# ---- load_store_unit ----
===== src/rtl/load_store_unit.sv =====
// Memory-access stage: byte/half/word loads and stores against a word-wide
// data memory. Sub-word stores use a two-cycle read-modify-write.
module load_store_unit #(
  parameter int unsigned WIDTH = 32
) (
  input  logic             clk,
  input  logic             rst_n,
  input  logic             req_valid,
  input  logic             req_write,
  input  logic [1:0]       req_size,
  input  logic             req_unsigned,
  input  logic [WIDTH-1:0] req_addr,
  input  logic [WIDTH-1:0] req_wdata,
  output logic             stall,
  output logic [WIDTH-1:0] mem_addr,
  output logic             mem_we,
  output logic [WIDTH-1:0] mem_wdata,
  input  logic [WIDTH-1:0] mem_rdata,
  output logic             rsp_valid,
  output logic [WIDTH-1:0] rsp_rdata,
  output logic             rsp_err
);

  typedef enum logic [0:0] {StIdle, StRmwWr} state_e;

  state_e           state_q, state_d;
  logic [WIDTH-1:0] addr_q, addr_d;
  logic [WIDTH-1:0] merged_q, merged_d;
  logic             rsp_valid_q, rsp_valid_d;
  logic [WIDTH-1:0] rsp_rdata_q, rsp_rdata_d;
  logic             rsp_err_q, rsp_err_d;

  logic             misaligned;
  logic [7:0]       rd_byte;
  logic [15:0]      rd_half;
  logic [WIDTH-1:0] load_data;
  logic [WIDTH-1:0] merged;
  logic             mem_we_c;

  // Alignment / reserved-size check.
  always_comb begin
    case (req_size)
      2'b00:   misaligned = 1'b0;
      2'b01:   misaligned = req_addr[0];
      2'b10:   misaligned = |req_addr[1:0];
      default: misaligned = 1'b1;
    endcase
  end

  // Lane extraction and sign/zero extension of load data.
  always_comb begin
    rd_byte   = mem_rdata[{req_addr[1:0], 3'b000} +: 8];
    rd_half   = mem_rdata[{req_addr[1], 4'b0000} +: 16];
    load_data = mem_rdata;
    case (req_size)
      2'b00:   load_data = {{(WIDTH-8){~req_unsigned & rd_byte[7]}}, rd_byte};
      2'b01:   load_data = {{(WIDTH-16){~req_unsigned & rd_half[15]}}, rd_half};
      default: load_data = mem_rdata;
    endcase
  end

  // Merge sub-word store data into the current memory word.
  always_comb begin
    merged = mem_rdata;
    if (req_size == 2'b00) begin
      merged[{req_addr[1:0], 3'b000} +: 8] = req_wdata[7:0];
    end else begin
      merged[{req_addr[1], 4'b0000} +: 16] = req_wdata[15:0];
    end
  end

  // Next-state, memory-side outputs and response next values.
  always_comb begin
    state_d     = state_q;
    addr_d      = addr_q;
    merged_d    = merged_q;
    rsp_valid_d = 1'b0;
    rsp_rdata_d = rsp_rdata_q;
    rsp_err_d   = rsp_err_q;
    stall       = 1'b0;
    mem_we_c    = 1'b0;
    mem_addr    = req_addr;
    mem_wdata   = req_wdata;
    case (state_q)
      StIdle: begin
        if (req_valid) begin
          if (misaligned) begin
            rsp_valid_d = 1'b1;
            rsp_rdata_d = '0;
            rsp_err_d   = 1'b1;
          end else if (!req_write) begin
            rsp_valid_d = 1'b1;
            rsp_rdata_d = load_data;
            rsp_err_d   = 1'b0;
          end else if (req_size == 2'b10) begin
            mem_we_c    = 1'b1;
            rsp_valid_d = 1'b1;
            rsp_rdata_d = '0;
            rsp_err_d   = 1'b0;
          end else begin
            // First RMW cycle: read old word, hold upstream.
            stall    = 1'b1;
            addr_d   = {req_addr[WIDTH-1:2], 2'b00};
            merged_d = merged;
            state_d  = StRmwWr;
          end
        end
      end
      StRmwWr: begin
        mem_addr    = addr_q;
        mem_we_c    = 1'b1;
        mem_wdata   = merged_q;
        rsp_valid_d = 1'b1;
        rsp_rdata_d = '0;
        rsp_err_d   = 1'b0;
        state_d     = StIdle;
      end
    endcase
  end

  // Reset kills a write immediately, without waiting for an edge.
  assign mem_we = mem_we_c & rst_n;

  // State and response registers.
  always_ff @(posedge clk or negedge rst_n) begin
    if (!rst_n) begin
      state_q     <= StIdle;
      addr_q      <= '0;
      merged_q    <= '0;
      rsp_valid_q <= 1'b0;
      rsp_rdata_q <= '0;
      rsp_err_q   <= 1'b0;
    end else begin
      state_q     <= state_d;
      addr_q      <= addr_d;
      merged_q    <= merged_d;
      rsp_valid_q <= rsp_valid_d;
      rsp_rdata_q <= rsp_rdata_d;
      rsp_err_q   <= rsp_err_d;
    end
  end

  assign rsp_valid = rsp_valid_q;
  assign rsp_rdata = rsp_rdata_q;
  assign rsp_err   = rsp_err_q;

endmodule


===== config.mk =====
export PLATFORM = sky130hd
export DESIGN_NAME = load_store_unit
export DESIGN_NICKNAME = d
export VERILOG_FILES = /design/src/rtl/load_store_unit.sv
export SDC_FILE = /design/constraint.sdc
export NUM_CORES = 1
export LEC_CHECK = 0
export CAP_MARGIN = 30
export CELL_PAD_IN_SITES_DETAIL_PLACEMENT = 0
export CELL_PAD_IN_SITES_GLOBAL_PLACEMENT = 1
export CORE_MARGIN = 2
export CORE_UTILIZATION = 31
export CTS_BUF_LIST = sky130_fd_sc_hd__clkbuf_16
export CTS_CLUSTER_SIZE = 28
export DETAILED_ROUTE_END_ITERATION = 8
export GPL_ROUTABILITY_DRIVEN = 0
export GPL_TIMING_DRIVEN = 0
export PLACE_DENSITY = 0.83
export SLEW_MARGIN = 20
export SYNTH_ARGS = -nofsm -noshare
export SYNTH_HDL_FRONTEND = slang
export SYNTH_SLANG_ARGS = --single-unit

===== constraint.sdc =====
create_clock -name clk -period 2.2 [get_ports clk]
set_input_delay 0.44 -clock clk [delete_from_list [all_inputs] [get_ports clk]]
set_output_delay 0.44 -clock clk [all_outputs]
set_load 0.01 [all_outputs]

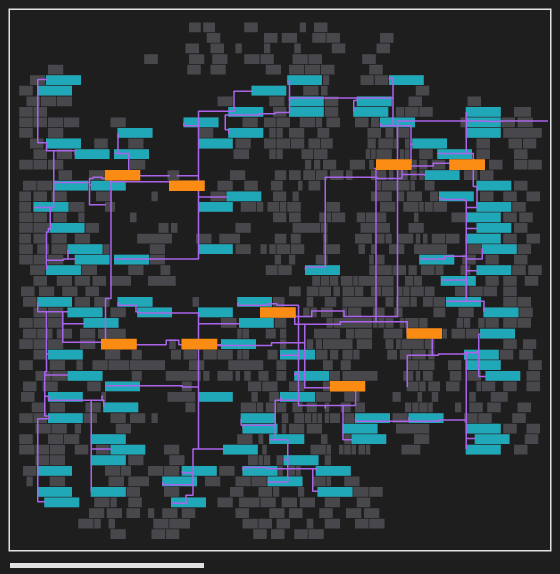
load_store_unit/clk_routes.png
Scale bar: 50 µm.
[orange] clock drivers | count: 9
[cyan] flip-flops | count: 97
[purple] clock wires | length: 1420 µm
routed clock nets	10
flops lie	widely spread
power share of the clock group: 0.285
power dissipated in the clock network: 1.50 mW

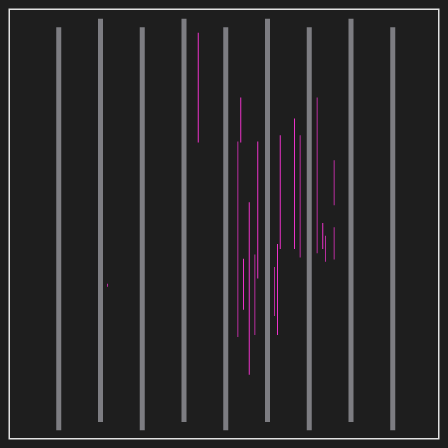
load_store_unit/layer_met4.png
Supply wires on this layer in grey.
wire length on this layer	510 µm
main direction	vertical
vias after detailed routing: 5330
total length of routed wires: 21090 µm

==> results.txt <==
Total of endpoints with negative setup slack in the final report: 2
Critical path depth: 7
Outcome: finished, violations left
Number of unique standard cell types used by synthesis: 51
Final HPWL from detailed placement: 15640 µm
Final worst path period need: 2239 ps
Startpoint-to-endpoint class of the critical path: reg2out
RSZ-0062 raised after global routing: yes
Buffer type at the clock tree root: sky130_fd_sc_hd__clkbuf_16
Worst-case setup margin in the final layout: -39.21 ps
Overall chip area: 19350 µm²
Maximum number of pins on one net before global-route repair: 57
Arrival time reported for the critical path endpoint: 1800 ps
R2R Path End: rsp_rdata[23]
Area reported by Yosys stat: 5659 µm²
CP Launch Type: flip-flop
Syn-to-layout area delta: 54.19%
Total core area: 17960 µm²
Count of H-tree levels built during CTS: 3
Reg area: 2427 µm²
Non-clock buffer instance count of the final layout: 268
Simple logic cell fraction of the synthesized area: 0.08446
Synth top cell by count: sky130_fd_sc_hd__mux2_2
Synth top cells by count: sky130_fd_sc_hd__mux2_2, sky130_fd_sc_hd__dfrtp_1, sky130_fd_sc_hd__a21oi_1, sky130_fd_sc_hd__clkbuf_1, sky130_fd_sc_hd__nor2_1
Number of endpoints with negative hold slack in the final report: 4
Violations in the final reports: hold timing, setup timing
Fill cell instance count of the final layout: 1630
Worst hold slack after final layout: -3.566 ps
Worst-path cell chain: buf_6, clkbuf_16, buf_12, buf_8, buf_6, mux2_4, buf_6
-- where the power goes --
part           switching [mW]  total [mW]  internal (mW)
Combinational           0.658        1.49          0.835
Clock                   0.736        1.50          0.766
Sequential              0.175        2.28           2.10
Total                    1.57        5.27           3.70
-- layout by cell type (no fill, tap or decap), drive strengths merged, types with 3 or more instances in the layout --
master           n
a211o            3
a21boi           3
a21oi           37
a221o           17
a221oi          17
a222oi           3
a22oi           16
a32o             9
and3b            3
buf             89
clkbuf          29
clkdlybuf4s15   21
clkdlybuf4s50  128
clkinv           3
clkinvlp         3
dfrtp           97
dlygate4sd2      8
ha               4
inv              6
mux2           118
mux2i           19
nand2           19
nand2b          14
nor2            22
nor2b            7
nor3             3
nor4b            3
o21ai           10
o2bb2ai          4
or3              3
-- stage by stage --
| stage | util | total power, mW | instance area, µm² |
|---|---|---|---|
| global route | 0.4858 | 5.527 | 8726 |
| global placement | 0.4456 | 3.690 | 8005 |
| floorplan | - | 2.980 | 5707 |
| detailed placement | 0.4472 | 3.756 | 8034 |
| CTS | 0.4826 | 5.286 | 8670 |
| finish | 0.4858 | 5.272 | 8726 |

# ---- alu_exec ----
alu_exec/clk_routes.png
Scale bar: 50 µm.
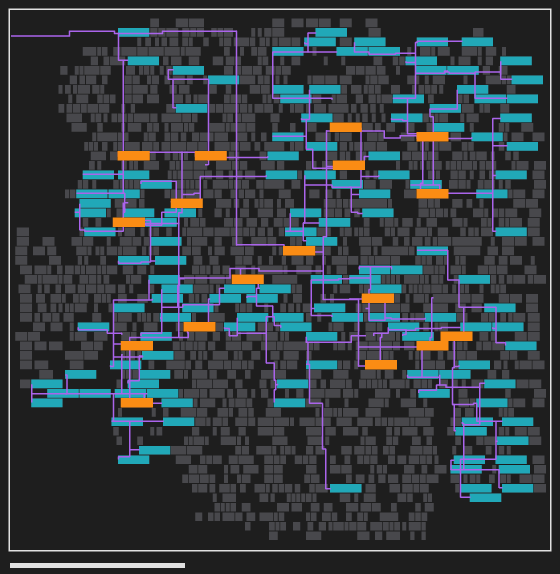
## src/rtl/alu_pkg.sv

```systemverilog
// Shared definitions for the ALU execution stage.
//   - operator codes (OP_ADD..OP_DIV), signed data-type code
//   - FSM state enum
//   - bit positions inside the 2-bit err vector
package alu_pkg;

    localparam logic [4:0] OP_ADD = 5'd0;
    localparam logic [4:0] OP_SUB = 5'd1;
    localparam logic [4:0] OP_AND = 5'd2;
    localparam logic [4:0] OP_OR  = 5'd3;
    localparam logic [4:0] OP_XOR = 5'd4;
    localparam logic [4:0] OP_MUL = 5'd5;
    localparam logic [4:0] OP_DIV = 5'd6;

    // Only this data_type value selects signed arithmetic.
    localparam logic [3:0] DT_SIGNED = 4'd1;

    localparam int unsigned ERR_DIV0    = 0;
    localparam int unsigned ERR_ILLEGAL = 1;

    typedef enum logic [1:0] {
        StIdle,
        StExec,
        StDone
    } state_e;

endpackage

```

## src/rtl/alu_seq_muldiv.sv

```systemverilog
// Iterative unsigned (magnitude) multiply / restoring divide engine.
// One iteration per clock, DATA_W iterations per operation.
// Ports:
//   clk_i, rst_i  clock, asynchronous active-high reset
//   start_i       load operands and begin (takes priority over a running op)
//   is_div_i      1 = divide, 0 = multiply (sampled with start_i)
//   a_i, b_i      multiplicand/multiplier or dividend/divisor magnitudes
//   done_o        high once the last iteration has completed, until next start
//   res_o         product, or {remainder, quotient}
module alu_seq_muldiv
    import alu_pkg::*;
#(
    parameter int unsigned DATA_W = 16,
    parameter int unsigned CNT_W  = 5
) (
    input  logic                  clk_i,
    input  logic                  rst_i,
    input  logic                  start_i,
    input  logic                  is_div_i,
    input  logic [DATA_W-1:0]     a_i,
    input  logic [DATA_W-1:0]     b_i,
    output logic                  done_o,
    output logic [2*DATA_W-1:0]   res_o
);

    logic              run_q, run_d;
    logic              done_q, done_d;
    logic              div_q, div_d;
    logic [CNT_W-1:0]  cnt_q, cnt_d;
    // hi: product high half / partial remainder; lo: multiplier / quotient
    logic [DATA_W-1:0] hi_q, hi_d;
    logic [DATA_W-1:0] lo_q, lo_d;
    logic [DATA_W-1:0] b_q, b_d;

    logic [DATA_W:0]   mul_sum;
    logic [DATA_W:0]   div_shift;
    logic [DATA_W:0]   div_diff;

    always_comb begin
        run_d  = run_q;
        done_d = done_q;
        div_d  = div_q;
        cnt_d  = cnt_q;
        hi_d   = hi_q;
        lo_d   = lo_q;
        b_d    = b_q;

        mul_sum   = {1'b0, hi_q} + (lo_q[0] ? {1'b0, b_q} : '0);
        div_shift = {hi_q, lo_q[DATA_W-1]};
        // Top bit set means the trial subtraction went negative (restore).
        div_diff  = div_shift - {1'b0, b_q};

        if (start_i) begin
            run_d  = 1'b1;
            done_d = 1'b0;
            div_d  = is_div_i;
            cnt_d  = '0;
            hi_d   = '0;
            lo_d   = a_i;
            b_d    = b_i;
        end else if (run_q) begin
            if (div_q) begin
                if (!div_diff[DATA_W]) begin
                    hi_d = div_diff[DATA_W-1:0];
                    lo_d = {lo_q[DATA_W-2:0], 1'b1};
                end else begin
                    hi_d = div_shift[DATA_W-1:0];
                    lo_d = {lo_q[DATA_W-2:0], 1'b0};
                end
            end else begin
                hi_d = mul_sum[DATA_W:1];
                lo_d = {mul_sum[0], lo_q[DATA_W-1:1]};
            end
            cnt_d = cnt_q + 1'b1;
            if (cnt_q == CNT_W'(DATA_W - 1)) begin
                run_d  = 1'b0;
                done_d = 1'b1;
            end
        end
    end

    always_ff @(posedge clk_i or posedge rst_i) begin
        if (rst_i) begin
            run_q  <= 1'b0;
            done_q <= 1'b0;
            div_q  <= 1'b0;
            cnt_q  <= '0;
            hi_q   <= '0;
            lo_q   <= '0;
            b_q    <= '0;
        end else begin
            run_q  <= run_d;
            done_q <= done_d;
            div_q  <= div_d;
            cnt_q  <= cnt_d;
            hi_q   <= hi_d;
            lo_q   <= lo_d;
            b_q    <= b_d;
        end
    end

    assign done_o = done_q;
    assign res_o  = {hi_q, lo_q};

endmodule

```

## src/rtl/alu_exec.sv

```systemverilog
// ALU execution stage. Latches a decoded command on parser_done, executes it
// (single-cycle logic/add ops, multi-cycle MUL/DIV via alu_seq_muldiv) and
// presents a 2*DATA_W result with a valid/ready handshake.
// Ports:
//   clk, rst                    clock, asynchronous active-high reset
//   data_type, operator         decoded command fields (1 = signed)
//   src1, src2, parser_done     operands and command strobe
//   result, result_valid, err   response (err[0] div-by-zero, err[1] illegal op)
//   result_ready                consumer accepts the response
//   busy                        FSM not idle
//   cmd_drop                    one-cycle pulse when a command was lost
// Build option: define ALU_EXEC_PENDING_EN to add a one-entry pending command
// slot that absorbs a command arriving while busy.
module alu_exec
    import alu_pkg::*;
#(
    parameter int unsigned DATA_W = 16,
    parameter int unsigned CNT_W  = 5
) (
    input  logic                  clk,
    input  logic                  rst,
    input  logic [3:0]            data_type,
    input  logic [4:0]            operator,
    input  logic [DATA_W-1:0]     src1,
    input  logic [DATA_W-1:0]     src2,
    input  logic                  parser_done,
    output logic [2*DATA_W-1:0]   result,
    output logic                  result_valid,
    input  logic                  result_ready,
    output logic [1:0]            err,
    output logic                  busy,
    output logic                  cmd_drop
);

    state_e                state_q, state_d;
    logic [3:0]            dt_q, dt_d;
    logic [4:0]            op_q, op_d;
    logic [DATA_W-1:0]     a_q, a_d;
    logic [DATA_W-1:0]     b_q, b_d;
    logic [2*DATA_W-1:0]   res_q, res_d;
    logic [1:0]            err_q, err_d;
    logic                  valid_q, valid_d;
    logic                  drop_q, drop_d;
    logic                  ld_en;

    // Command being loaded into EXEC (from the inputs or the pending slot).
    logic [3:0]            c_dt;
    logic [4:0]            c_op;
    logic [DATA_W-1:0]     c_a, c_b;

`ifdef ALU_EXEC_PENDING_EN
    logic                  pend_q, pend_d;
    logic [3:0]            pdt_q, pdt_d;
    logic [4:0]            pop_q, pop_d;
    logic [DATA_W-1:0]     pa_q, pa_d, pb_q, pb_d;

    // Whenever a load happens with the slot full, the slot is what gets loaded.
    assign c_dt = pend_q ? pdt_q : data_type;
    assign c_op = pend_q ? pop_q : operator;
    assign c_a  = pend_q ? pa_q  : src1;
    assign c_b  = pend_q ? pb_q  : src2;
`else
    assign c_dt = data_type;
    assign c_op = operator;
    assign c_a  = src1;
    assign c_b  = src2;
`endif

    // Engine operates on magnitudes of the command being loaded.
    logic                  c_signed, c_is_div, md_start, md_done;
    logic [DATA_W-1:0]     mag_a, mag_b;
    logic [2*DATA_W-1:0]   md_res;

    assign c_signed = (c_dt == DT_SIGNED);
    assign c_is_div = (c_op == OP_DIV);
    assign mag_a    = (c_signed && c_a[DATA_W-1]) ? -c_a : c_a;
    assign mag_b    = (c_signed && c_b[DATA_W-1]) ? -c_b : c_b;
    assign md_start = ld_en && ((c_op == OP_MUL) || (c_is_div && (c_b != '0)));

    alu_seq_muldiv #(
        .DATA_W (DATA_W),
        .CNT_W  (CNT_W)
    ) u_muldiv (
        .clk_i    (clk),
        .rst_i    (rst),
        .start_i  (md_start),
        .is_div_i (c_is_div),
        .a_i      (mag_a),
        .b_i      (mag_b),
        .done_o   (md_done),
        .res_o    (md_res)
    );

    // Result computation for the latched command.
    logic                  s_q, neg_a, neg_b, iter_op;
    logic [DATA_W:0]       a_ext, b_ext, add_r, sub_r;
    logic [DATA_W-1:0]     quo, rem, quo_f, rem_f;
    logic [2*DATA_W-1:0]   prod, iter_res, simple_res;
    logic [1:0]            simple_err;

    assign s_q     = (dt_q == DT_SIGNED);
    assign neg_a   = s_q & a_q[DATA_W-1];
    assign neg_b   = s_q & b_q[DATA_W-1];
    assign iter_op = (op_q == OP_MUL) || ((op_q == OP_DIV) && (b_q != '0));

    assign a_ext   = s_q ? {a_q[DATA_W-1], a_q} : {1'b0, a_q};
    assign b_ext   = s_q ? {b_q[DATA_W-1], b_q} : {1'b0, b_q};
    assign add_r   = a_ext + b_ext;
    assign sub_r   = a_ext - b_ext;

    assign prod    = (neg_a ^ neg_b) ? -md_res : md_res;
    assign quo     = md_res[DATA_W-1:0];
    assign rem     = md_res[2*DATA_W-1:DATA_W];
    assign quo_f   = (neg_a ^ neg_b) ? -quo : quo;
    assign rem_f   = neg_a ? -rem : rem;
    assign iter_res = (op_q == OP_MUL) ? prod : {rem_f, quo_f};

    always_comb begin
        simple_res = '0;
        simple_err = '0;
        case (op_q)
            OP_ADD: simple_res = s_q ? {{(DATA_W-1){add_r[DATA_W]}}, add_r}
                                     : {{(DATA_W-1){1'b0}}, add_r};
            OP_SUB: simple_res = s_q ? {{(DATA_W-1){sub_r[DATA_W]}}, sub_r}
                                     : {{(DATA_W-1){1'b0}}, sub_r};
            OP_AND: simple_res = {{DATA_W{1'b0}}, a_q & b_q};
            OP_OR:  simple_res = {{DATA_W{1'b0}}, a_q | b_q};
            OP_XOR: simple_res = {{DATA_W{1'b0}}, a_q ^ b_q};
            OP_MUL: simple_res = '0;
            // Only reached with a zero divisor: quotient all ones, remainder = src1.
            OP_DIV: begin
                simple_res = {a_q, {DATA_W{1'b1}}};
                simple_err[ERR_DIV0] = 1'b1;
            end
            default: simple_err[ERR_ILLEGAL] = 1'b1;
        endcase
    end

    always_comb begin
        state_d = state_q;
        dt_d    = dt_q;
        op_d    = op_q;
        a_d     = a_q;
        b_d     = b_q;
        res_d   = res_q;
        err_d   = err_q;
        valid_d = valid_q;
        drop_d  = 1'b0;
        ld_en   = 1'b0;
`ifdef ALU_EXEC_PENDING_EN
        pend_d  = pend_q;
        pdt_d   = pdt_q;
        pop_d   = pop_q;
        pa_d    = pa_q;
        pb_d    = pb_q;
`endif

        unique case (state_q)
            StIdle: begin
`ifdef ALU_EXEC_PENDING_EN
                if (pend_q) begin
                    ld_en  = 1'b1;
                    pend_d = 1'b0;
                end else if (parser_done) begin
                    ld_en = 1'b1;
                end
`else
                if (parser_done) begin
                    ld_en = 1'b1;
                end
`endif
            end
            StExec: begin
                if (!iter_op || md_done) begin
                    res_d   = iter_op ? iter_res : simple_res;
                    err_d   = iter_op ? 2'b00 : simple_err;
                    valid_d = 1'b1;
                    state_d = StDone;
                end
            end
            StDone: begin
                if (result_ready) begin
                    valid_d = 1'b0;
                    state_d = StIdle;
`ifdef ALU_EXEC_PENDING_EN
                    if (pend_q) begin
                        ld_en  = 1'b1;
                        pend_d = 1'b0;
                    end
`endif
                end
            end
            default: state_d = StIdle;
        endcase

        if (ld_en) begin
            state_d = StExec;
            dt_d    = c_dt;
            op_d    = c_op;
            a_d     = c_a;
            b_d     = c_b;
        end

`ifdef ALU_EXEC_PENDING_EN
        // A strobe not consumed directly goes to the slot if it was empty at this edge.
        if (parser_done && !((state_q == StIdle) && !pend_q)) begin
            if (!pend_q) begin
                pend_d = 1'b1;
                pdt_d  = data_type;
                pop_d  = operator;
                pa_d   = src1;
                pb_d   = src2;
            end else begin
                drop_d = 1'b1;
            end
        end
`else
        if (parser_done && (state_q != StIdle)) begin
            drop_d = 1'b1;
        end
`endif
    end

    always_ff @(posedge clk or posedge rst) begin
        if (rst) begin
            state_q <= StIdle;
            dt_q    <= '0;
            op_q    <= '0;
            a_q     <= '0;
            b_q     <= '0;
            res_q   <= '0;
            err_q   <= '0;
            valid_q <= 1'b0;
            drop_q  <= 1'b0;
        end else begin
            state_q <= state_d;
            dt_q    <= dt_d;
            op_q    <= op_d;
            a_q     <= a_d;
            b_q     <= b_d;
            res_q   <= res_d;
            err_q   <= err_d;
            valid_q <= valid_d;
            drop_q  <= drop_d;
        end
    end

`ifdef ALU_EXEC_PENDING_EN
    always_ff @(posedge clk or posedge rst) begin
        if (rst) begin
            pend_q <= 1'b0;
            pdt_q  <= '0;
            pop_q  <= '0;
            pa_q   <= '0;
            pb_q   <= '0;
        end else begin
            pend_q <= pend_d;
            pdt_q  <= pdt_d;
            pop_q  <= pop_d;
            pa_q   <= pa_d;
            pb_q   <= pb_d;
        end
    end
`endif

    assign result       = res_q;
    assign result_valid = valid_q;
    assign err          = err_q;
    assign busy         = (state_q != StIdle);
    assign cmd_drop     = drop_q;

endmodule

```

## config.mk

```make
export PLATFORM = sky130hd
export DESIGN_NAME = alu_exec
export DESIGN_NICKNAME = d
export VERILOG_FILES = /design/src/rtl/alu_pkg.sv /design/src/rtl/alu_seq_muldiv.sv /design/src/rtl/alu_exec.sv
export SDC_FILE = /design/constraint.sdc
export NUM_CORES = 1
export LEC_CHECK = 0
export CORE_UTILIZATION = 50
export CTS_BUF_LIST = sky130_fd_sc_hd__clkbuf_16
export CTS_CLUSTER_DIAMETER = 200
export CTS_CLUSTER_SIZE = 10
export DETAILED_ROUTE_END_ITERATION = 8
export GPL_ROUTABILITY_DRIVEN = 0
export PLACE_DENSITY = 0.72
export SLEW_MARGIN = 25
export SYNTH_ARGS = -nofsm -noshare
export SYNTH_HDL_FRONTEND = slang
export SYNTH_HIERARCHICAL = 1
export SYNTH_SLANG_ARGS = --single-unit
```

## constraint.sdc

```tcl
create_clock -name clk -period 4.03 [get_ports clk]
set_clock_uncertainty 0.15 [all_clocks]
set_input_delay 1.0075 -clock clk [delete_from_list [all_inputs] [get_ports clk]]
set_output_delay 1.0075 -clock clk [all_outputs]
set_load 0.03 [all_outputs]
```

==> results.txt <==
Horizontal die dimension: 154.6 µm
Count of cells along the worst hold path: 2
Sequential power: 2.89 mW
Sequential-to-total area share from yosys stat: 0.2900
Number of unique standard cell types used by synthesis: 95
Maximum number of pins on one net before global-route repair: 75
DRC violations left: 0
First-pass GRT wire length: 59760 µm
Fraction of final layout cells with drive strength greater than 1: 0.08251
Accumulated negative setup slack: 0 ps
Antenna violations before repair: 2
CP Capture Type: flip-flop
Async SR Flop Fraction: 1.000
Placed standard-cell area: 12830 µm²
Number of buffers inserted during clock tree synthesis: 17
Proportion of power drawn by combinational gates: 0.659
Cell family contributing the most delay on the critical path: simple AND/OR/NAND/NOR gates
Vias after detailed routing: 11400
Outcome: completed
Reg-to-reg startpoint: b_q[0]
Arrival time reported for the critical path endpoint: 3770 ps
Number of buffers inserted by post-CTS setup repair: 0
Largest buffer count on any clock path: 2
Height of the die: 154.6 µm
# IOs: 82
Final non-filler cell total: 1829
Synth top cell by count: sky130_fd_sc_hd__nand2_1
Highest routed metal layer: met4
About alu_exec/clk_routes.png:
[purple] clock wires | length: 2030 µm
[orange] clock drivers | count: 17
[cyan] flip-flops | count: 135
routed clock nets	18
flops lie	widely spread
clock latency on the worst-skew pair: 430 ps
power dissipated in the clock network: 1.64 mW
power share of the clock group: 0.123

-- worst max-delay path by stage --
stage / cells past startpoint / slack, ps / endpoint / start
after floorplan: 13 / 730 / u_muldiv/run_q / src2[1]
after global placement: 12 / 130 / u_muldiv/hi_q[8] / src2[4]
after detailed placement: 12 / 60 / u_muldiv/hi_q[8] / src2[4]
after CTS: 12 / 490 / u_muldiv/hi_q[8] / src2[4]
after global routing: 12 / 290 / u_muldiv/hi_q[8] / src2[4]
final: 12 / 480 / u_muldiv/hi_q[8] / src2[4]
-- metal layers --
layer | vias to the layer above | GRT usage
met4 | 0 | 0.1273
met5 | - | 0
met2 | 643 | 0.5087
li1 | 5259 | -
met3 | 89 | 0.08378
met1 | 5413 | 0.4288
-- cells by family after synthesis --
group | after synthesis | share of synthesized area
flops | 135 | 0.2900
simple gates | 467 | 0.1947
fa+ha+maj | 95 | 0.1046
mux | 46 | 0.04135
buf+inv | 165 | 0.05735
xor+xnor | 85 | 0.06455
compound gates | 444 | 0.2474
-- registers in the layout, summed over array words and instances (netlist names), 5 cells and up --
signal and cells:
a_q 16, b_q 16, op_q 5, result 32
u_muldiv/b_q 16, u_muldiv/cnt_q 5, u_muldiv/hi_q 16, u_muldiv/lo_q 16

# ---- alu_exec_stage ----
alu_exec_stage/flops_by_reg.png
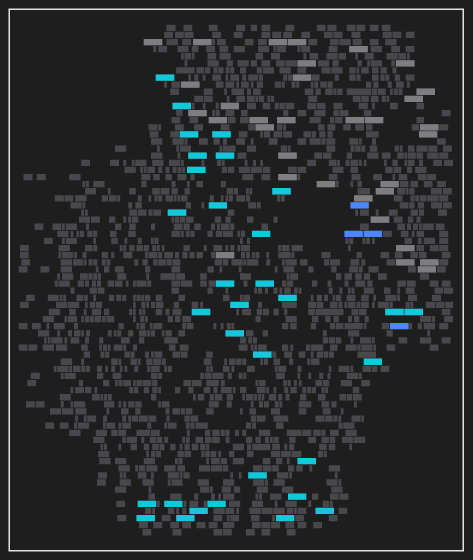
alu_exec_stage/sizes.png
Scale bar: 50 µm.
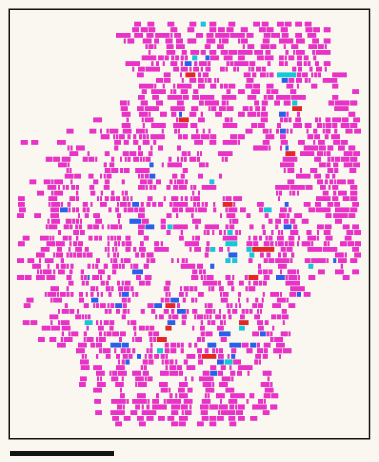
===== config.mk =====
export PLATFORM = sky130hd
export DESIGN_NAME = alu_exec_stage
export DESIGN_NICKNAME = d
export VERILOG_FILES = /design/src/rtl/alu_exec_stage.sv
export SDC_FILE = /design/constraint.sdc
export NUM_CORES = 1
export LEC_CHECK = 0
export CORE_ASPECT_RATIO = 1.2
export CORE_MARGIN = 3
export CORE_UTILIZATION = 29
export CTS_BUF_LIST = sky130_fd_sc_hd__clkbuf_8
export CTS_CLUSTER_DIAMETER = 150
export DETAILED_ROUTE_END_ITERATION = 10
export PLACE_DENSITY = 0.58
export SYNTH_ARGS = -nofsm -noshare
export SYNTH_HDL_FRONTEND = slang
export SYNTH_SLANG_ARGS = --single-unit

===== constraint.sdc =====
create_clock -name clk -period 7.3 [get_ports clk]
set_input_delay 1.46 -clock clk [delete_from_list [all_inputs] [get_ports clk]]
set_output_delay 1.46 -clock clk [all_outputs]
set_load 0.02 [all_outputs]

===== src/rtl/alu_exec_stage.sv =====
// MIPS execute stage: ALU control decode, 32-bit ALU with zero test, and branch-target adder.
// Every result is captured in the EX/MEM output register, one cycle after the inputs.
module alu_exec_stage #(
    parameter int unsigned WIDTH = 32
) (
    input  logic             clk,
    input  logic             reset,
    input  logic             en,
    input  logic [1:0]       alu_op,
    input  logic [5:0]       funct,
    input  logic [WIDTH-1:0] src_a,
    input  logic [WIDTH-1:0] src_b,
    input  logic [WIDTH-1:0] pc_plus4,
    input  logic [WIDTH-1:0] branch_offset,
    output logic [3:0]       alu_ctrl,
    output logic [WIDTH-1:0] alu_result,
    output logic             zero,
    output logic [WIDTH-1:0] branch_target
);

    typedef enum logic [3:0] {
        CTRL_AND = 4'b0000,
        CTRL_OR  = 4'b0001,
        CTRL_ADD = 4'b0010,
        CTRL_SUB = 4'b0110,
        CTRL_SLT = 4'b0111,
        CTRL_NOR = 4'b1100,
        CTRL_INV = 4'b1111
    } alu_ctrl_e;

    localparam logic [5:0] FUNCT_ADD = 6'b100000;
    localparam logic [5:0] FUNCT_SUB = 6'b100010;
    localparam logic [5:0] FUNCT_AND = 6'b100100;
    localparam logic [5:0] FUNCT_OR  = 6'b100101;
    localparam logic [5:0] FUNCT_SLT = 6'b101010;
    localparam logic [5:0] FUNCT_NOR = 6'b100111;

    alu_ctrl_e        ctrl_next;
    logic [WIDTH-1:0] result_next;
    logic             zero_next;
    logic [WIDTH-1:0] target_next;
    logic             slt_bit;

    always_comb begin
        ctrl_next = CTRL_ADD;
        unique case (alu_op)
            2'b00: ctrl_next = CTRL_ADD;
            2'b01: ctrl_next = CTRL_SUB;
            2'b11: ctrl_next = CTRL_ADD;
            2'b10: begin
                unique case (funct)
                    FUNCT_ADD: ctrl_next = CTRL_ADD;
                    FUNCT_SUB: ctrl_next = CTRL_SUB;
                    FUNCT_AND: ctrl_next = CTRL_AND;
                    FUNCT_OR:  ctrl_next = CTRL_OR;
                    FUNCT_SLT: ctrl_next = CTRL_SLT;
                    FUNCT_NOR: ctrl_next = CTRL_NOR;
                    default:   ctrl_next = CTRL_INV;
                endcase
            end
            default: ctrl_next = CTRL_ADD;
        endcase
    end

    assign slt_bit = ($signed(src_a) < $signed(src_b));

    // Unused control codes (including the invalid decode) yield 0, so zero reads 1.
    always_comb begin
        result_next = '0;
        case (ctrl_next)
            CTRL_AND: result_next = src_a & src_b;
            CTRL_OR:  result_next = src_a | src_b;
            CTRL_ADD: result_next = src_a + src_b;
            CTRL_SUB: result_next = src_a - src_b;
            CTRL_SLT: result_next = {{(WIDTH-1){1'b0}}, slt_bit};
            CTRL_NOR: result_next = ~(src_a | src_b);
            default:  result_next = '0;
        endcase
    end

    assign zero_next   = (result_next == '0);
    assign target_next = pc_plus4 + branch_offset;

    always_ff @(posedge clk) begin
        if (reset) begin
            alu_ctrl      <= '0;
            alu_result    <= '0;
            zero          <= 1'b0;
            branch_target <= '0;
        end else if (en) begin
            alu_ctrl      <= ctrl_next;
            alu_result    <= result_next;
            zero          <= zero_next;
            branch_target <= target_next;
        end
    end

endmodule


==> results.txt <==
Buffer type at the clock tree root: sky130_fd_sc_hd__clkbuf_8
Outcome: completed
Xor/xnor cell area share of the yosys netlist: 0.03327
DRC violations left: 0
RSZ-0062 raised after global routing: no
Overall global routing resource usage: 0.2051
Max FO, Critical Path: 18
Number of antenna repair diodes: 0
CP Launch Type: input pin
# IOs: 208
Number of I/O port buffers: 207
Proportion of power drawn by combinational gates: 0.540
Cell family contributing the most delay on the critical path: buffers and inverters
Reg area: 1381 µm²
Number of unique standard cell types used by synthesis: 96
IR drop worst, VDD: 68.61 µV
Buffer and inverter count on the worst path: 2
Static power due to leakage: 5.265 nW
Overall chip area: 35830 µm²
## Picture notes: alu_exec_stage/flops_by_reg.png
colour	netlist name	placed flops
blue	alu_ctrl	4
cyan	alu_result	32
register share of the cell area: 0.1129
core utilization of the finished layout: 0.3742
sequential power: 0.438 mW

## Picture notes: alu_exec_stage/sizes.png
colour	size	cells	most used
cyan	_3 and _4 cells	19	buf_4
magenta	_0 and _1 cells	1373	clkdlybuf4s50_1
red	_6 and larger	12	clkbuf_8
blue	_2 cells	41	or2_2
non-clock buffer instance count of the final layout: 217
fin area: 12240 µm²
Syn-to-layout area delta: 25.64%
worst-case setup margin in the final layout: 1834 ps

-- power by group through the flow --
| stage | registers (mW) | logic, mW | clock network (mW) |
|---|---|---|---|
| 2_1_floorplan | 0.487 | 0.543 | 0 |
| 3_3_place_gp | 0.445 | 0.909 | 0 |
| 3_5_place_dp | 0.446 | 0.911 | 0 |
| 4_1_cts | 0.438 | 0.917 | 0.360 |
| 5_1_grt | 0.442 | 1.00 | 0.373 |
| 6_report | 0.438 | 0.923 | 0.350 |
-- metrics by stage --
stage	setup WS, ps	power (mW)	std cells
floorplan	3066	1.030	1285
global placement	1504	1.355	1873
detailed placement	1531	1.357	1873
CTS	1910	1.716	1889
global route	1731	1.817	1889
finish	1834	1.711	1889
-- per-layer routing --
metal / vias to the layer above / track usage / share of wire
met1: 5080 / 0.2566 / 0.42
met2: 428 / 0.3505 / 0.47
met3: 98 / 0.03147 / 0.061
met5: - / 0 / 0
met4: 0 / 0.09067 / 0.044
li1: 5061 / - / -
-- final timing paths --
path                  start             end  slack, ps  cells past startpoint
max reg2reg  alu_result[19]  alu_result[19]       6250                      2
min reg2reg     alu_ctrl[0]     alu_ctrl[0]        470                      2
min             alu_ctrl[0]     alu_ctrl[0]        470                      2
max                funct[1]            zero       1830                     11

# ---- channel_serializer ----
channel_serializer/clk_routes.png
Scale bar: 20 µm.
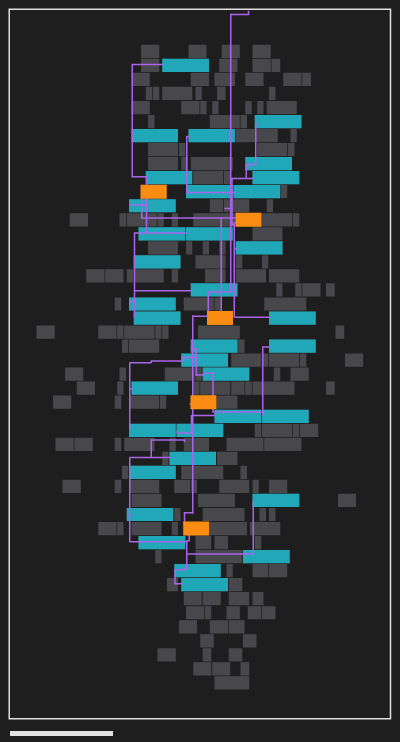
channel_serializer/flops_by_reg.png
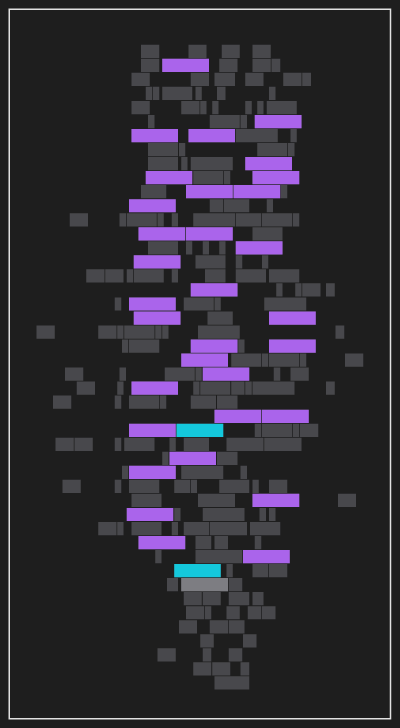
[config.mk]
export PLATFORM = sky130hd
export DESIGN_NAME = channel_serializer
export DESIGN_NICKNAME = d
export VERILOG_FILES = /design/src/rtl/channel_serializer.sv
export SDC_FILE = /design/constraint.sdc
export NUM_CORES = 1
export LEC_CHECK = 0
export CAP_MARGIN = 20
export CORE_ASPECT_RATIO = 2
export CORE_MARGIN = 5
export CORE_UTILIZATION = 25
export CTS_BUF_LIST = sky130_fd_sc_hd__clkbuf_8
export DETAILED_ROUTE_END_ITERATION = 8
export HOLD_SLACK_MARGIN = 0.05
export RECOVER_POWER = 25
export SLEW_MARGIN = 30
export SYNTH_ARGS = -nofsm -noshare
export SYNTH_HDL_FRONTEND = slang
export SYNTH_SLANG_ARGS = --single-unit
[constraint.sdc]
create_clock -name clk -period 1.9 [get_ports clk]
set_input_delay 0.38 -clock clk [delete_from_list [all_inputs] [get_ports clk]]
set_output_delay 0.38 -clock clk [all_outputs]
set_load 0.005 [all_outputs]
[src/rtl/channel_serializer.sv]
// Splits each N-bit word into K chunks of W bits, least-significant chunk first.
// The final chunk of a word carries a set flag in out_d_o[W].
module channel_serializer #(
  parameter int N = 32,
  parameter int K = 4,
  parameter int W = N / K
) (
  input  logic         clk,
  input  logic         reset,
  input  logic [N-1:0] in_d_i,
  input  logic         in_v_i,
  output logic         in_a_o,
  output logic [W:0]   out_d_o,
  output logic         out_v_o,
  input  logic         out_a_i
);

  localparam int IW = $clog2(K);
  localparam logic [IW-1:0] LAST_IDX = IW'(K - 1);

  generate
    if ((N % K != 0) || (K < 2)) begin : g_bad_params
      $error("channel_serializer: N must be a multiple of K and K must be at least 2");
    end
  endgenerate

  typedef enum logic [0:0] {
    S_IDLE = 1'b0,
    S_SEND = 1'b1
  } state_e;

  state_e        state_q, state_d;
  logic [IW-1:0] idx_q, idx_d;
  logic [N-1:0]  buf_q, buf_d;
  logic          last_s;

  assign last_s  = (idx_q == LAST_IDX);
  assign out_v_o = (state_q == S_SEND);
  assign out_d_o = {last_s, buf_q[idx_q*W +: W]};
  // Accept a word whenever the slot is free or is freed by this cycle's final ack.
  assign in_a_o  = in_v_i & ((state_q == S_IDLE) | (out_v_o & out_a_i & last_s));

  // State, chunk index and word buffer registers.
  always_ff @(posedge clk or negedge reset) begin
    if (!reset) begin
      state_q <= S_IDLE;
      idx_q   <= '0;
      buf_q   <= '0;
    end else begin
      state_q <= state_d;
      idx_q   <= idx_d;
      buf_q   <= buf_d;
    end
  end

  // Next-state logic; the buffer only reloads on an accepted word.
  always_comb begin
    state_d = state_q;
    idx_d   = idx_q;
    buf_d   = buf_q;
    case (state_q)
      S_IDLE: begin
        if (in_v_i) begin
          buf_d   = in_d_i;
          idx_d   = '0;
          state_d = S_SEND;
        end else begin
          state_d = S_IDLE;
        end
      end
      S_SEND: begin
        if (!out_a_i) begin
          state_d = S_SEND;
        end else if (!last_s) begin
          idx_d = idx_q + IW'(1);
        end else if (in_v_i) begin
          buf_d = in_d_i;
          idx_d = '0;
        end else begin
          idx_d   = '0;
          state_d = S_IDLE;
        end
      end
      default: begin
        state_d = S_IDLE;
        idx_d   = '0;
      end
    endcase
  end

endmodule

==> results.txt <==
Outcome: finished, violations left
Violations in the final reports: setup timing
Net switching share of the total power: 0.3115
Total of endpoints with negative setup slack in the final report: 5
Number of unique standard cell types used by synthesis: 19
Reg-to-reg startpoint: idx_q[0]
Placement Rows: 46
Critical-path top delay cell: sky130_fd_sc_hd__mux4_2
Min-Delay Startpoint: buf_q[14]
Count of H-tree levels built during CTS: 2
TritonCTS Sinks: 35
Number of global-route vias before repair: 1569
Worst-case setup margin in the final layout: -16.41 ps
Buffer and inverter count on the worst path: 3
Synthesized Nets: 203
Registers: 35
First-pass GRT wire length: 7859 µm
Data required time at the worst endpoint: 1520 ps
Tightest Hold Check Type: reg2reg
Internal power contribution: 2.657 mW
Initial core utilization: 0.2547
Static power due to leakage: 1.204 nW
Worst Hold Endpoint: buf_q[14]
Cell count of the worst reg-to-reg path: 6
Largest cells by area after synthesis: sky130_fd_sc_hd__dfrtp_1, sky130_fd_sc_hd__o32ai_2, sky130_fd_sc_hd__mux4_2
First-pass iteration count of the detailed router: 4
Buffering overhead: 0.2251
Area used by multi-input combinational logic: 915.9 µm²
Dominant kind of cell: combinational gates
Yosys synthesis warning count: 0
Overall global routing resource usage: 0.1020
DR vias/cell: 4.426
Number of signal-net inverters in the final layout: 32
Clock-pin slew reported for the worst setup and hold paths after clock tree synthesis: 70 ps
Vias after detailed routing: 1403
CTS tree: yes
Async SR Flop Fraction: 1.000
Total of clock buffers placed in the layout: 7
Number of synthesized flops with an enable pin: 0
About channel_serializer/clk_routes.png:
[orange] clock drivers | count: 5
[purple] clock wires | length: 492 µm
[cyan] flip-flops | count: 35
routed clock nets	6
power dissipated in the clock network: 0.584 mW
clock latency on the worst-skew pair: 280 ps
power share of the clock group: 0.151

About channel_serializer/flops_by_reg.png:
colour	netlist name	placed flops
purple	buf_q	32
cyan	idx_q	2
sequential power: 1.29 mW
register share of the cell area: 0.3183
core utilization of the finished layout: 0.3464

routing by layer:
metal  share of wire  up-vias  wire [µm]  global-route usage
met3           0.044        7        206             0.02045
li1                -      688          -                   -
met1            0.37      675       1730              0.1133
met2            0.56       33       2638              0.1803
met5               0        -          0                   0
met4           0.023        0        110             0.04839
state kept, by name, summed over array words and instances, names as in the netlist:
signal,cells
buf_q,32
out_v_o,1
idx_q,2
stage by stage:
step,setup TNS [ps],hold WS [ps],area (µm²),instances
after floorplan,0,84.41,2023,166
after CTS,-163.5,515.0,2739,316
after detailed placement,-2486,535.9,2628,304
final,-56.62,547.2,2751,317
after global placement,-2580,530.8,2628,304
after global routing,-409.9,564.5,2751,317
kinds of logic after synthesis:
family / synth area share
buf+inv: 0.1249
simple gates: 0.07669
compound gates: 0.2653
flops: 0.4329
mux: 0.09400
fa+ha+maj: 0.006183
power by group through the flow:
stage	Combinational, mW	Sequential (mW)	Clock, mW
3_3_place_gp	2.03	1.28	0
3_5_place_dp	2.06	1.30	0
5_1_grt	2.17	1.34	0.636
6_report	1.98	1.29	0.584
4_1_cts	2.00	1.30	0.608
2_1_floorplan	1.39	1.24	0

# ---- axi_chan_delay_fifo ----
axi_chan_delay_fifo/clk_routes.png
Scale bar: 100 µm.
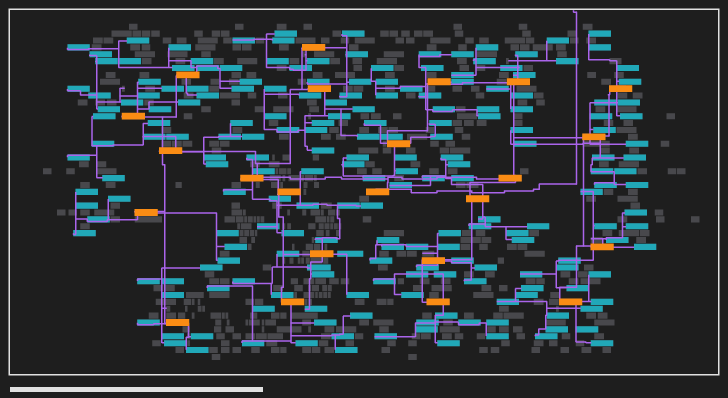
===== config.mk =====
export PLATFORM = sky130hd
export DESIGN_NAME = axi_chan_delay_fifo
export DESIGN_NICKNAME = d
export VERILOG_FILES = /design/src/rtl/axi_cosim_pkg.sv /design/src/rtl/axi_chan_delay_fifo.sv
export SDC_FILE = /design/constraint.sdc
export NUM_CORES = 1
export LEC_CHECK = 0
export CAP_MARGIN = 25
export CORE_ASPECT_RATIO = 0.5
export CORE_MARGIN = 4
export CORE_UTILIZATION = 25
export DETAILED_ROUTE_END_ITERATION = 10
export HOLD_SLACK_MARGIN = 0.1
export PLACE_DENSITY = 0.46
export SLEW_MARGIN = 20
export SYNTH_ARGS = -nofsm -noshare
export SYNTH_HDL_FRONTEND = slang
export SYNTH_SLANG_ARGS = --single-unit

===== constraint.sdc =====
create_clock -name ACLK -period 20.4 [get_ports ACLK]
set_input_delay 4.08 -clock ACLK [delete_from_list [all_inputs] [get_ports ACLK]]
set_output_delay 4.08 -clock ACLK [all_outputs]
set_load 0.05 [all_outputs]

===== src/rtl/axi_cosim_pkg.sv =====
// Shared definitions for the AXI cosimulation fabric.
//
// Holds the AXI encodings used by the BFM, the behavioural memory and the
// channel delay buffers, plus helpers that size and lay out the packed channel
// bundles carried by each axi_chan_delay_fifo instance.
//
// Bundle layout (LSB first) for AW/AR:
//   prot[2:0] | cache[3:0] | lock | burst[1:0] | size[2:0] | len | addr | id
//   (lock is 2 bits and len 4 bits for AXI3, 1 bit and 8 bits for AXI4)
// W: last | strb | data | id (id present for AXI3 only)
// B: resp[1:0] | id
// R: last | resp[1:0] | data | id
package axi_cosim_pkg;

  localparam int unsigned AXI_SIZE_W  = 3;
  localparam int unsigned AXI_BURST_W = 2;
  localparam int unsigned AXI_CACHE_W = 4;
  localparam int unsigned AXI_PROT_W  = 3;
  localparam int unsigned AXI_RESP_W  = 2;

  typedef enum logic [1:0] {
    BURST_FIXED = 2'd0,
    BURST_INCR  = 2'd1,
    BURST_WRAP  = 2'd2
  } axi_burst_e;

  typedef enum logic [1:0] {
    RESP_OKAY   = 2'd0,
    RESP_EXOKAY = 2'd1,
    RESP_SLVERR = 2'd2,
    RESP_DECERR = 2'd3
  } axi_resp_e;

  function automatic int unsigned axi_len_w(input bit axi3);
    return axi3 ? 4 : 8;
  endfunction

  function automatic int unsigned axi_lock_w(input bit axi3);
    return axi3 ? 2 : 1;
  endfunction

  // Address channel (AW/AR) field offsets.
  function automatic int unsigned ax_off_cache();
    return AXI_PROT_W;
  endfunction

  function automatic int unsigned ax_off_lock();
    return AXI_PROT_W + AXI_CACHE_W;
  endfunction

  function automatic int unsigned ax_off_burst(input bit axi3);
    return ax_off_lock() + axi_lock_w(axi3);
  endfunction

  function automatic int unsigned ax_off_size(input bit axi3);
    return ax_off_burst(axi3) + AXI_BURST_W;
  endfunction

  function automatic int unsigned ax_off_len(input bit axi3);
    return ax_off_size(axi3) + AXI_SIZE_W;
  endfunction

  function automatic int unsigned ax_off_addr(input bit axi3);
    return ax_off_len(axi3) + axi_len_w(axi3);
  endfunction

  function automatic int unsigned ax_off_id(input bit axi3, input int unsigned ad_w);
    return ax_off_addr(axi3) + ad_w;
  endfunction

  // Channel bundle widths.
  function automatic int unsigned ax_width(input int unsigned id_w, input int unsigned ad_w,
                                           input bit axi3);
    return ax_off_id(axi3, ad_w) + id_w;
  endfunction

  function automatic int unsigned w_width(input int unsigned id_w, input int unsigned da_w,
                                          input bit axi3);
    return 1 + da_w / 8 + da_w + (axi3 ? id_w : 0);
  endfunction

  function automatic int unsigned b_width(input int unsigned id_w);
    return AXI_RESP_W + id_w;
  endfunction

  function automatic int unsigned r_width(input int unsigned id_w, input int unsigned da_w);
    return 1 + AXI_RESP_W + da_w + id_w;
  endfunction

  // Width of an occupancy counter that must represent 0..depth.
  function automatic int unsigned lvl_w(input int unsigned depth);
    return $clog2(depth) + 1;
  endfunction

endpackage


===== src/rtl/axi_chan_delay_fifo.sv =====
// Single AXI channel buffer with programmable per-beat latency.
//
// Every accepted beat carries its own countdown, loaded from DELAY when it is
// written. The head beat is offered downstream only once its countdown has
// reached zero; younger beats keep counting down behind it, so strict FIFO
// order is kept while latency overlaps.
//
// Ports:
//   ACLK       clock, rising edge
//   ARESET     asynchronous active-high reset; drops all stored beats
//   DELAY      added latency (cycles) for beats accepted from now on
//   S_PAYLOAD  upstream payload
//   S_VALID    upstream valid
//   S_READY    upstream ready (registered)
//   M_PAYLOAD  downstream payload, head entry
//   M_VALID    downstream valid (from registers only)
//   M_READY    downstream ready
//   LEVEL      number of occupied entries (registered)
module axi_chan_delay_fifo
  import axi_cosim_pkg::*;
#(
  parameter int unsigned WIDTH_PL  = 45,
  parameter int unsigned DEPTH     = 4,
  parameter int unsigned WIDTH_DLY = 4
) (
  input  logic                       ACLK,
  input  logic                       ARESET,
  input  logic [WIDTH_DLY-1:0]       DELAY,
  input  logic [WIDTH_PL-1:0]        S_PAYLOAD,
  input  logic                       S_VALID,
  output logic                       S_READY,
  output logic [WIDTH_PL-1:0]        M_PAYLOAD,
  output logic                       M_VALID,
  input  logic                       M_READY,
  output logic [lvl_w(DEPTH)-1:0]    LEVEL
);

  localparam int unsigned PTR_W = $clog2(DEPTH);
  localparam int unsigned CNT_W = lvl_w(DEPTH);

  logic [WIDTH_PL-1:0]  mem_p0 [DEPTH];
  logic [WIDTH_DLY-1:0] cd_p0  [DEPTH];
  logic [PTR_W-1:0]     wptr_p0;
  logic [PTR_W-1:0]     rptr_p0;
  logic [CNT_W-1:0]     count_p0;
  logic [CNT_W-1:0]     count_nxt;
  logic                 s_ready_p0;
  logic                 push;
  logic                 pop;

  // Head is presentable once occupied and its countdown has expired. Both
  // terms are registers, so M_VALID/M_PAYLOAD have no input-to-output path.
  assign M_VALID   = (count_p0 != '0) && (cd_p0[rptr_p0] == '0);
  assign M_PAYLOAD = mem_p0[rptr_p0];
  assign S_READY   = s_ready_p0;
  assign LEVEL     = count_p0;

  assign push = S_VALID && s_ready_p0;
  assign pop  = M_VALID && M_READY;

  always_comb begin
    count_nxt = count_p0;
    case ({push, pop})
      2'b10:   count_nxt = count_p0 + 1'b1;
      2'b01:   count_nxt = count_p0 - 1'b1;
      default: count_nxt = count_p0;
    endcase
  end

  // ---- storage stage: entries, countdowns, pointers, occupancy ----
  always_ff @(posedge ACLK or posedge ARESET) begin
    if (ARESET) begin
      for (int i = 0; i < int'(DEPTH); i++) begin
        mem_p0[i] <= '0;
        cd_p0[i]  <= '0;
      end
      wptr_p0    <= '0;
      rptr_p0    <= '0;
      count_p0   <= '0;
      s_ready_p0 <= 1'b0;
    end else begin
      // Free entries sit at zero already, so counting every non-zero entry
      // down is the same as counting down only the occupied ones. A beat
      // written this cycle takes DELAY untouched.
      for (int i = 0; i < int'(DEPTH); i++) begin
        if (push && (wptr_p0 == PTR_W'(i))) begin
          mem_p0[i] <= S_PAYLOAD;
          cd_p0[i]  <= DELAY;
        end else if (cd_p0[i] != '0) begin
          cd_p0[i] <= cd_p0[i] - 1'b1;
        end
      end
      if (push) wptr_p0 <= wptr_p0 + 1'b1;
      if (pop)  rptr_p0 <= rptr_p0 + 1'b1;
      count_p0 <= count_nxt;
      // First edge after reset sees count 0, so this also raises ready then.
      s_ready_p0 <= (count_nxt != CNT_W'(DEPTH));
    end
  end

endmodule


==> results.txt <==
Outcome: completed
Core utilization of the finished layout: 0.3180
Placed standard-cell area: 10730 µm²
Simple logic cell fraction of the synthesized area: 0.03234
Total length of routed wires: 21860 µm
Xor/xnor cell area share of the yosys netlist: 0.01137
Met1 GRT Util: 0.1426
Overall chip area: 40310 µm²
Total of endpoints with negative setup slack in the final report: 0
Maximum number of pins on one net before global-route repair: 94
IR drop worst, VDD: 73.83 µV
Clock-pin slew reported for the worst setup and hold paths after clock tree synthesis: 60 ps
Max FO, Critical Path: 29
DRC violations left: 0
Fin area: 11500 µm²
Placement Rows: 49
Static power due to leakage: 4.691 nW
DR WL/cell: 18.42 µm
RSZ-0062 raised after global routing: no
Fraction of final layout cells with drive strength greater than 1: 0.4040
Setup crit start: rptr_p0[0]
Tightest Hold Check Type: reg2reg
Count of cells along the worst hold path: 1
Fraction of met2 tracks used by global routing: 0.1993
Biggest cell delay along the critical path: 770 ps
Max-cap viol count: 0
Synthesized Nets: 655
Number of antenna repair diodes: 0
Top cells excl fill/tap: sky130_fd_sc_hd__dfrtp_1, sky130_fd_sc_hd__mux2_2, sky130_fd_sc_hd__clkdlybuf4s50_1, sky130_fd_sc_hd__mux4_2, sky130_fd_sc_hd__clkbuf_16
Largest buffer count on any clock path: 3
Mux cell area share after synthesis: 0.3392
Count of instantiated cells in the yosys netlist: 588
Number of nets in the layout: 756
Area reported by Yosys stat: 9246 µm²
Total core area: 36170 µm²
Pins Over Slew Limit: 0
Accumulated negative setup slack: 0 ps
Final worst path period need: 7371 ps
Post-CTS Hold Fix Bufs: 0
OpenROAD warning count: 33
Buffer type at the clock tree root: sky130_fd_sc_hd__clkbuf_16
Routability cong.: 0.7238
Sequential-to-total area share from yosys stat: 0.5521
Total of flip-flops plus latches after synthesis: 204
Number of buffers inserted by post-CTS setup repair: 0
Notes on axi_chan_delay_fifo/clk_routes.png above:
[orange] clock drivers | count: 23
[cyan] flip-flops | count: 204
[purple] clock wires | length: 3110 µm
flops lie	widely spread
clock latency on the worst-skew pair: 510 ps
Post-Route Skew: 6.931 ps
power dissipated in the clock network: 0.426 mW
power share of the clock group: 0.190

==> flip-flops by register name, summed over array words and instances (netlist names) <==
register	cells
mem_p0	180
cd_p0	16
LEVEL	3
rptr_p0	2
wptr_p0	2
S_READY	1
==> critical path: cells and delay by family, from the launching register on <==
kind / cells / cell delay, ps
buffers and inverters: 2 / 1360
muxes: 1 / 610
DFF: 1 / 770
==> metrics by stage <==
stage	power [mW]	hold WS (ps)	std cells	setup WS (ps)
2_1_floorplan	1.532	473.8	588	10750
3_3_place_gp	1.824	481.7	1147	13510
4_1_cts	2.286	501.6	1187	12890
6_report	2.241	499.2	1187	13030
5_1_grt	2.383	517.5	1187	12760
3_5_place_dp	1.845	488.6	1148	13450
==> where the power goes <==
group | internal, mW | total (mW) | leakage [nW] | switching [mW]
combinational | 0.500 | 1.07 | 1.90 | 0.571
clock | 0.262 | 0.426 | 0.379 | 0.164
sequential | 0.615 | 0.743 | 2.41 | 0.128
==> layout make-up <==
cell class,count,area [µm²]
multi-input combinational,334,3849
clock buffer,33,663.1
clock inverter,6,105.1
fill,3590,24670
sequential,204,5110
tap,484,605.6
timing repair buffer,110,1101
inverter,16,67.56

# ---- mem_ctrl ----
mem_ctrl/layer_met4.png
Supply wires on this layer in grey.
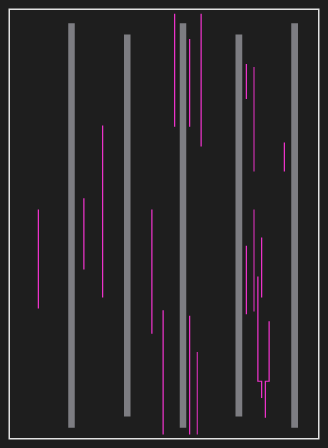
mem_ctrl/sizes.png
Scale bar: 20 µm.
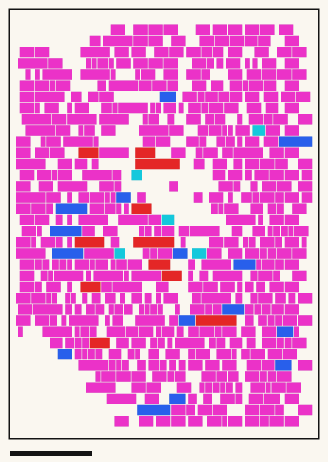
<file path="config.mk">
export PLATFORM = sky130hd
export DESIGN_NAME = mem_ctrl
export DESIGN_NICKNAME = d
export VERILOG_FILES = /design/src/rtl/mem_ctrl.sv
export SDC_FILE = /design/constraint.sdc
export NUM_CORES = 1
export LEC_CHECK = 0
export CAP_MARGIN = 20
export CORE_ASPECT_RATIO = 1.4
export CORE_UTILIZATION = 42
export DETAILED_ROUTE_END_ITERATION = 10
export GPL_TIMING_DRIVEN = 0
export PLACE_DENSITY = 0.95
export REMOVE_ABC_BUFFERS = 1
export SYNTH_ARGS = -nofsm -noshare
export SYNTH_HDL_FRONTEND = slang
export SYNTH_SLANG_ARGS = --single-unit
</file>
<file path="constraint.sdc">
create_clock -name clk -period 3.15 [get_ports clk]
set_input_delay 0.4725 -clock clk [delete_from_list [all_inputs] [get_ports clk]]
set_output_delay 0.4725 -clock clk [all_outputs]
set_load 0.03 [all_outputs]
</file>
<file path="src/rtl/mem_ctrl.sv">
// mem_ctrl: request sequencer for the mem_word latch array with safe setup/pulse/hold timing
// Ports: clk, rst_n (sync, active-low); req_valid/req_ready/req_we/req_addr/req_wdata request handshake;
//        rsp_valid/rsp_ready/rsp_rdata/rsp_err response handshake; mem_rw/mem_sel/mem_wdata drive the
//        array, mem_rdata returns word i at [i*DATA_W +: DATA_W]; busy is high outside IDLE.
// Option: define WRITE_VERIFY_EN to read every written word back and flag a mismatch in rsp_err.
module mem_ctrl #(
    parameter int N_WORDS = 16,
    parameter int ADDR_W  = 4,
    parameter int DATA_W  = 8,
    parameter int WR_HOLD = 2
) (
    input  logic                        clk,
    input  logic                        rst_n,
    input  logic                        req_valid,
    output logic                        req_ready,
    input  logic                        req_we,
    input  logic [ADDR_W-1:0]           req_addr,
    input  logic [DATA_W-1:0]           req_wdata,
    output logic                        rsp_valid,
    input  logic                        rsp_ready,
    output logic [DATA_W-1:0]           rsp_rdata,
    output logic                        rsp_err,
    output logic                        mem_rw,
    output logic [N_WORDS-1:0]          mem_sel,
    output logic [DATA_W-1:0]           mem_wdata,
    input  logic [N_WORDS*DATA_W-1:0]   mem_rdata,
    output logic                        busy
);
    typedef enum logic [2:0] {IDLE, SETUP, WPULSE, WHOLD, RSEL, RCAP, RESP} state_t;
    localparam int CNT_W = $clog2(WR_HOLD + 1);
    state_t              state;
    logic [CNT_W-1:0]    cnt;
    logic                we_q;
    logic [ADDR_W-1:0]   addr_q;
    logic                oor;
    logic [N_WORDS-1:0]  onehot;
    logic [DATA_W-1:0]   rd_word;

    assign req_ready = state == IDLE;
    assign busy      = state != IDLE;
    assign oor       = int'(addr_q) >= N_WORDS;

    always_comb begin
        onehot  = '0;
        rd_word = '0;
        for (int i = 0; i < N_WORDS; i++) begin
            onehot[i] = int'(addr_q) == i;
            if (int'(addr_q) == i) rd_word = mem_rdata[i*DATA_W +: DATA_W];
        end
    end

    // mem_wdata is loaded on accept and held until the next write, so it doubles as the
    // reference for the readback comparison.
    always_ff @(posedge clk) begin
        if (!rst_n) begin
            state     <= IDLE;
            cnt       <= '0;
            we_q      <= 1'b0;
            addr_q    <= '0;
            rsp_valid <= 1'b0;
            rsp_rdata <= '0;
            rsp_err   <= 1'b0;
            mem_rw    <= 1'b0;
            mem_sel   <= '0;
            mem_wdata <= '0;
        end else begin
            case (state)
                IDLE: if (req_valid) begin
                    we_q   <= req_we;
                    addr_q <= req_addr;
                    mem_rw <= req_we;
                    if (req_we) mem_wdata <= req_wdata;
                    state  <= SETUP;
                end
                SETUP: begin
                    cnt <= '0;
                    if (oor) begin
                        state     <= RESP;
                        rsp_valid <= 1'b1;
                        rsp_err   <= 1'b1;
                        rsp_rdata <= '0;
                        mem_rw    <= 1'b0;
                    end else begin
                        mem_sel <= onehot;
                        state   <= we_q ? WPULSE : RSEL;
                    end
                end
                WPULSE: if (cnt == CNT_W'(WR_HOLD - 1)) begin
                    state   <= WHOLD;
                    mem_sel <= '0;
                end else begin
                    cnt <= cnt + CNT_W'(1);
                end
                WHOLD: begin
                    mem_rw <= 1'b0;
`ifdef WRITE_VERIFY_EN
                    mem_sel <= onehot;
                    state   <= RSEL;
`else
                    state     <= RESP;
                    rsp_valid <= 1'b1;
                    rsp_rdata <= '0;
                    rsp_err   <= 1'b0;
`endif
                end
                RSEL: state <= RCAP;
                RCAP: begin
                    state     <= RESP;
                    mem_sel   <= '0;
                    rsp_valid <= 1'b1;
                    rsp_rdata <= rd_word;
`ifdef WRITE_VERIFY_EN
                    rsp_err   <= we_q && (rd_word != mem_wdata);
`else
                    rsp_err   <= 1'b0;
`endif
                end
                RESP: if (rsp_ready) begin
                    state     <= IDLE;
                    rsp_valid <= 1'b0;
                end
                default: state <= IDLE;
            endcase
        end
    end
endmodule

</file>
==> results.txt <==
Outcome: completed
Critical-path top delay cell: sky130_fd_sc_hd__dfxtp_2
Horizontal die dimension: 74.92 µm
First-pass iteration count of the detailed router: 5
Fill cell instance count of the final layout: 553
OpenROAD warning count: 25
Mux cell area share after synthesis: 0.1128
Number of endpoints with negative hold slack in the final report: 0
Static power due to leakage: 1.801 nW
Xor/xnor cell area share of the yosys netlist: 0.002801
Detail Route met3 WL: 1099 µm
Biggest cell delay along the critical path: 980 ps
Number of buffers inserted by post-CTS setup repair: 0
Top contributor to total power: sequential cells
DRC violations left: 0
Worst-path cell chain: nor2b_1, buf_4, a21oi_1, a22oi_1, a311oi_1, o311a_1
Most frequently placed logic cell in the final layout: sky130_fd_sc_hd__clkdlybuf4s50_1
Maximum number of pins on one net before global-route repair: 52
Post_cts resized: 0
Cell family contributing the most delay on the critical path: flip-flops
Power spent charging and discharging nets: 0.5430 mW
Total of flip-flops plus latches after synthesis: 44
Highest routed metal layer: met4
Max FO, Critical Path: 47
Largest buffer count on any clock path: 2
Net switching share of the total power: 0.3178
Internal power contribution: 1.166 mW
Notes on mem_ctrl/layer_met4.png above:
wire length on this layer	420 µm
nets with wire on the layer	18
main direction	vertical
longest straight run	41.5 µm
total length of routed wires: 12340 µm
vias after detailed routing: 3856

Notes on mem_ctrl/sizes.png above:
colour	size	cells	most used
blue	_2 cells	15	mux2_2
cyan	_3 and _4 cells	5	buf_4
red	_6 and larger	11	clkbuf_8
magenta	_0 and _1 cells	525	clkdlybuf4s50_1
fin area: 5082 µm²
non-clock buffer instance count of the final layout: 186
Syn-to-layout area delta: 62.54%
worst-case setup margin in the final layout: 480.1 ps

-- metrics by stage --
step                utilization  hold slack [ps]  std cells  total power, mW
floorplan                     -            446.1        362           0.9104
global placement         0.6861            458.1        637            1.205
CTS                      0.7137            475.5        649            1.702
finish                   0.7187            479.9        651            1.709
detailed placement       0.6966            463.3        641            1.238
global route             0.7187            511.9        651            1.774
-- path summary, 6_finish.rpt --
path | endpoint | depth (start not counted) | slack [ps]
setup / recovery | rsp_rdata[7] | 6 | 480
hold / removal | we_q | 2 | 480
setup reg to reg | rsp_rdata[7] | 6 | 480
hold reg to reg | we_q | 2 | 480
-- flip-flops by register name (all words and copies together), names as in the netlist --
name and flops:
cnt 2, mem_sel 16, mem_rw 1, state 3
we_q 1, rsp_rdata 8, rsp_valid 1, mem_wdata 8
addr_q 4
-- layout make-up --
type                    instances  area share
multi-input cells             310      0.3976
well taps                      95     0.02339
inverters                       8    0.005908
repair buffers                186      0.3752
clock inverters                 2    0.007632
flip-flops and latches         44      0.1741
clock buffers                   6     0.01625
-- per-layer routing --
metal / vias to the layer above / global-route usage
li1: 1817 / -
met1: 1816 / 0.3090
met2: 186 / 0.5515
met3: 37 / 0.07267
met4: 0 / 0.1253
met5: - / 0

# ---- constant_coeff_scaler ----
constant_coeff_scaler/layer_met4.png
Supply wires on this layer in grey.
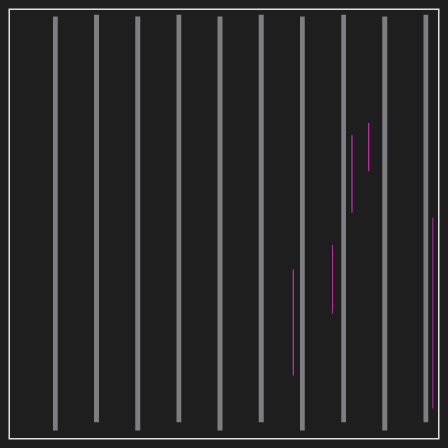
constant_coeff_scaler/clocks.png
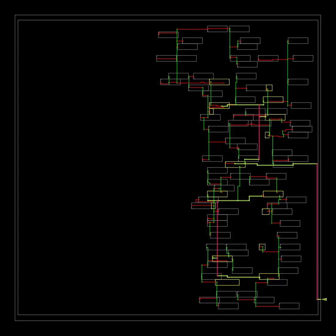
`config.mk`:
```
export PLATFORM = sky130hd
export DESIGN_NAME = constant_coeff_scaler
export DESIGN_NICKNAME = d
export VERILOG_FILES = /design/src/rtl/constant_coeff_scaler.sv
export SDC_FILE = /design/constraint.sdc
export NUM_CORES = 1
export LEC_CHECK = 0
export CAP_MARGIN = 10
export CORE_UTILIZATION = 50
export DETAILED_ROUTE_END_ITERATION = 16
export GPL_ROUTABILITY_DRIVEN = 0
export PLACE_DENSITY = 0.7
export SYNTH_ARGS = -nofsm -noshare
export SYNTH_HDL_FRONTEND = slang
export SYNTH_SLANG_ARGS = --single-unit
```
`constraint.sdc`:
```
create_clock -name clk -period 5.9 [get_ports clk]
set_clock_uncertainty 0.15 [all_clocks]
set_input_delay 1.18 -clock clk [delete_from_list [all_inputs] [get_ports clk]]
set_output_delay 1.18 -clock clk [all_outputs]
set_load 0.05 [all_outputs]
```
`src/rtl/constant_coeff_scaler.sv`:
```
// Multi-channel constant-coefficient multiplier: a table coefficient scales every
// channel of a beat, then each product is shifted, optionally rounded and saturated.
module constant_coeff_scaler #(
  parameter int dataWidth_i = 10,
  parameter int COEFF_W     = 8,
  parameter int NUM_CH      = 2,
  parameter int NUM_COEFF   = 4,
  parameter logic [NUM_COEFF*COEFF_W-1:0] COEFF_TABLE = {8'sd127, 8'sd64, -8'sd30, 8'sd30},
  parameter int FRAC_BITS   = 4,
  parameter int ROUND_MODE  = 1,
  parameter int dataWidth_o = 12,
  parameter int CNT_W       = 16,
  localparam int SEL_W      = (NUM_COEFF > 1) ? $clog2(NUM_COEFF) : 1
) (
  input  logic                          clk,
  input  logic                          rst,
  input  logic                          in_valid,
  output logic                          in_ready,
  input  logic [SEL_W-1:0]              in_sel,
  input  logic [NUM_CH*dataWidth_i-1:0] in_data,
  output logic                          out_valid,
  input  logic                          out_ready,
  output logic [NUM_CH*dataWidth_o-1:0] out_data,
  output logic [NUM_CH-1:0]             out_sat,
  input  logic                          sat_clr,
  output logic [CNT_W-1:0]              sat_count
);

  localparam int PROD_W = dataWidth_i + COEFF_W;
  // One extra bit so the rounding add can never wrap.
  localparam int SUM_W  = PROD_W + 1;
  localparam int LUT_N  = 1 << SEL_W;
  localparam int RND_INT = (ROUND_MODE != 0 && FRAC_BITS > 0) ?
                           (1 << ((FRAC_BITS > 0) ? FRAC_BITS - 1 : 0)) : 0;
  localparam logic signed [SUM_W-1:0] RND_ADD = SUM_W'(RND_INT);
  localparam logic signed [SUM_W-1:0] OUT_MAX = SUM_W'((1 << (dataWidth_o - 1)) - 1);
  localparam logic signed [SUM_W-1:0] OUT_MIN = ~OUT_MAX;
  localparam int POP_W  = $clog2(NUM_CH + 1);
  localparam int CSUM_W = CNT_W + POP_W;

  // Handshake: a beat moves on a rising edge when valid and ready are both high in
  // that cycle. Every stage advances together whenever the output slot is empty or
  // being drained (en); otherwise the whole pipeline holds, keeping the output stable.
  logic en;
  logic out_hs;

  assign en       = ~out_valid | out_ready;
  assign in_ready = en;
  assign out_hs   = out_valid & out_ready;

  // Unused indices fall back to entry 0, so an out-of-range select is harmless.
  logic signed [COEFF_W-1:0] coeff_lut [LUT_N];
  logic signed [COEFF_W-1:0] coeff;

  genvar k;
  for (k = 0; k < LUT_N; k++) begin : g_lut
    if (k < NUM_COEFF) begin : g_hit
      assign coeff_lut[k] = COEFF_TABLE[k*COEFF_W +: COEFF_W];
    end else begin : g_miss
      assign coeff_lut[k] = COEFF_TABLE[0 +: COEFF_W];
    end
  end

  assign coeff = coeff_lut[in_sel];

  logic signed [PROD_W-1:0]      prod    [NUM_CH];
  logic signed [PROD_W-1:0]      s1_prod [NUM_CH];
  logic                          s1_valid;
  logic        [dataWidth_o-1:0] res     [NUM_CH];
  logic        [NUM_CH-1:0]      sat_hi;
  logic        [NUM_CH-1:0]      sat_lo;

  genvar c;
  for (c = 0; c < NUM_CH; c++) begin : g_ch
    logic signed [dataWidth_i-1:0] sample;
    logic signed [SUM_W-1:0]       sum;
    logic signed [SUM_W-1:0]       shifted;

    assign sample  = in_data[c*dataWidth_i +: dataWidth_i];
    assign prod[c] = PROD_W'(sample) * PROD_W'(coeff);

    assign sum     = {s1_prod[c][PROD_W-1], s1_prod[c]} + RND_ADD;
    assign shifted = sum >>> FRAC_BITS;
    assign sat_hi[c] = shifted > OUT_MAX;
    assign sat_lo[c] = shifted < OUT_MIN;
    assign res[c] = sat_hi[c] ? OUT_MAX[dataWidth_o-1:0] :
                    sat_lo[c] ? OUT_MIN[dataWidth_o-1:0] :
                                shifted[dataWidth_o-1:0];
  end

  // S1 holds full-precision products, S2 holds the final scaled results.
  always_ff @(posedge clk or posedge rst) begin
    if (rst) begin
      s1_valid  <= 1'b0;
      out_valid <= 1'b0;
      out_data  <= '0;
      out_sat   <= '0;
      for (int i = 0; i < NUM_CH; i++) begin
        s1_prod[i] <= '0;
      end
    end else if (en) begin
      s1_valid  <= in_valid;
      out_valid <= s1_valid;
      for (int i = 0; i < NUM_CH; i++) begin
        s1_prod[i] <= prod[i];
        out_data[i*dataWidth_o +: dataWidth_o] <= res[i];
        out_sat[i] <= sat_hi[i] | sat_lo[i];
      end
    end
  end

  logic [CSUM_W-1:0] sat_pop;
  logic [CSUM_W-1:0] cnt_sum;
  logic [CNT_W-1:0]  cnt_next;

  always_comb begin
    sat_pop = '0;
    for (int i = 0; i < NUM_CH; i++) begin
      sat_pop = sat_pop + CSUM_W'(out_sat[i]);
    end
    cnt_sum = CSUM_W'(sat_count) + sat_pop;
    if (|cnt_sum[CSUM_W-1:CNT_W]) begin
      cnt_next = '1;
    end else begin
      cnt_next = cnt_sum[CNT_W-1:0];
    end
  end

  // A clear in the same cycle as a counted handshake wins.
  always_ff @(posedge clk or posedge rst) begin
    if (rst) begin
      sat_count <= '0;
    end else if (sat_clr) begin
      sat_count <= '0;
    end else if (out_hs) begin
      sat_count <= cnt_next;
    end
  end

endmodule

```
==> results.txt <==
Outcome: completed
Register share of the cell area: 0.1561
Final HPWL from detailed placement: 16960 µm
Max-cap viol count: 0
CP Launch Type: input pin
Synth top cells by count: sky130_fd_sc_hd__inv_1, sky130_fd_sc_hd__fa_1, sky130_fd_sc_hd__nor2_1, sky130_fd_sc_hd__ha_1
Initial core utilization: 0.5136
Fraction of final layout cells with drive strength greater than 1: 0.1507
Slew at the pin closest to its max-slew limit: 1046 ps
IR drop worst, VDD: 259.8 µV
Largest buffer count on any clock path: 2
DRC violation total after the first TritonRoute iteration: 373
Max FO, Critical Path: 6
Number of I/O port buffers: 70
Cell count of the worst reg-to-reg path: 5
Total of endpoints with negative setup slack in the final report: 0
Commonest register cell after synthesis: sky130_fd_sc_hd__dfrtp_1
Biggest cell delay along the critical path: 670 ps
Dominant kind of cell: combinational gates
Count of instantiated cells in the yosys netlist: 1120
CP Capture Type: flip-flop
Horizontal die dimension: 141.1 µm
## Picture notes: constant_coeff_scaler/layer_met4.png
nets with wire on the layer	4
share of all routed wire	0.78%
vias after detailed routing: 7624
total length of routed wires: 20580 µm

## Picture notes: constant_coeff_scaler/clocks.png
power dissipated in the clock network: 0.541 mW
clock latency on the worst-skew pair: 330 ps
number of buffers inserted during clock tree synthesis: 9
total of clock buffers placed in the layout: 9
TritonCTS Sinks: 74

[metal layers]
metal / vias up / track usage / routed length (µm)
met4: 0 / 0.04519 / 160
met2: 151 / 0.3781 / 9635
li1: 3830 / - / -
met1: 3630 / 0.3130 / 10010
met3: 13 / 0.02276 / 773
met5: - / 0 / 0
[path summary, 6_finish.rpt]
path	slack, ps	startpoint	endpoint
max	300	in_data[16]	s1_prod[17]
min	310	s1_valid	out_valid
max reg2reg	3190	s1_prod[22]	out_data[2]
min reg2reg	310	s1_valid	out_valid
max in group asynchronous	3500	rst	out_data[11]
min in group asynchronous	1080	rst	sat_count[0]
[through the flow]
step / instances / hold slack [ps] / TNS (ps) / total power [mW]
final: 1527 / 311.6 / 0 / 5.488
after global routing: 1527 / 352.0 / 0 / 6.072
after CTS: 1524 / 316.5 / 0 / 5.334
after detailed placement: 1508 / 304.6 / -6984 / 4.738
after global placement: 1508 / 288.3 / -5507 / 4.650
after floorplan: 1120 / 280.0 / -19.34 / 3.544
[registers in the layout (all words and copies together), names as in the netlist]
| signal | flops |
|---|---|
| s1_prod | 30 |
| out_sat | 2 |
| out_data | 24 |
| sat_count | 16 |
| out_valid | 1 |
| s1_valid | 1 |

# ---- spi_slave ----
spi_slave/sizes.png
Scale bar: 20 µm.
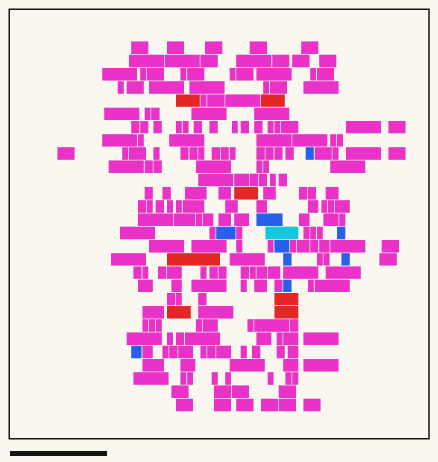
spi_slave/clk_routes.png
Scale bar: 20 µm.
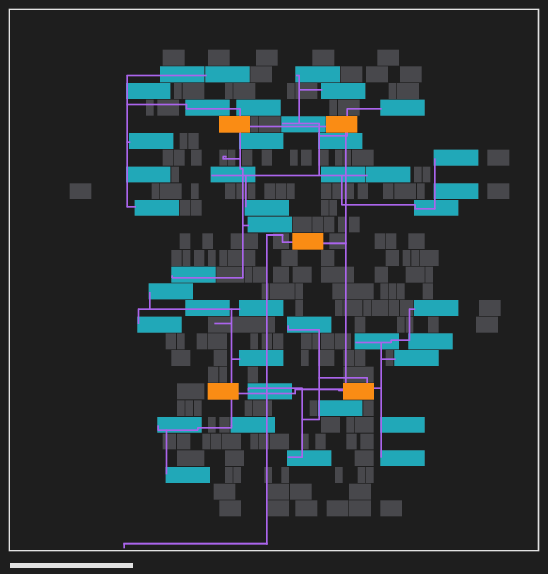
spi_slave/clocks.png
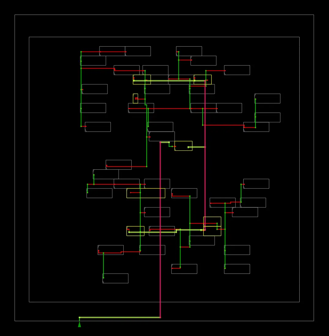
[src/rtl/spi_slave.sv]
// SPI slave front end for a single-port RAM: 10-bit command frames in on MOSI,
// 8-bit read data out on MISO after a read-data command.
module spi_slave (
   input  logic       clk,
   input  logic       rst_n,
   input  logic       SS_n,
   input  logic       MOSI,
   output logic       MISO,
   output logic [9:0] rx_data,
   output logic       rx_valid,
   input  logic [7:0] tx_data,
   input  logic       tx_valid
);

   typedef enum logic [2:0] {IDLE, CHK_CMD, WRITE, READ_ADD, READ_DATA} state_t;

   state_t     r_state, w_next;
   logic [3:0] r_bit_cnt;
   logic [9:0] r_rx_sh;
   logic [9:0] r_rx_data;
   logic       r_rx_valid;
   logic       r_rd_addr_flag;
   logic [6:0] r_tx_sh;
   logic [2:0] r_tx_left;
   logic       r_tx_busy;
   logic       r_tx_done;
   logic       r_miso;

   logic       w_abort;
   logic       w_rx_shift;
   logic       w_rx_last;
   logic       w_tx_load;

   always_ff @(posedge clk) begin
      if (!rst_n) r_state <= IDLE;
      else        r_state <= w_next;
   end

   always_comb begin
      w_next = r_state;
      case (r_state)
         IDLE:    if (!SS_n) w_next = CHK_CMD;
         CHK_CMD: begin
            if (SS_n)                w_next = IDLE;
            else if (!MOSI)          w_next = WRITE;
            else if (r_rd_addr_flag) w_next = READ_DATA;
            else                     w_next = READ_ADD;
         end
         default: if (SS_n) w_next = IDLE;
      endcase
   end

   // Bit count of 9 marks a fully received word; read data is captured once per frame.
   always_comb begin
      w_abort    = (r_state != IDLE) && SS_n;
      w_rx_shift = (r_state == WRITE || r_state == READ_ADD || r_state == READ_DATA) &&
                   (r_bit_cnt != 4'd9);
      w_rx_last  = w_rx_shift && (r_bit_cnt == 4'd8);
      w_tx_load  = (r_state == READ_DATA) && (r_bit_cnt == 4'd9) && !r_tx_done && tx_valid;
   end

   always_ff @(posedge clk) begin
      if (!rst_n) begin
         r_bit_cnt      <= '0;
         r_rx_sh        <= '0;
         r_rx_data      <= '0;
         r_rx_valid     <= 1'b0;
         r_rd_addr_flag <= 1'b0;
         r_tx_sh        <= '0;
         r_tx_left      <= '0;
         r_tx_busy      <= 1'b0;
         r_tx_done      <= 1'b0;
         r_miso         <= 1'b0;
      end else if (w_abort) begin
         r_bit_cnt  <= '0;
         r_rx_sh    <= '0;
         r_rx_valid <= 1'b0;
         r_tx_sh    <= '0;
         r_tx_left  <= '0;
         r_tx_busy  <= 1'b0;
         r_tx_done  <= 1'b0;
         r_miso     <= 1'b0;
      end else begin
         r_rx_valid <= 1'b0;
         if (r_state == CHK_CMD) begin
            r_rx_sh   <= {9'd0, MOSI};
            r_bit_cnt <= '0;
         end
         if (w_rx_shift) begin
            r_rx_sh   <= {r_rx_sh[8:0], MOSI};
            r_bit_cnt <= r_bit_cnt + 4'd1;
         end
         if (w_rx_last) begin
            r_rx_data  <= {r_rx_sh[8:0], MOSI};
            r_rx_valid <= 1'b1;
            if (r_state == READ_ADD)       r_rd_addr_flag <= 1'b1;
            else if (r_state == READ_DATA) r_rd_addr_flag <= 1'b0;
         end
         // MSB goes straight to MISO on capture; the other 7 bits follow from r_tx_sh.
         if (w_tx_load) begin
            r_miso    <= tx_data[7];
            r_tx_sh   <= tx_data[6:0];
            r_tx_left <= 3'd7;
            r_tx_busy <= 1'b1;
            r_tx_done <= 1'b1;
         end else if (r_tx_busy) begin
            if (r_tx_left != 3'd0) begin
               r_miso    <= r_tx_sh[6];
               r_tx_sh   <= {r_tx_sh[5:0], 1'b0};
               r_tx_left <= r_tx_left - 3'd1;
            end else begin
               r_miso    <= 1'b0;
               r_tx_busy <= 1'b0;
            end
         end
      end
   end

   assign MISO     = r_miso;
   assign rx_data  = r_rx_data;
   assign rx_valid = r_rx_valid;

endmodule

[config.mk]
export PLATFORM = sky130hd
export DESIGN_NAME = spi_slave
export DESIGN_NICKNAME = d
export VERILOG_FILES = /design/src/rtl/spi_slave.sv
export SDC_FILE = /design/constraint.sdc
export NUM_CORES = 1
export LEC_CHECK = 0
export ABC_AREA = 0
export CORE_AREA = 4 4 82 84
export DETAILED_ROUTE_END_ITERATION = 8
export DIE_AREA = 0 0 86 88
export GPL_TIMING_DRIVEN = 0
export SLEW_MARGIN = 15
export SYNTH_ARGS = -nofsm -noshare
export SYNTH_HDL_FRONTEND = slang
export SYNTH_SLANG_ARGS = --single-unit
[constraint.sdc]
create_clock -name clk -period 4.7 [get_ports clk]
set_input_delay 1.175 -clock clk [delete_from_list [all_inputs] [get_ports clk]]
set_output_delay 1.175 -clock clk [all_outputs]
set_load 0.01 [all_outputs]
==> results.txt <==
# IOs: 25
Routability cong.: 0.7233
Pins Over Slew Limit: 0
Sum of internal, switching and leakage power: 0.6833 mW
Synth top cells by count: sky130_fd_sc_hd__dfxtp_1, sky130_fd_sc_hd__nor2_1, sky130_fd_sc_hd__nand2_1, sky130_fd_sc_hd__nand3_1, sky130_fd_sc_hd__a21oi_1
Reg area: 820.8 µm²
Final worst path period need: 2435 ps
Max FO, Critical Path: 10
Number of synthesized flops with an enable pin: 0
DR WL/cell: 11.85 µm
Top contributor to total power: sequential cells
Buffering overhead: 0.1379
Async SR Flop Fraction: 0
Logic share of the area: 0.3806
Power share of the sequential group: 0.517
Overall global routing resource usage: 0.1009
CP Launch Type: input pin
Simple logic cell fraction of the synthesized area: 0.2287
Number of flip-flops under the largest register name: 10
Number of antenna repair diodes: 0
Count of instantiated cells in the yosys netlist: 201
Overall chip area: 7568 µm²
Largest buffer count on any clock path: 2
Power per Cell Area: 311.2 nW/µm²
Outcome: completed
Data required time at the worst endpoint: 4860 ps
Total core area: 5921 µm²
Post-Place Cells: 300
Largest cells by area after synthesis: sky130_fd_sc_hd__dfxtp_1, sky130_fd_sc_hd__mux2i_1, sky130_fd_sc_hd__nand3_1
Number of buffers inserted by post-CTS setup repair: 0
Final cycle utilization of the critical path: 0.5181
Number of global-route vias before repair: 1319
Clock-pin slew reported for the worst setup and hold paths after clock tree synthesis: 80 ps
Startpoint-to-endpoint class of the critical path: in2reg
Total of flip-flops plus latches after synthesis: 41
Final non-filler cell total: 308
Worst-path cell chain: clkdlybuf4s50_1, o31ai_1, nand2_1, clkbuf_1, nor3_1
Max-cap viol count: 0
Sequential power: 0.353 mW
Buffer type at the clock tree root: sky130_fd_sc_hd__clkbuf_8
Area fraction in full adders, half adders and majority gates: 0.03584
CP Capture Type: flip-flop
First-pass iteration count of the detailed router: 4
## Picture notes: spi_slave/sizes.png
colour	size	cells	most used
red	_6 and larger	7	clkbuf_8
magenta	_0 and _1 cells	216	dfxtp_1
cyan	_3 and _4 cells	1	nor3b_4
blue	_2 cells	9	buf_2
Syn-to-layout area delta: 25.81%
worst-case setup margin in the final layout: 2265 ps
non-clock buffer instance count of the final layout: 39

## Picture notes: spi_slave/clk_routes.png
[orange] clock drivers | count: 5
[cyan] flip-flops | count: 41
[purple] clock wires | length: 534 µm
routed clock nets	6
power share of the clock group: 0.424
power dissipated in the clock network: 0.290 mW
clock latency on the worst-skew pair: 290 ps
Post-Route Skew: 8.340 ps

## Picture notes: spi_slave/clocks.png
number of buffers inserted during clock tree synthesis: 5
registers: 41
TritonCTS Sinks: 41
total of clock buffers placed in the layout: 7

[metal layers]
| layer | track usage | part of all wire | vias up |
|---|---|---|---|
| met5 | 0 | 0 | - |
| met4 | 0.06331 | 0.025 | 0 |
| met3 | 0.02822 | 0.038 | 5 |
| met2 | 0.1528 | 0.47 | 20 |
| met1 | 0.1266 | 0.47 | 686 |
| li1 | - | - | 759 |
[path summary, 6_finish.rpt]
path | startpoint | endpoint | slack (ps) | cells past startpoint
min reg2reg | r_tx_done | r_tx_done | 450 | 2
min | r_tx_done | r_tx_done | 450 | 2
max reg2reg | r_tx_left[0] | r_tx_sh[2] | 2860 | 8
max | SS_n | r_bit_cnt[2] | 2260 | 5
[worst max-delay path: cells and delay by family]
| family | cells | cell delay (ps) |
|---|---|---|
| and+or+nand+nor | 2 | 380 |
| buffers and inverters | 2 | 930 |
| AOI/OAI and AO/OA | 1 | 110 |
[per-stage QoR]
stage	area, µm²	hold slack, ps	utilization
5_1_grt	2196	474.3	0.3709
3_5_place_dp	2079	435.4	0.3512
3_3_place_gp	2079	427.8	0.3512
6_report	2196	449.8	0.3709
4_1_cts	2196	447.4	0.3709
2_1_floorplan	1745	420.3	-

# ---- dram_write_collector ----
$ cat src/rtl/dram_write_collector.sv
// Collects ALU result vectors into a small FIFO and issues them as masked DRAM writes,
// one job per cfg handshake, with a one-cycle done pulse after the final write.
module dram_write_collector #(
  parameter int DBW   = 16,
  parameter int VSIZE = 32,
  parameter int ABW   = 32,
  parameter int NBW   = 20,
  parameter int DEPTH = 4
) (
  input  logic                 i_clk,
  input  logic                 i_rst,
  input  logic                 cfg_rdy,
  output logic                 cfg_ack,
  input  logic [ABW-1:0]       i_base,
  input  logic [ABW-1:0]       i_stride,
  input  logic [NBW-1:0]       i_nlane,
  input  logic                 dramwd_rdy,
  output logic                 dramwd_ack,
  input  logic [DBW*VSIZE-1:0] i_dramwd,
  output logic                 dramw_rdy,
  input  logic                 dramw_ack,
  output logic [ABW-1:0]       o_dramw_addr,
  output logic [DBW*VSIZE-1:0] o_dramw_data,
  output logic [VSIZE-1:0]     o_dramw_mask,
  output logic                 o_done_dval
);

  localparam int DW = DBW * VSIZE;
  localparam int PW = $clog2(DEPTH);
  localparam int CW = NBW + 1;
  localparam int LW = NBW + $clog2(VSIZE) + 1;

  typedef enum logic [1:0] {S_IDLE, S_RUN, S_DONE} state_e;

  state_e          state_q, state_d;
  logic [CW-1:0]   nvec_q, nvec_d;
  logic [CW-1:0]   in_cnt_q, in_cnt_d;
  logic [CW-1:0]   out_cnt_q, out_cnt_d;
  logic [NBW-1:0]  nlane_q, nlane_d;
  logic [ABW-1:0]  addr_q, addr_d;
  logic [ABW-1:0]  stride_q, stride_d;
  logic [PW:0]     wr_ptr_q, wr_ptr_d;
  logic [PW:0]     rd_ptr_q, rd_ptr_d;

  logic [DW-1:0]    data_mem [DEPTH];
  logic [VSIZE-1:0] mask_mem [DEPTH];

  logic            fifo_full, fifo_empty;
  logic            cfg_xfer, push, pop;
  logic [CW-1:0]   lanes_rounded;
  logic [LW-1:0]   lanes_done, lanes_left;
  logic [VSIZE-1:0] push_mask;

  assign fifo_empty = (wr_ptr_q == rd_ptr_q);
  assign fifo_full  = (wr_ptr_q[PW] != rd_ptr_q[PW]) && (wr_ptr_q[PW-1:0] == rd_ptr_q[PW-1:0]);

  assign dramw_rdy    = !fifo_empty;
  assign o_dramw_addr = addr_q;
  // Data and mask read as zero while nothing is pending, so the unreset memory never leaks out.
  assign o_dramw_data = fifo_empty ? '0 : data_mem[rd_ptr_q[PW-1:0]];
  assign o_dramw_mask = fifo_empty ? '0 : mask_mem[rd_ptr_q[PW-1:0]];
  assign o_done_dval  = (state_q == S_DONE);

  assign dramwd_ack = dramwd_rdy && (state_q == S_RUN) && !fifo_full && (in_cnt_q < nvec_q);
  assign cfg_xfer   = cfg_rdy && cfg_ack;
  assign push       = dramwd_ack;
  assign pop        = dramw_rdy && dramw_ack;

  // Lane count rounded up to whole vectors; one spare bit keeps the rounding add from overflowing.
  assign lanes_rounded = CW'(i_nlane) + CW'(VSIZE - 1);

  always_comb begin
    lanes_done = LW'(in_cnt_q) * LW'(VSIZE);
    lanes_left = LW'(nlane_q) - lanes_done;
    push_mask  = '0;
    for (int l = 0; l < VSIZE; l++) begin
      push_mask[l] = (LW'(l) < lanes_left);
    end
  end

  // NOTE: every output of a combinational block gets a default first, so no path infers a latch.
  always_comb begin
    state_d = state_q;
    cfg_ack = 1'b0;
    unique case (state_q)
      S_IDLE: begin
        cfg_ack = cfg_rdy;
        if (cfg_rdy) state_d = S_RUN;
      end
      S_RUN:   if (pop && (out_cnt_q == nvec_q - CW'(1))) state_d = S_DONE;
      S_DONE:  state_d = S_IDLE;
      default: state_d = S_IDLE;
    endcase
  end

  always_comb begin
    nvec_d    = nvec_q;
    in_cnt_d  = in_cnt_q;
    out_cnt_d = out_cnt_q;
    nlane_d   = nlane_q;
    addr_d    = addr_q;
    stride_d  = stride_q;
    wr_ptr_d  = wr_ptr_q;
    rd_ptr_d  = rd_ptr_q;
    if (cfg_xfer) begin
      nvec_d    = lanes_rounded / CW'(VSIZE);
      nlane_d   = i_nlane;
      addr_d    = i_base;
      stride_d  = i_stride;
      in_cnt_d  = '0;
      out_cnt_d = '0;
    end else begin
      if (push) begin
        in_cnt_d = in_cnt_q + CW'(1);
        wr_ptr_d = wr_ptr_q + 1'b1;
      end
      if (pop) begin
        out_cnt_d = out_cnt_q + CW'(1);
        rd_ptr_d  = rd_ptr_q + 1'b1;
        addr_d    = addr_q + stride_q;
      end
    end
  end

  // NOTE: sequential state uses non-blocking assignments so all registers update together.
  always_ff @(posedge i_clk or negedge i_rst) begin
    if (!i_rst) begin
      state_q   <= S_IDLE;
      nvec_q    <= '0;
      in_cnt_q  <= '0;
      out_cnt_q <= '0;
      nlane_q   <= '0;
      addr_q    <= '0;
      stride_q  <= '0;
      wr_ptr_q  <= '0;
      rd_ptr_q  <= '0;
    end else begin
      state_q   <= state_d;
      nvec_q    <= nvec_d;
      in_cnt_q  <= in_cnt_d;
      out_cnt_q <= out_cnt_d;
      nlane_q   <= nlane_d;
      addr_q    <= addr_d;
      stride_q  <= stride_d;
      wr_ptr_q  <= wr_ptr_d;
      rd_ptr_q  <= rd_ptr_d;
    end
  end

  // NOTE: the storage array has no reset; emptiness is carried entirely by the reset pointers.
  always_ff @(posedge i_clk) begin
    if (push) begin
      data_mem[wr_ptr_q[PW-1:0]] <= i_dramwd;
      mask_mem[wr_ptr_q[PW-1:0]] <= push_mask;
    end
  end

`ifndef SYNTHESIS
  always @(posedge i_clk) begin
    if (i_rst && cfg_xfer) assert (i_nlane != '0);
  end
`endif

endmodule

$ cat config.mk
export PLATFORM = sky130hd
export DESIGN_NAME = dram_write_collector
export DESIGN_NICKNAME = d
export VERILOG_FILES = /design/src/rtl/dram_write_collector.sv
export SDC_FILE = /design/constraint.sdc
export NUM_CORES = 2
export LEC_CHECK = 0
export CORE_AREA = 2 2 458 460
export DETAILED_ROUTE_END_ITERATION = 10
export DIE_AREA = 0 0 460 462
export PLACE_DENSITY = 0.69
export SYNTH_ARGS = -nofsm -noshare
export SYNTH_HDL_FRONTEND = slang
export SYNTH_SLANG_ARGS = --single-unit
$ cat constraint.sdc
create_clock -name i_clk -period 14.1 [get_ports i_clk]
set_input_delay 2.82 -clock i_clk [delete_from_list [all_inputs] [get_ports i_clk]]
set_output_delay 2.82 -clock i_clk [all_outputs]
set_load 0.02 [all_outputs]
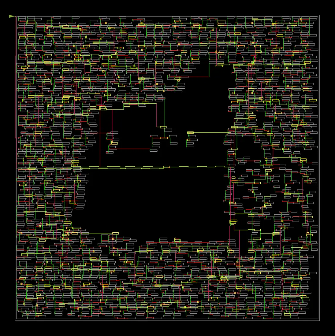
dram_write_collector/clocks.png
power dissipated in the clock network: 6.06 mW
clock latency on the worst-skew pair: 870 ps
TritonCTS Sinks: 2326
total of clock buffers placed in the layout: 287

==> results.txt <==
Critical path depth: 6
Setup crit end: o_dramw_data[342]
Number of buffers inserted by post-CTS setup repair: 0
Min-Delay Startpoint: stride_q[21]
Sequential power: 8.54 mW
Top cell area share: 0.7120
Tightest Hold Check Type: reg2reg
Power share of the sequential group: 0.332
Placement Rows: 168
Synth top cell by count: sky130_fd_sc_hd__edfxtp_1
Static power due to leakage: 37.33 nW
First-pass GRT wire length: 338300 µm
Outcome: completed
Overall chip area: 212500 µm²
Arrival time reported for the critical path endpoint: 5670 ps
Max FO, Critical Path: 98
Clock-pin slew reported for the worst setup and hold paths after clock tree synthesis: 50 ps
Number of I/O port buffers: 1180
Number of tap cells added at floorplan: 2720
Synthesized netlist cell count: 4687
Buffering overhead: 0.1084
Top contributor to total power: combinational cells
OpenROAD warning count: 56
IR drop worst, VDD: 229.2 µV
Setup crit start: rd_ptr_q[0]
Cell family contributing the most delay on the critical path: buffers and inverters
Net switching share of the total power: 0.3485
==> worst register-to-register path, delay by kind of cell, from the launching register on <==
kind | cells | cell delay (ps)
adders and majority gates | 1 | 320
DFF | 1 | 440
AOI/OAI and AO/OA | 7 | 1190
buffers and inverters | 4 | 2080
and+or+nand+nor | 2 | 780
==> cell families (layout without fill, tap and decap cells) <==
group                      after synthesis  count (layout)  synth area share
adders and majority gates               71              71          0.009843
AOI/OAI and AO/OA                      271             271           0.01780
xor gates and xnor gates               107             107           0.01021
buffers and inverters                  289            1729           0.01198
other                                    0              42                 0
DFF                                   2326            2326            0.7529
muxes                                  550             550            0.1342
and+or+nand+nor                       1073            1073           0.06309
==> routing by layer <==
metal	up-vias	share of wire	track usage
met4	94	0.029	0.07505
met3	444	0.10	0.08474
met2	1810	0.48	0.3441
met5	-	0.0026	0
li1	21090	-	-
met1	25320	0.39	0.2731
==> registers in the layout, indices dropped and copies added (netlist names) <==
name and flops:
nlane_q 20, out_cnt_q 21, data_mem 2048, mask_mem 128, wr_ptr_q 3, in_cnt_q 21, rd_ptr_q 3, o_dramw_addr 32
state_q 2, stride_q 32, nvec_q 16

# ---- weight_ram_arbiter ----
weight_ram_arbiter/clk_routes.png
Scale bar: 20 µm.
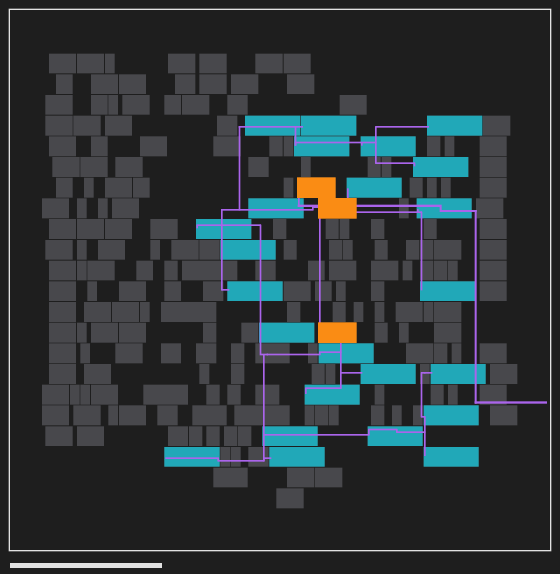
weight_ram_arbiter/clocks.png
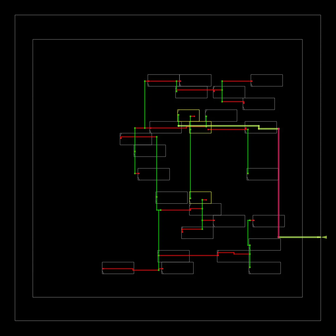
<file path="config.mk">
export PLATFORM = sky130hd
export DESIGN_NAME = weight_ram_arbiter
export DESIGN_NICKNAME = d
export VERILOG_FILES = /design/src/rtl/weight_ram_arbiter.sv
export SDC_FILE = /design/constraint.sdc
export NUM_CORES = 1
export LEC_CHECK = 0
export CORE_MARGIN = 4
export CORE_UTILIZATION = 30
export CTS_CLUSTER_SIZE = 8
export DETAILED_ROUTE_END_ITERATION = 16
export GPL_TIMING_DRIVEN = 0
export PLACE_DENSITY = 0.7
export RECOVER_POWER = 50
export REMOVE_ABC_BUFFERS = 1
export SLEW_MARGIN = 20
export SYNTH_ARGS = -nofsm -noshare
export SYNTH_HDL_FRONTEND = slang
export SYNTH_SLANG_ARGS = --single-unit
</file>
<file path="constraint.sdc">
create_clock -name clk -period 5.4 [get_ports clk]
set_input_delay 1.35 -clock clk [delete_from_list [all_inputs] [get_ports clk]]
set_output_delay 1.35 -clock clk [all_outputs]
set_load 0.02 [all_outputs]
</file>
<file path="src/rtl/weight_ram_arbiter.sv">
// weight_ram_arbiter: shares one weight RAM between the read driver and the host loader, routing read data back by owner tag.
module weight_ram_arbiter #(
  parameter int ADDR_W = 7,
  parameter int DATA_W = 8,
  parameter int RD_LATENCY = 1,
  parameter int HOST_MAX_WAIT = 8
) (
  input  logic              clk,
  input  logic              reset,
  input  logic              layer_busy,
  input  logic              rd_req,
  input  logic [ADDR_W-1:0] rd_addr,
  output logic              rd_gnt,
  output logic [DATA_W-1:0] rd_data,
  output logic              rd_valid,
  input  logic              host_req,
  input  logic              host_we,
  input  logic [ADDR_W-1:0] host_addr,
  input  logic [DATA_W-1:0] host_wdata,
  output logic              host_gnt,
  output logic [DATA_W-1:0] host_rdata,
  output logic              host_rvalid,
  output logic              ram_en,
  output logic              ram_we,
  output logic [ADDR_W-1:0] ram_addr,
  output logic [DATA_W-1:0] ram_din,
  input  logic [DATA_W-1:0] ram_dout
);
  localparam int CW = $clog2(HOST_MAX_WAIT + 1);
  localparam logic [CW-1:0] MAXW = CW'(HOST_MAX_WAIT);
  logic [CW-1:0] wait_cnt_q, wait_cnt_d;
  logic [RD_LATENCY-1:0] tag_v_q, tag_v_d, tag_h_q, tag_h_d;
  logic [DATA_W-1:0] rd_data_q, rd_data_d, host_rdata_q, host_rdata_d;
  logic rd_valid_q, rd_valid_d, host_valid_q, host_valid_d;
  logic host_el, host_win, rd_win, ret_v, ret_h;
  always_comb begin
    host_el = host_req && !(host_we && layer_busy);
    host_win = !reset && host_el && (!rd_req || wait_cnt_q == MAXW);
    rd_win = !reset && rd_req && !host_win;
    rd_gnt = rd_win;
    host_gnt = host_win;
    ram_en = rd_win || host_win;
    ram_we = host_win && host_we;
    ram_addr = host_win ? host_addr : rd_win ? rd_addr : '0;
    ram_din = ram_we ? host_wdata : '0;
    // a locked-out write holds the age counter rather than aging toward a force
    wait_cnt_d = (host_win || !host_req) ? '0 :
                 (host_el && wait_cnt_q != MAXW) ? wait_cnt_q + CW'(1) : wait_cnt_q;
    tag_v_d = RD_LATENCY'({tag_v_q, rd_win || (host_win && !host_we)});
    tag_h_d = RD_LATENCY'({tag_h_q, host_win});
    ret_v = tag_v_q[RD_LATENCY-1];
    ret_h = tag_h_q[RD_LATENCY-1];
    rd_valid_d = ret_v && !ret_h;
    host_valid_d = ret_v && ret_h;
    rd_data_d = rd_valid_d ? ram_dout : rd_data_q;
    host_rdata_d = host_valid_d ? ram_dout : host_rdata_q;
  end
  always_ff @(posedge clk) begin
    if (reset) begin
      wait_cnt_q <= '0;
      tag_v_q <= '0;
      tag_h_q <= '0;
      rd_valid_q <= 1'b0;
      host_valid_q <= 1'b0;
      rd_data_q <= '0;
      host_rdata_q <= '0;
    end else begin
      wait_cnt_q <= wait_cnt_d;
      tag_v_q <= tag_v_d;
      tag_h_q <= tag_h_d;
      rd_valid_q <= rd_valid_d;
      host_valid_q <= host_valid_d;
      rd_data_q <= rd_data_d;
      host_rdata_q <= host_rdata_d;
    end
  end
  assign rd_valid = rd_valid_q;
  assign rd_data = rd_data_q;
  assign host_rvalid = host_valid_q;
  assign host_rdata = host_rdata_q;
endmodule

</file>
==> results.txt <==
Number of synthesized flops with an enable pin: 0
First-pass GRT wire length: 5478 µm
Routability cong.: 0.7808
Number of buffers inserted during clock tree synthesis: 3
Fraction of area in clock buffers and inverters: 0.02072
Post-synth top area cell: sky130_fd_sc_hd__dfxtp_1
Buffer and inverter count on the worst path: 2
Post-CTS Hold Fix Bufs: 0
Async SR Flop Fraction: 0
Worst Hold Endpoint: host_rdata[0]
Total core area: 3744 µm²
Rel. slew slack: 0.3525
Detailed-routed wire length on met2: 1492 µm
Synthesized netlist cell count: 147
Cell count of the worst reg-to-reg path: 5
Reg area: 480.5 µm²
Core utilization of the finished layout: 0.5324
Outcome: completed
Setup crit start: reset
Area used by multi-input combinational logic: 638.1 µm²
Top cell area share: 0.4042
Worst-path cell chain: dlygate4sd3_1, a211oi_4, and3_1, clkdlybuf4s50_1
## Picture notes: weight_ram_arbiter/clk_routes.png
[purple] clock wires | length: 297 µm
[orange] clock drivers | count: 3
[cyan] flip-flops | count: 24
routed clock nets	4
power dissipated in the clock network: 0.101 mW
clock latency on the worst-skew pair: 260 ps
power share of the clock group: 0.265

## Picture notes: weight_ram_arbiter/clocks.png
Post-Route Skew: 4.268 ps
total of clock buffers placed in the layout: 3

==> worst reg2reg max path, stage by stage (launching register included) <==
cell and delay [ps]:
sky130_fd_sc_hd__dfxtp_1 350, sky130_fd_sc_hd__inv_1 80, sky130_fd_sc_hd__ha_1 230, sky130_fd_sc_hd__nand3b_4 150, sky130_fd_sc_hd__a211oi_4 550, sky130_fd_sc_hd__a21boi_0 170
==> power by group through the flow <==
stage	clock network [mW]	logic, mW	registers [mW]
6_report	0.101	0.0928	0.189
3_3_place_gp	0	0.0922	0.193
2_1_floorplan	0	0.0295	0.199
3_5_place_dp	0	0.0928	0.193
4_1_cts	0.103	0.0939	0.189
5_1_grt	0.115	0.101	0.190
==> sequential cells by signal (all words and copies together) (netlist names) <==
signal       cells
host_rdata       8
rd_data          8
wait_cnt_q       4
host_rvalid      1
rd_valid         1
ret_h            1
ret_v            1
==> kinds of logic (layout without fill, tap and decap cells) <==
kind of cell	Yosys count	count (layout)	share of synthesized area
buffers and inverters	19	87	0.07578
DFF	24	24	0.4042
muxes	7	7	0.05895
adders and majority gates	2	2	0.02105
and+or+nand+nor	64	64	0.2684
AOI/OAI and AO/OA	31	32	0.1716

# ---- uart_tx_param ----
### src/rtl/uart_pkg.sv
// Shared types and protocol constants for the parameterised UART transmitter.
package uart_pkg;

    typedef enum logic [1:0] {
        PAR_NONE = 2'd0,
        PAR_EVEN = 2'd1,
        PAR_ODD  = 2'd2
    } parity_t;

    typedef enum logic [2:0] {
        S_IDLE   = 3'd0,
        S_START  = 3'd1,
        S_DATA   = 3'd2,
        S_PARITY = 3'd3,
        S_STOP   = 3'd4
    } state_t;

    localparam logic [7:0] ACK    = 8'hAA;
    localparam logic [7:0] RESEND = 8'hCC;

endpackage

### src/rtl/uart_fifo.sv
// Synchronous FIFO with show-ahead read data and registered not-full flag.
module uart_fifo #(
    parameter int unsigned WIDTH = 8,
    parameter int unsigned DEPTH = 4
) (
    input  logic                      clk,
    input  logic                      rst_n,
    input  logic                      wr_en,
    input  logic [WIDTH-1:0]          wr_data,
    input  logic                      rd_en,
    output logic [WIDTH-1:0]          rd_data,
    output logic [$clog2(DEPTH):0]    count,
    output logic                      ready
);

    localparam int unsigned PTR_W = $clog2(DEPTH);
    localparam int unsigned CNT_W = PTR_W + 1;

    if (DEPTH < 2 || (DEPTH & (DEPTH - 1)) != 0) begin : g_bad_depth
        $error("uart_fifo: DEPTH must be a power of 2 and at least 2");
    end

    logic [WIDTH-1:0] mem [DEPTH];
    logic [PTR_W-1:0] wr_ptr;
    logic [PTR_W-1:0] rd_ptr;
    logic             do_wr;
    logic             do_rd;
    logic [CNT_W-1:0] count_n;

    assign do_wr   = wr_en && ready;
    assign do_rd   = rd_en && (count != '0);
    assign rd_data = mem[rd_ptr];

    always_comb begin
        count_n = count + CNT_W'(do_wr) - CNT_W'(do_rd);
    end

    // Pointers, occupancy and the ready flag; ready stays low while in reset.
    always_ff @(posedge clk) begin
        if (!rst_n) begin
            wr_ptr <= '0;
            rd_ptr <= '0;
            count  <= '0;
            ready  <= 1'b0;
        end else begin
            if (do_wr) wr_ptr <= wr_ptr + PTR_W'(1);
            if (do_rd) rd_ptr <= rd_ptr + PTR_W'(1);
            count <= count_n;
            ready <= (count_n != CNT_W'(DEPTH));
        end
    end

    always_ff @(posedge clk) begin
        if (do_wr) mem[wr_ptr] <= wr_data;
    end

endmodule

### src/rtl/uart_tx_param.sv
// UART transmitter with a write FIFO, optional parity, 1/2 stop bits and RTS hold-off.
module uart_tx_param
    import uart_pkg::*;
#(
    parameter int unsigned DATA_BITS    = 8,
    parameter int unsigned CLKS_PER_BIT = 16,
    parameter parity_t     PARITY_MODE  = PAR_NONE,
    parameter int unsigned STOP_BITS    = 1,
    parameter int unsigned FIFO_DEPTH   = 4
) (
    input  logic                          clk,
    input  logic                          rst_n,
    input  logic [DATA_BITS-1:0]          tx_data,
    input  logic                          tx_valid,
    output logic                          tx_ready,
    input  logic                          USB_RTS,
    output logic                          USB_TX,
    output logic                          busy,
    output logic                          frame_done,
    output logic [$clog2(FIFO_DEPTH):0]   fifo_count
);

    localparam int unsigned CNT_W      = (CLKS_PER_BIT > 1) ? $clog2(CLKS_PER_BIT) : 1;
    localparam int unsigned IDX_W      = $clog2(DATA_BITS + 1);
    localparam logic        HAS_PARITY = (PARITY_MODE != PAR_NONE);
    localparam logic        PAR_FLIP   = (PARITY_MODE == PAR_ODD);

    if (DATA_BITS < 5 || DATA_BITS > 9) begin : g_bad_data_bits
        $error("uart_tx_param: DATA_BITS must be 5..9");
    end
    if (CLKS_PER_BIT < 2) begin : g_bad_clks
        $error("uart_tx_param: CLKS_PER_BIT must be at least 2");
    end
    if (STOP_BITS < 1 || STOP_BITS > 2) begin : g_bad_stop
        $error("uart_tx_param: STOP_BITS must be 1 or 2");
    end
    if (PARITY_MODE != PAR_NONE && PARITY_MODE != PAR_EVEN && PARITY_MODE != PAR_ODD) begin : g_bad_par
        $error("uart_tx_param: illegal PARITY_MODE");
    end

    state_t                 state;
    state_t                 state_n;
    logic [CNT_W-1:0]       bit_cnt;
    logic [CNT_W-1:0]       cnt_n;
    logic [IDX_W-1:0]       data_idx;
    logic [IDX_W-1:0]       idx_n;
    logic                   stop_idx;
    logic                   stop_n;
    logic [DATA_BITS-1:0]   shift_reg;
    logic [DATA_BITS-1:0]   shift_n;
    logic                   par_reg;
    logic                   par_n;
    logic                   tx_n;
    logic                   busy_n;
    logic                   done_n;
    logic [DATA_BITS-1:0]   fifo_rd;
    logic                   bit_end;
    logic                   last_data;
    logic                   last_stop;
    logic                   pop;

    uart_fifo #(
        .WIDTH (DATA_BITS),
        .DEPTH (FIFO_DEPTH)
    ) u_fifo (
        .clk     (clk),
        .rst_n   (rst_n),
        .wr_en   (tx_valid),
        .wr_data (tx_data),
        .rd_en   (pop),
        .rd_data (fifo_rd),
        .count   (fifo_count),
        .ready   (tx_ready)
    );

    assign bit_end   = (bit_cnt == CNT_W'(CLKS_PER_BIT - 1));
    assign last_data = (data_idx == IDX_W'(DATA_BITS - 1));
    assign last_stop = (stop_idx == 1'(STOP_BITS - 1));
    // RTS is only looked at while idle or on the closing cycle of the last stop bit.
    assign pop = (fifo_count != '0) && !USB_RTS &&
                 ((state == S_IDLE) || (state == S_STOP && bit_end && last_stop));

    always_ff @(posedge clk) begin
        if (!rst_n) state <= S_IDLE;
        else        state <= state_n;
    end

    always_comb begin
        state_n = state;
        case (state)
            S_IDLE:   if (pop) state_n = S_START;
            S_START:  if (bit_end) state_n = S_DATA;
            S_DATA:   if (bit_end && last_data) state_n = HAS_PARITY ? S_PARITY : S_STOP;
            S_PARITY: if (bit_end) state_n = S_STOP;
            S_STOP:   if (bit_end && last_stop) state_n = pop ? S_START : S_IDLE;
            default:  state_n = S_IDLE;
        endcase
    end

    // Next values for the bit timer, shifter and the registered line/status outputs.
    always_comb begin
        cnt_n   = '0;
        shift_n = shift_reg;
        par_n   = par_reg;
        idx_n   = '0;
        stop_n  = 1'b0;
        tx_n    = 1'b1;
        if (state != S_IDLE && !bit_end) cnt_n = bit_cnt + CNT_W'(1);
        if (pop) begin
            shift_n = fifo_rd;
            par_n   = (^fifo_rd) ^ PAR_FLIP;
        end else if (state == S_DATA && bit_end) begin
            shift_n = shift_reg >> 1;
        end
        if (state_n == S_DATA)
            idx_n = (state == S_DATA && bit_end) ? data_idx + IDX_W'(1) : data_idx;
        if (state_n == S_STOP)
            stop_n = (state == S_STOP && bit_end) ? stop_idx + 1'b1 : stop_idx;
        case (state_n)
            S_START:  tx_n = 1'b0;
            S_DATA:   tx_n = shift_n[0];
            S_PARITY: tx_n = par_n;
            default:  tx_n = 1'b1;
        endcase
        busy_n = (state_n != S_IDLE);
        done_n = (state_n == S_STOP) && (stop_n == 1'(STOP_BITS - 1)) &&
                 (cnt_n == CNT_W'(CLKS_PER_BIT - 1));
    end

    always_ff @(posedge clk) begin
        if (!rst_n) begin
            bit_cnt    <= '0;
            data_idx   <= '0;
            stop_idx   <= 1'b0;
            shift_reg  <= '0;
            par_reg    <= 1'b0;
            USB_TX     <= 1'b1;
            busy       <= 1'b0;
            frame_done <= 1'b0;
        end else begin
            bit_cnt    <= cnt_n;
            data_idx   <= idx_n;
            stop_idx   <= stop_n;
            shift_reg  <= shift_n;
            par_reg    <= par_n;
            USB_TX     <= tx_n;
            busy       <= busy_n;
            frame_done <= done_n;
        end
    end

endmodule

### config.mk
export PLATFORM = sky130hd
export DESIGN_NAME = uart_tx_param
export DESIGN_NICKNAME = d
export VERILOG_FILES = /design/src/rtl/uart_pkg.sv /design/src/rtl/uart_fifo.sv /design/src/rtl/uart_tx_param.sv
export SDC_FILE = /design/constraint.sdc
export NUM_CORES = 1
export LEC_CHECK = 0
export ABC_CLOCK_PERIOD_IN_PS = 4800
export CAP_MARGIN = 0
export CORE_MARGIN = 2
export CORE_UTILIZATION = 42
export CTS_CLUSTER_SIZE = 30
export DETAILED_ROUTE_END_ITERATION = 6
export PLACE_DENSITY = 0.58
export SKIP_LAST_GASP = 1
export SLEW_MARGIN = 25
export SYNTH_ARGS = -nofsm -noshare
export SYNTH_HDL_FRONTEND = slang
export SYNTH_SLANG_ARGS = --single-unit
### constraint.sdc
create_clock -name clk -period 4.8 [get_ports clk]
set_clock_uncertainty 0.2 [all_clocks]
set_input_delay 0.96 -clock clk [delete_from_list [all_inputs] [get_ports clk]]
set_output_delay 0.96 -clock clk [all_outputs]
set_load 0.02 [all_outputs]
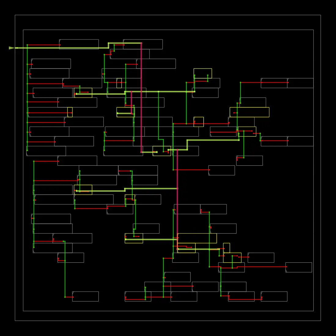
uart_tx_param/clocks.png
power dissipated in the clock network: 0.494 mW
total of clock buffers placed in the layout: 11

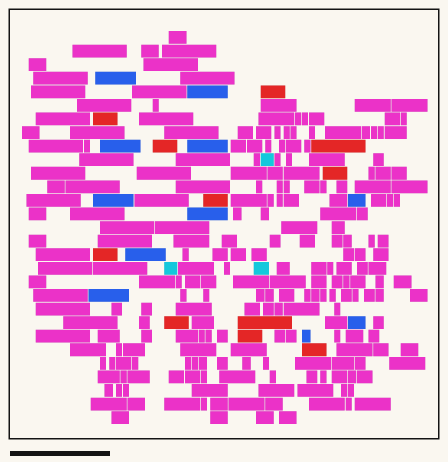
uart_tx_param/sizes.png
Scale bar: 20 µm.
colour	size	cells	most used
cyan	_3 and _4 cells	3	clkinvlp_4
magenta	_0 and _1 cells	230	dfxtp_1
blue	_2 cells	11	mux4_2
red	_6 and larger	11	clkbuf_8
non-clock buffer instance count of the final layout: 18
worst-case setup margin in the final layout: 1290 ps
Syn-to-layout area delta: 15.65%

==> results.txt <==
Largest cells by area after synthesis: sky130_fd_sc_hd__edfxtp_1, sky130_fd_sc_hd__dfxtp_1, sky130_fd_sc_hd__mux4_2
Horizontal die dimension: 85.75 µm
Setup crit start: USB_RTS
RSZ-0062 raised after global routing: no
Fin area: 3246 µm²
Clock latency on the worst-skew pair: 340 ps
Mapped Area: 2806 µm²
Critical path depth: 11
Reg-to-reg slack, setup: 1340 ps
Number of antenna repair diodes: 0
Register share of the cell area: 0.5058
First-pass iteration count of the detailed router: 4
Post-Place Cells: 316
Final non-filler cell total: 332
Worst-path cell chain: clkdlybuf4s50_1, a211o_1, clkinv_4, ha_1, inv_1, ha_1, fa_1, xnor2_1, xnor2_1, nor3_1, nor2_1
Height of the die: 85.75 µm
Power per Cell Area: 537.9 nW/µm²
Top cell area share: 0.3424
Critical-path top delay cell: sky130_fd_sc_hd__clkdlybuf4s50_1
Min-Delay Startpoint: bit_cnt[0]
Number of buffers inserted during clock tree synthesis: 9
Cell family contributing the most delay on the critical path: adder cells
Area reported by Yosys stat: 2806 µm²
Async SR Flop Fraction: 0
Synthesized Nets: 251
DRC violations left: 0
Number of buffers inserted by post-CTS setup repair: 0
Number of nets in the layout: 272
Outcome: completed
Largest buffer count on any clock path: 2
Core utilization of the finished layout: 0.5054
Timing-limited maximum frequency: 284.9 MHz
Count of cells along the worst hold path: 1
Placed standard-cell area: 3034 µm²
Reg area: 1642 µm²
Area used by multi-input combinational logic: 1062 µm²
CP Capture Type: flip-flop
==> placed cells by master, fill, tap and decap left out, types with 6 or more instances in the layout <==
master,count
sky130_fd_sc_hd__ha_1,9
sky130_fd_sc_hd__dfxtp_1,34
sky130_fd_sc_hd__mux4_2,8
sky130_fd_sc_hd__nor2_1,20
sky130_fd_sc_hd__edfxtp_1,32
sky130_fd_sc_hd__a311oi_1,6
sky130_fd_sc_hd__and3_1,8
sky130_fd_sc_hd__inv_1,12
sky130_fd_sc_hd__nand2_1,25
sky130_fd_sc_hd__clkbuf_8,9
sky130_fd_sc_hd__xnor2_1,12
sky130_fd_sc_hd__clkdlybuf4s50_1,18
==> cells by family (layout without fill, tap and decap cells) <==
family                   count (synthesis)  count (layout)  synth area share
AND-OR/OR-AND                           28              28           0.07267
XOR/XNOR                                17              17           0.05305
adder cells (fa/ha/maj)                 10              10           0.04726
buffers and inverters                   21              47           0.03656
flip-flops                              66              66            0.5849
multiplexers                             8               8           0.06420
AND/OR/NAND/NOR                         79              79            0.1413
==> power breakdown <==
part           switching [mW]  total, mW  internal, mW
Combinational           0.259      0.508         0.249
Clock                   0.203      0.494         0.292
Sequential             0.0656      0.744         0.678

# ---- demux_stream_n_way ----
==> src/rtl/demux_stream_n_way.sv <==
// Registered valid/ready 1-to-N stream demultiplexer with one holding slot per
// output channel, broadcast mode, and discard accounting for out-of-range selects.
module demux_stream_n_way #(
  parameter int WIDTH = 16,
  parameter int WAYS  = 4,
  localparam int SEL_W = $clog2(WAYS)
) (
  input  logic             clk,
  input  logic             rst_n,
  input  logic [WIDTH-1:0] in_data,
  input  logic [SEL_W-1:0] in_sel,
  input  logic             in_bcast,
  input  logic             in_valid,
  output logic             in_ready,
  output logic [WIDTH-1:0] out_data [WAYS],
  output logic [WAYS-1:0]  out_valid,
  input  logic [WAYS-1:0]  out_ready,
  output logic             err_pulse,
  output logic [7:0]       err_count
);

  localparam logic [SEL_W:0] WAYS_L = (SEL_W+1)'(WAYS);

  logic [WIDTH-1:0] r_data [WAYS];
  logic [WAYS-1:0]  r_valid;
  logic             r_err_pulse;
  logic [7:0]       r_err_count;

  logic [WAYS-1:0]  w_free;
  logic [WAYS-1:0]  w_sel_hit;
  logic [WAYS-1:0]  w_load;
  logic             w_in_range;
  logic             w_sel_free;
  logic             w_ready;
  logic             w_accept;
  logic             w_discard;

  // A slot can take a new word when it is empty or its word leaves this cycle.
  always_comb begin
    w_free     = ~r_valid | out_ready;
    w_in_range = ({1'b0, in_sel} < WAYS_L);
    w_sel_hit  = '0;
    w_sel_free = 1'b0;
    for (int j = 0; j < WAYS; j++) begin
      w_sel_hit[j] = (in_sel == SEL_W'(j));
      if (w_sel_hit[j] && w_free[j]) w_sel_free = 1'b1;
    end

    if (in_bcast)        w_ready = &w_free;
    else if (w_in_range) w_ready = w_sel_free;
    else                 w_ready = 1'b1;

    w_accept  = in_valid && w_ready;
    w_discard = w_accept && !in_bcast && !w_in_range;

    w_load = '0;
    if (w_accept) begin
      if (in_bcast)        w_load = '1;
      else if (w_in_range) w_load = w_sel_hit;
    end
  end

  // Load has priority over drain so a channel sustains one word per cycle.
  always_ff @(posedge clk or negedge rst_n) begin
    if (!rst_n) begin
      r_valid     <= '0;
      r_err_pulse <= 1'b0;
      r_err_count <= 8'h00;
      for (int j = 0; j < WAYS; j++) r_data[j] <= '0;
    end else begin
      for (int j = 0; j < WAYS; j++) begin
        if (w_load[j]) begin
          r_valid[j] <= 1'b1;
          r_data[j]  <= in_data;
        end else if (r_valid[j] && out_ready[j]) begin
          r_valid[j] <= 1'b0;
          r_data[j]  <= '0;
        end
      end
      r_err_pulse <= w_discard;
      if (w_discard && (r_err_count != 8'hFF)) r_err_count <= r_err_count + 8'h01;
    end
  end

  assign in_ready  = w_ready;
  assign out_valid = r_valid;
  assign out_data  = r_data;
  assign err_pulse = r_err_pulse;
  assign err_count = r_err_count;

endmodule
==> config.mk <==
export PLATFORM = sky130hd
export DESIGN_NAME = demux_stream_n_way
export DESIGN_NICKNAME = d
export VERILOG_FILES = /design/src/rtl/demux_stream_n_way.sv
export SDC_FILE = /design/constraint.sdc
export NUM_CORES = 1
export LEC_CHECK = 0
export CORE_MARGIN = 4
export CORE_UTILIZATION = 35
export CTS_BUF_LIST = sky130_fd_sc_hd__clkbuf_8
export DETAILED_ROUTE_END_ITERATION = 8
export GPL_ROUTABILITY_DRIVEN = 0
export PLACE_DENSITY_LB_ADDON = 0.3
export SYNTH_ARGS = -nofsm -noshare
export SYNTH_HDL_FRONTEND = slang
export SYNTH_SLANG_ARGS = --single-unit
==> constraint.sdc <==
create_clock -name clk -period 3.35 [get_ports clk]
set_clock_uncertainty 0.05 [all_clocks]
set_input_delay 1.005 -clock clk [delete_from_list [all_inputs] [get_ports clk]]
set_output_delay 1.005 -clock clk [all_outputs]
set_load 0.05 [all_outputs]
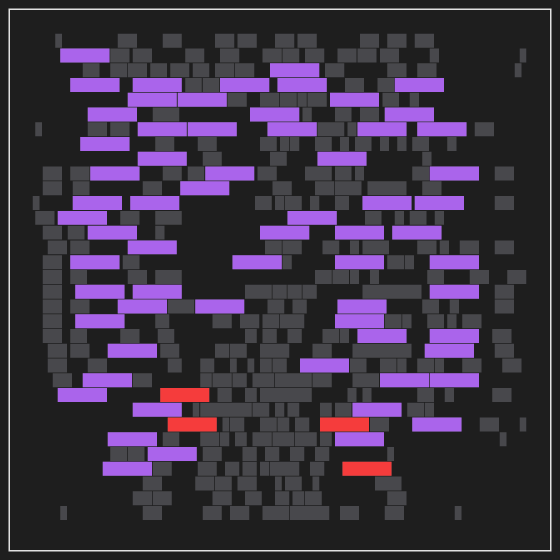
demux_stream_n_way/flops_by_reg.png
colour	netlist name	placed flops
red	out_valid	4
purple	out_data	64
sequential power: 1.12 mW
register share of the cell area: 0.3963
core utilization of the finished layout: 0.5253
Reg area: 1702 µm²

==> results.txt <==
Registers: 68
Number of unique standard cell types used by synthesis: 36
Area fraction in full adders, half adders and majority gates: 0
First-pass iteration count of the detailed router: 4
Cell count of the worst reg-to-reg path: 6
Dominant kind of cell: registers
Worst-path cell chain: clkdlybuf4s50_1, nor3b_1, a311oi_2, a31oi_1, o21ai_2, buf_12
Overall chip area: 9900 µm²
Xor/xnor cell area share of the yosys netlist: 0
Outcome: completed
Maximum number of pins on one net before global-route repair: 45
Met1 GRT Util: 0.2282
First-pass GRT wire length: 13480 µm
Static power due to leakage: 1.839 nW
Busiest layer in global routing: met2
CTS tree: yes
Tightest Hold Check Type: reg2reg
Buffer and inverter count on the worst path: 2
Critical-path top delay cell: sky130_fd_sc_hd__clkdlybuf4s50_1
Total of clock buffers placed in the layout: 10
Worst hold slack after final layout: 457.5 ps
Proportion of power drawn by combinational gates: 0.450
Height of the die: 99.50 µm
Slew at the pin closest to its max-slew limit: 597.4 ps
Reg-to-reg slack, setup: 1580 ps
Sequential-to-total area share from yosys stat: 0.5807
# IOs: 104
Number of global-route vias before repair: 2526
Total of flip-flops plus latches after synthesis: 68
Rel. slew slack: 0.6008
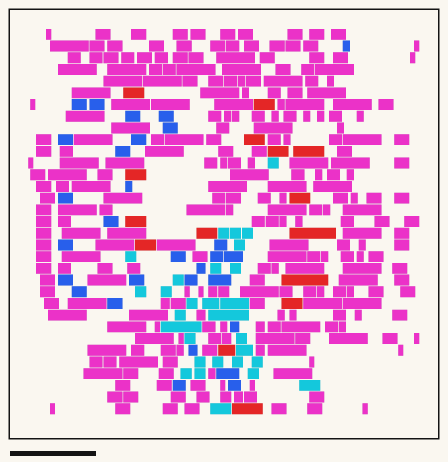
demux_stream_n_way/sizes.png
Scale bar: 20 µm.
colour	size	cells	most used
red	_6 and larger	15	clkbuf_8
blue	_2 cells	29	a22o_2
cyan	_3 and _4 cells	29	buf_4
magenta	_0 and _1 cells	270	clkdlybuf4s50_1
worst-case setup margin in the final layout: 59.82 ps
fin area: 4294 µm²
Syn-to-layout area delta: 46.54%

[state kept, by name, summed over array words and instances (netlist names)]
signal	cells
out_data	64
out_valid	4
[synth_stat cells, drive strengths merged]
| master | n | share of area |
|---|---|---|
| a21oi | 1 | 0.0030 |
| a22o | 32 | 0.10 |
| a311oi | 1 | 0.0030 |
| a31oi | 1 | 0.0021 |
| a41oi | 1 | 0.0030 |
| and2 | 1 | 0.0021 |
| and2b | 1 | 0.0026 |
| and4 | 2 | 0.0077 |
| buf | 21 | 0.050 |
| clkbuf | 3 | 0.0043 |
| conb | 1 | 0.0013 |
| dfrtp | 68 | 0.58 |
| inv | 2 | 0.0026 |
| nand2 | 5 | 0.0064 |
| nand2b | 6 | 0.016 |
| nand3 | 32 | 0.055 |
| nand4 | 2 | 0.0064 |
| nand4b | 1 | 0.0051 |
| nor2 | 1 | 0.0013 |
| nor2b | 1 | 0.0021 |
| nor3 | 1 | 0.0017 |
| nor3b | 2 | 0.0090 |
| nor4b | 1 | 0.0030 |
| o21ai | 5 | 0.011 |
| o2bb2ai | 32 | 0.096 |
| o311ai | 2 | 0.018 |
| or2 | 2 | 0.0043 |


==> layout pictures side by side <==
Sizing map.
panel A
Scale bar: 50 µm.
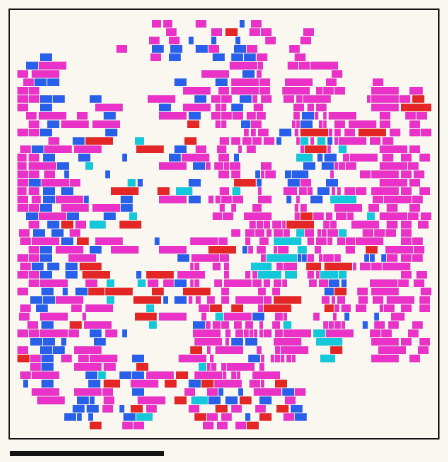
panel B
Scale bar: 100 µm.
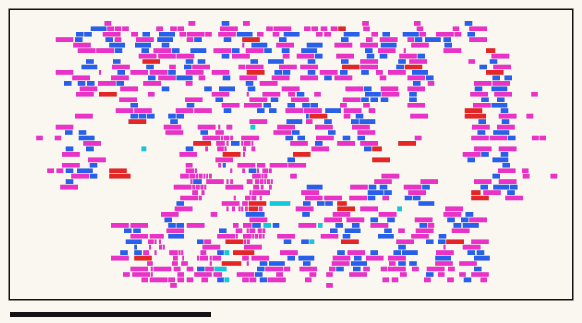
panel C
Scale bar: 20 µm.
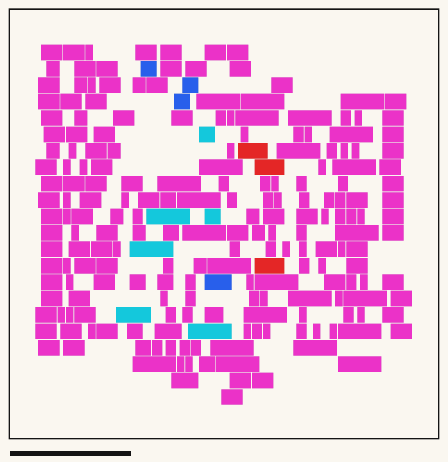
panel D
Scale bar: 50 µm.
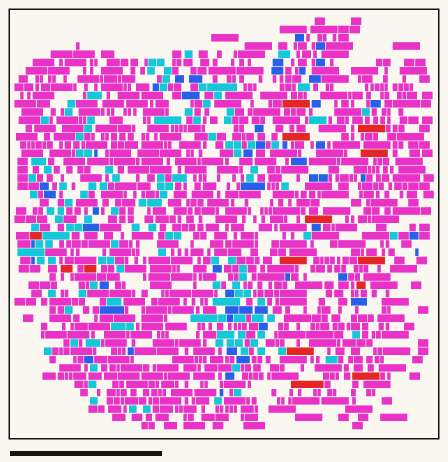
panel E
Scale bar: 20 µm.
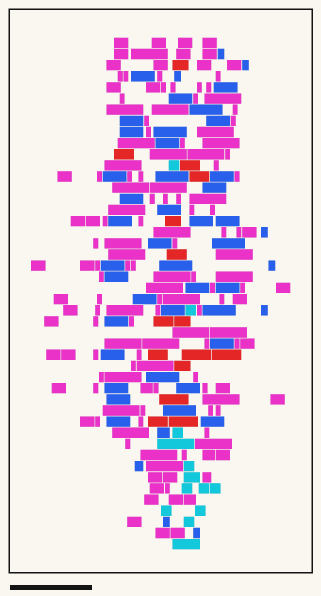
panel F
Scale bar: 50 µm.
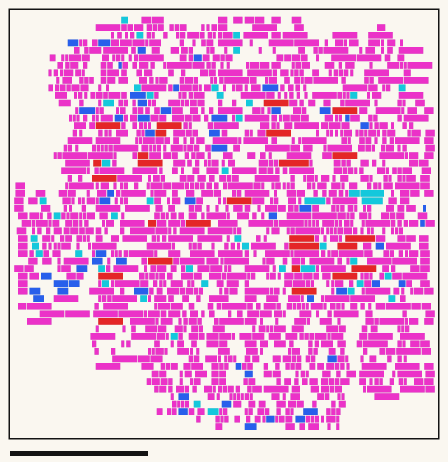
Of these, largest die: panel B
Of these, smallest die: panel C
axi_chan_delay_fifo is panel B.
constant_coeff_scaler is panel D.
alu_exec is panel F.
load_store_unit is panel A.
weight_ram_arbiter is panel C.
channel_serializer is panel E.


## Gallery

Clock nets.
(a)
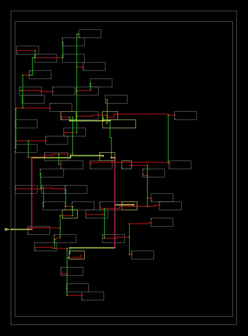
(b)
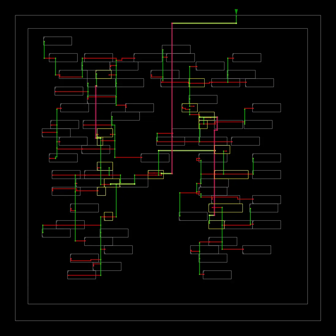
(c)
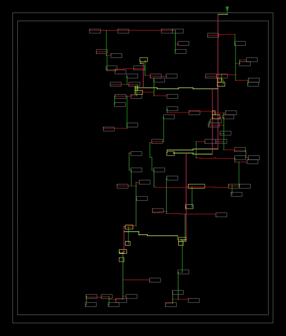
(d)
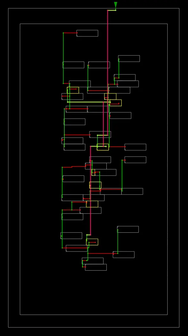
(e)
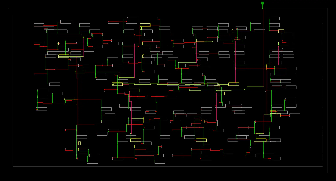
(f)
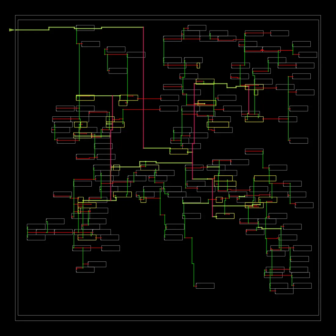
The one with the most sequential cells is (e).
(b) comes from demux_stream_n_way.
(f) comes from alu_exec.
(a) comes from mem_ctrl.
(d) comes from channel_serializer.
(c) comes from alu_exec_stage.
(e) comes from axi_chan_delay_fifo.

Power figures rest on the tool's default switching activity, not on a simulated workload.
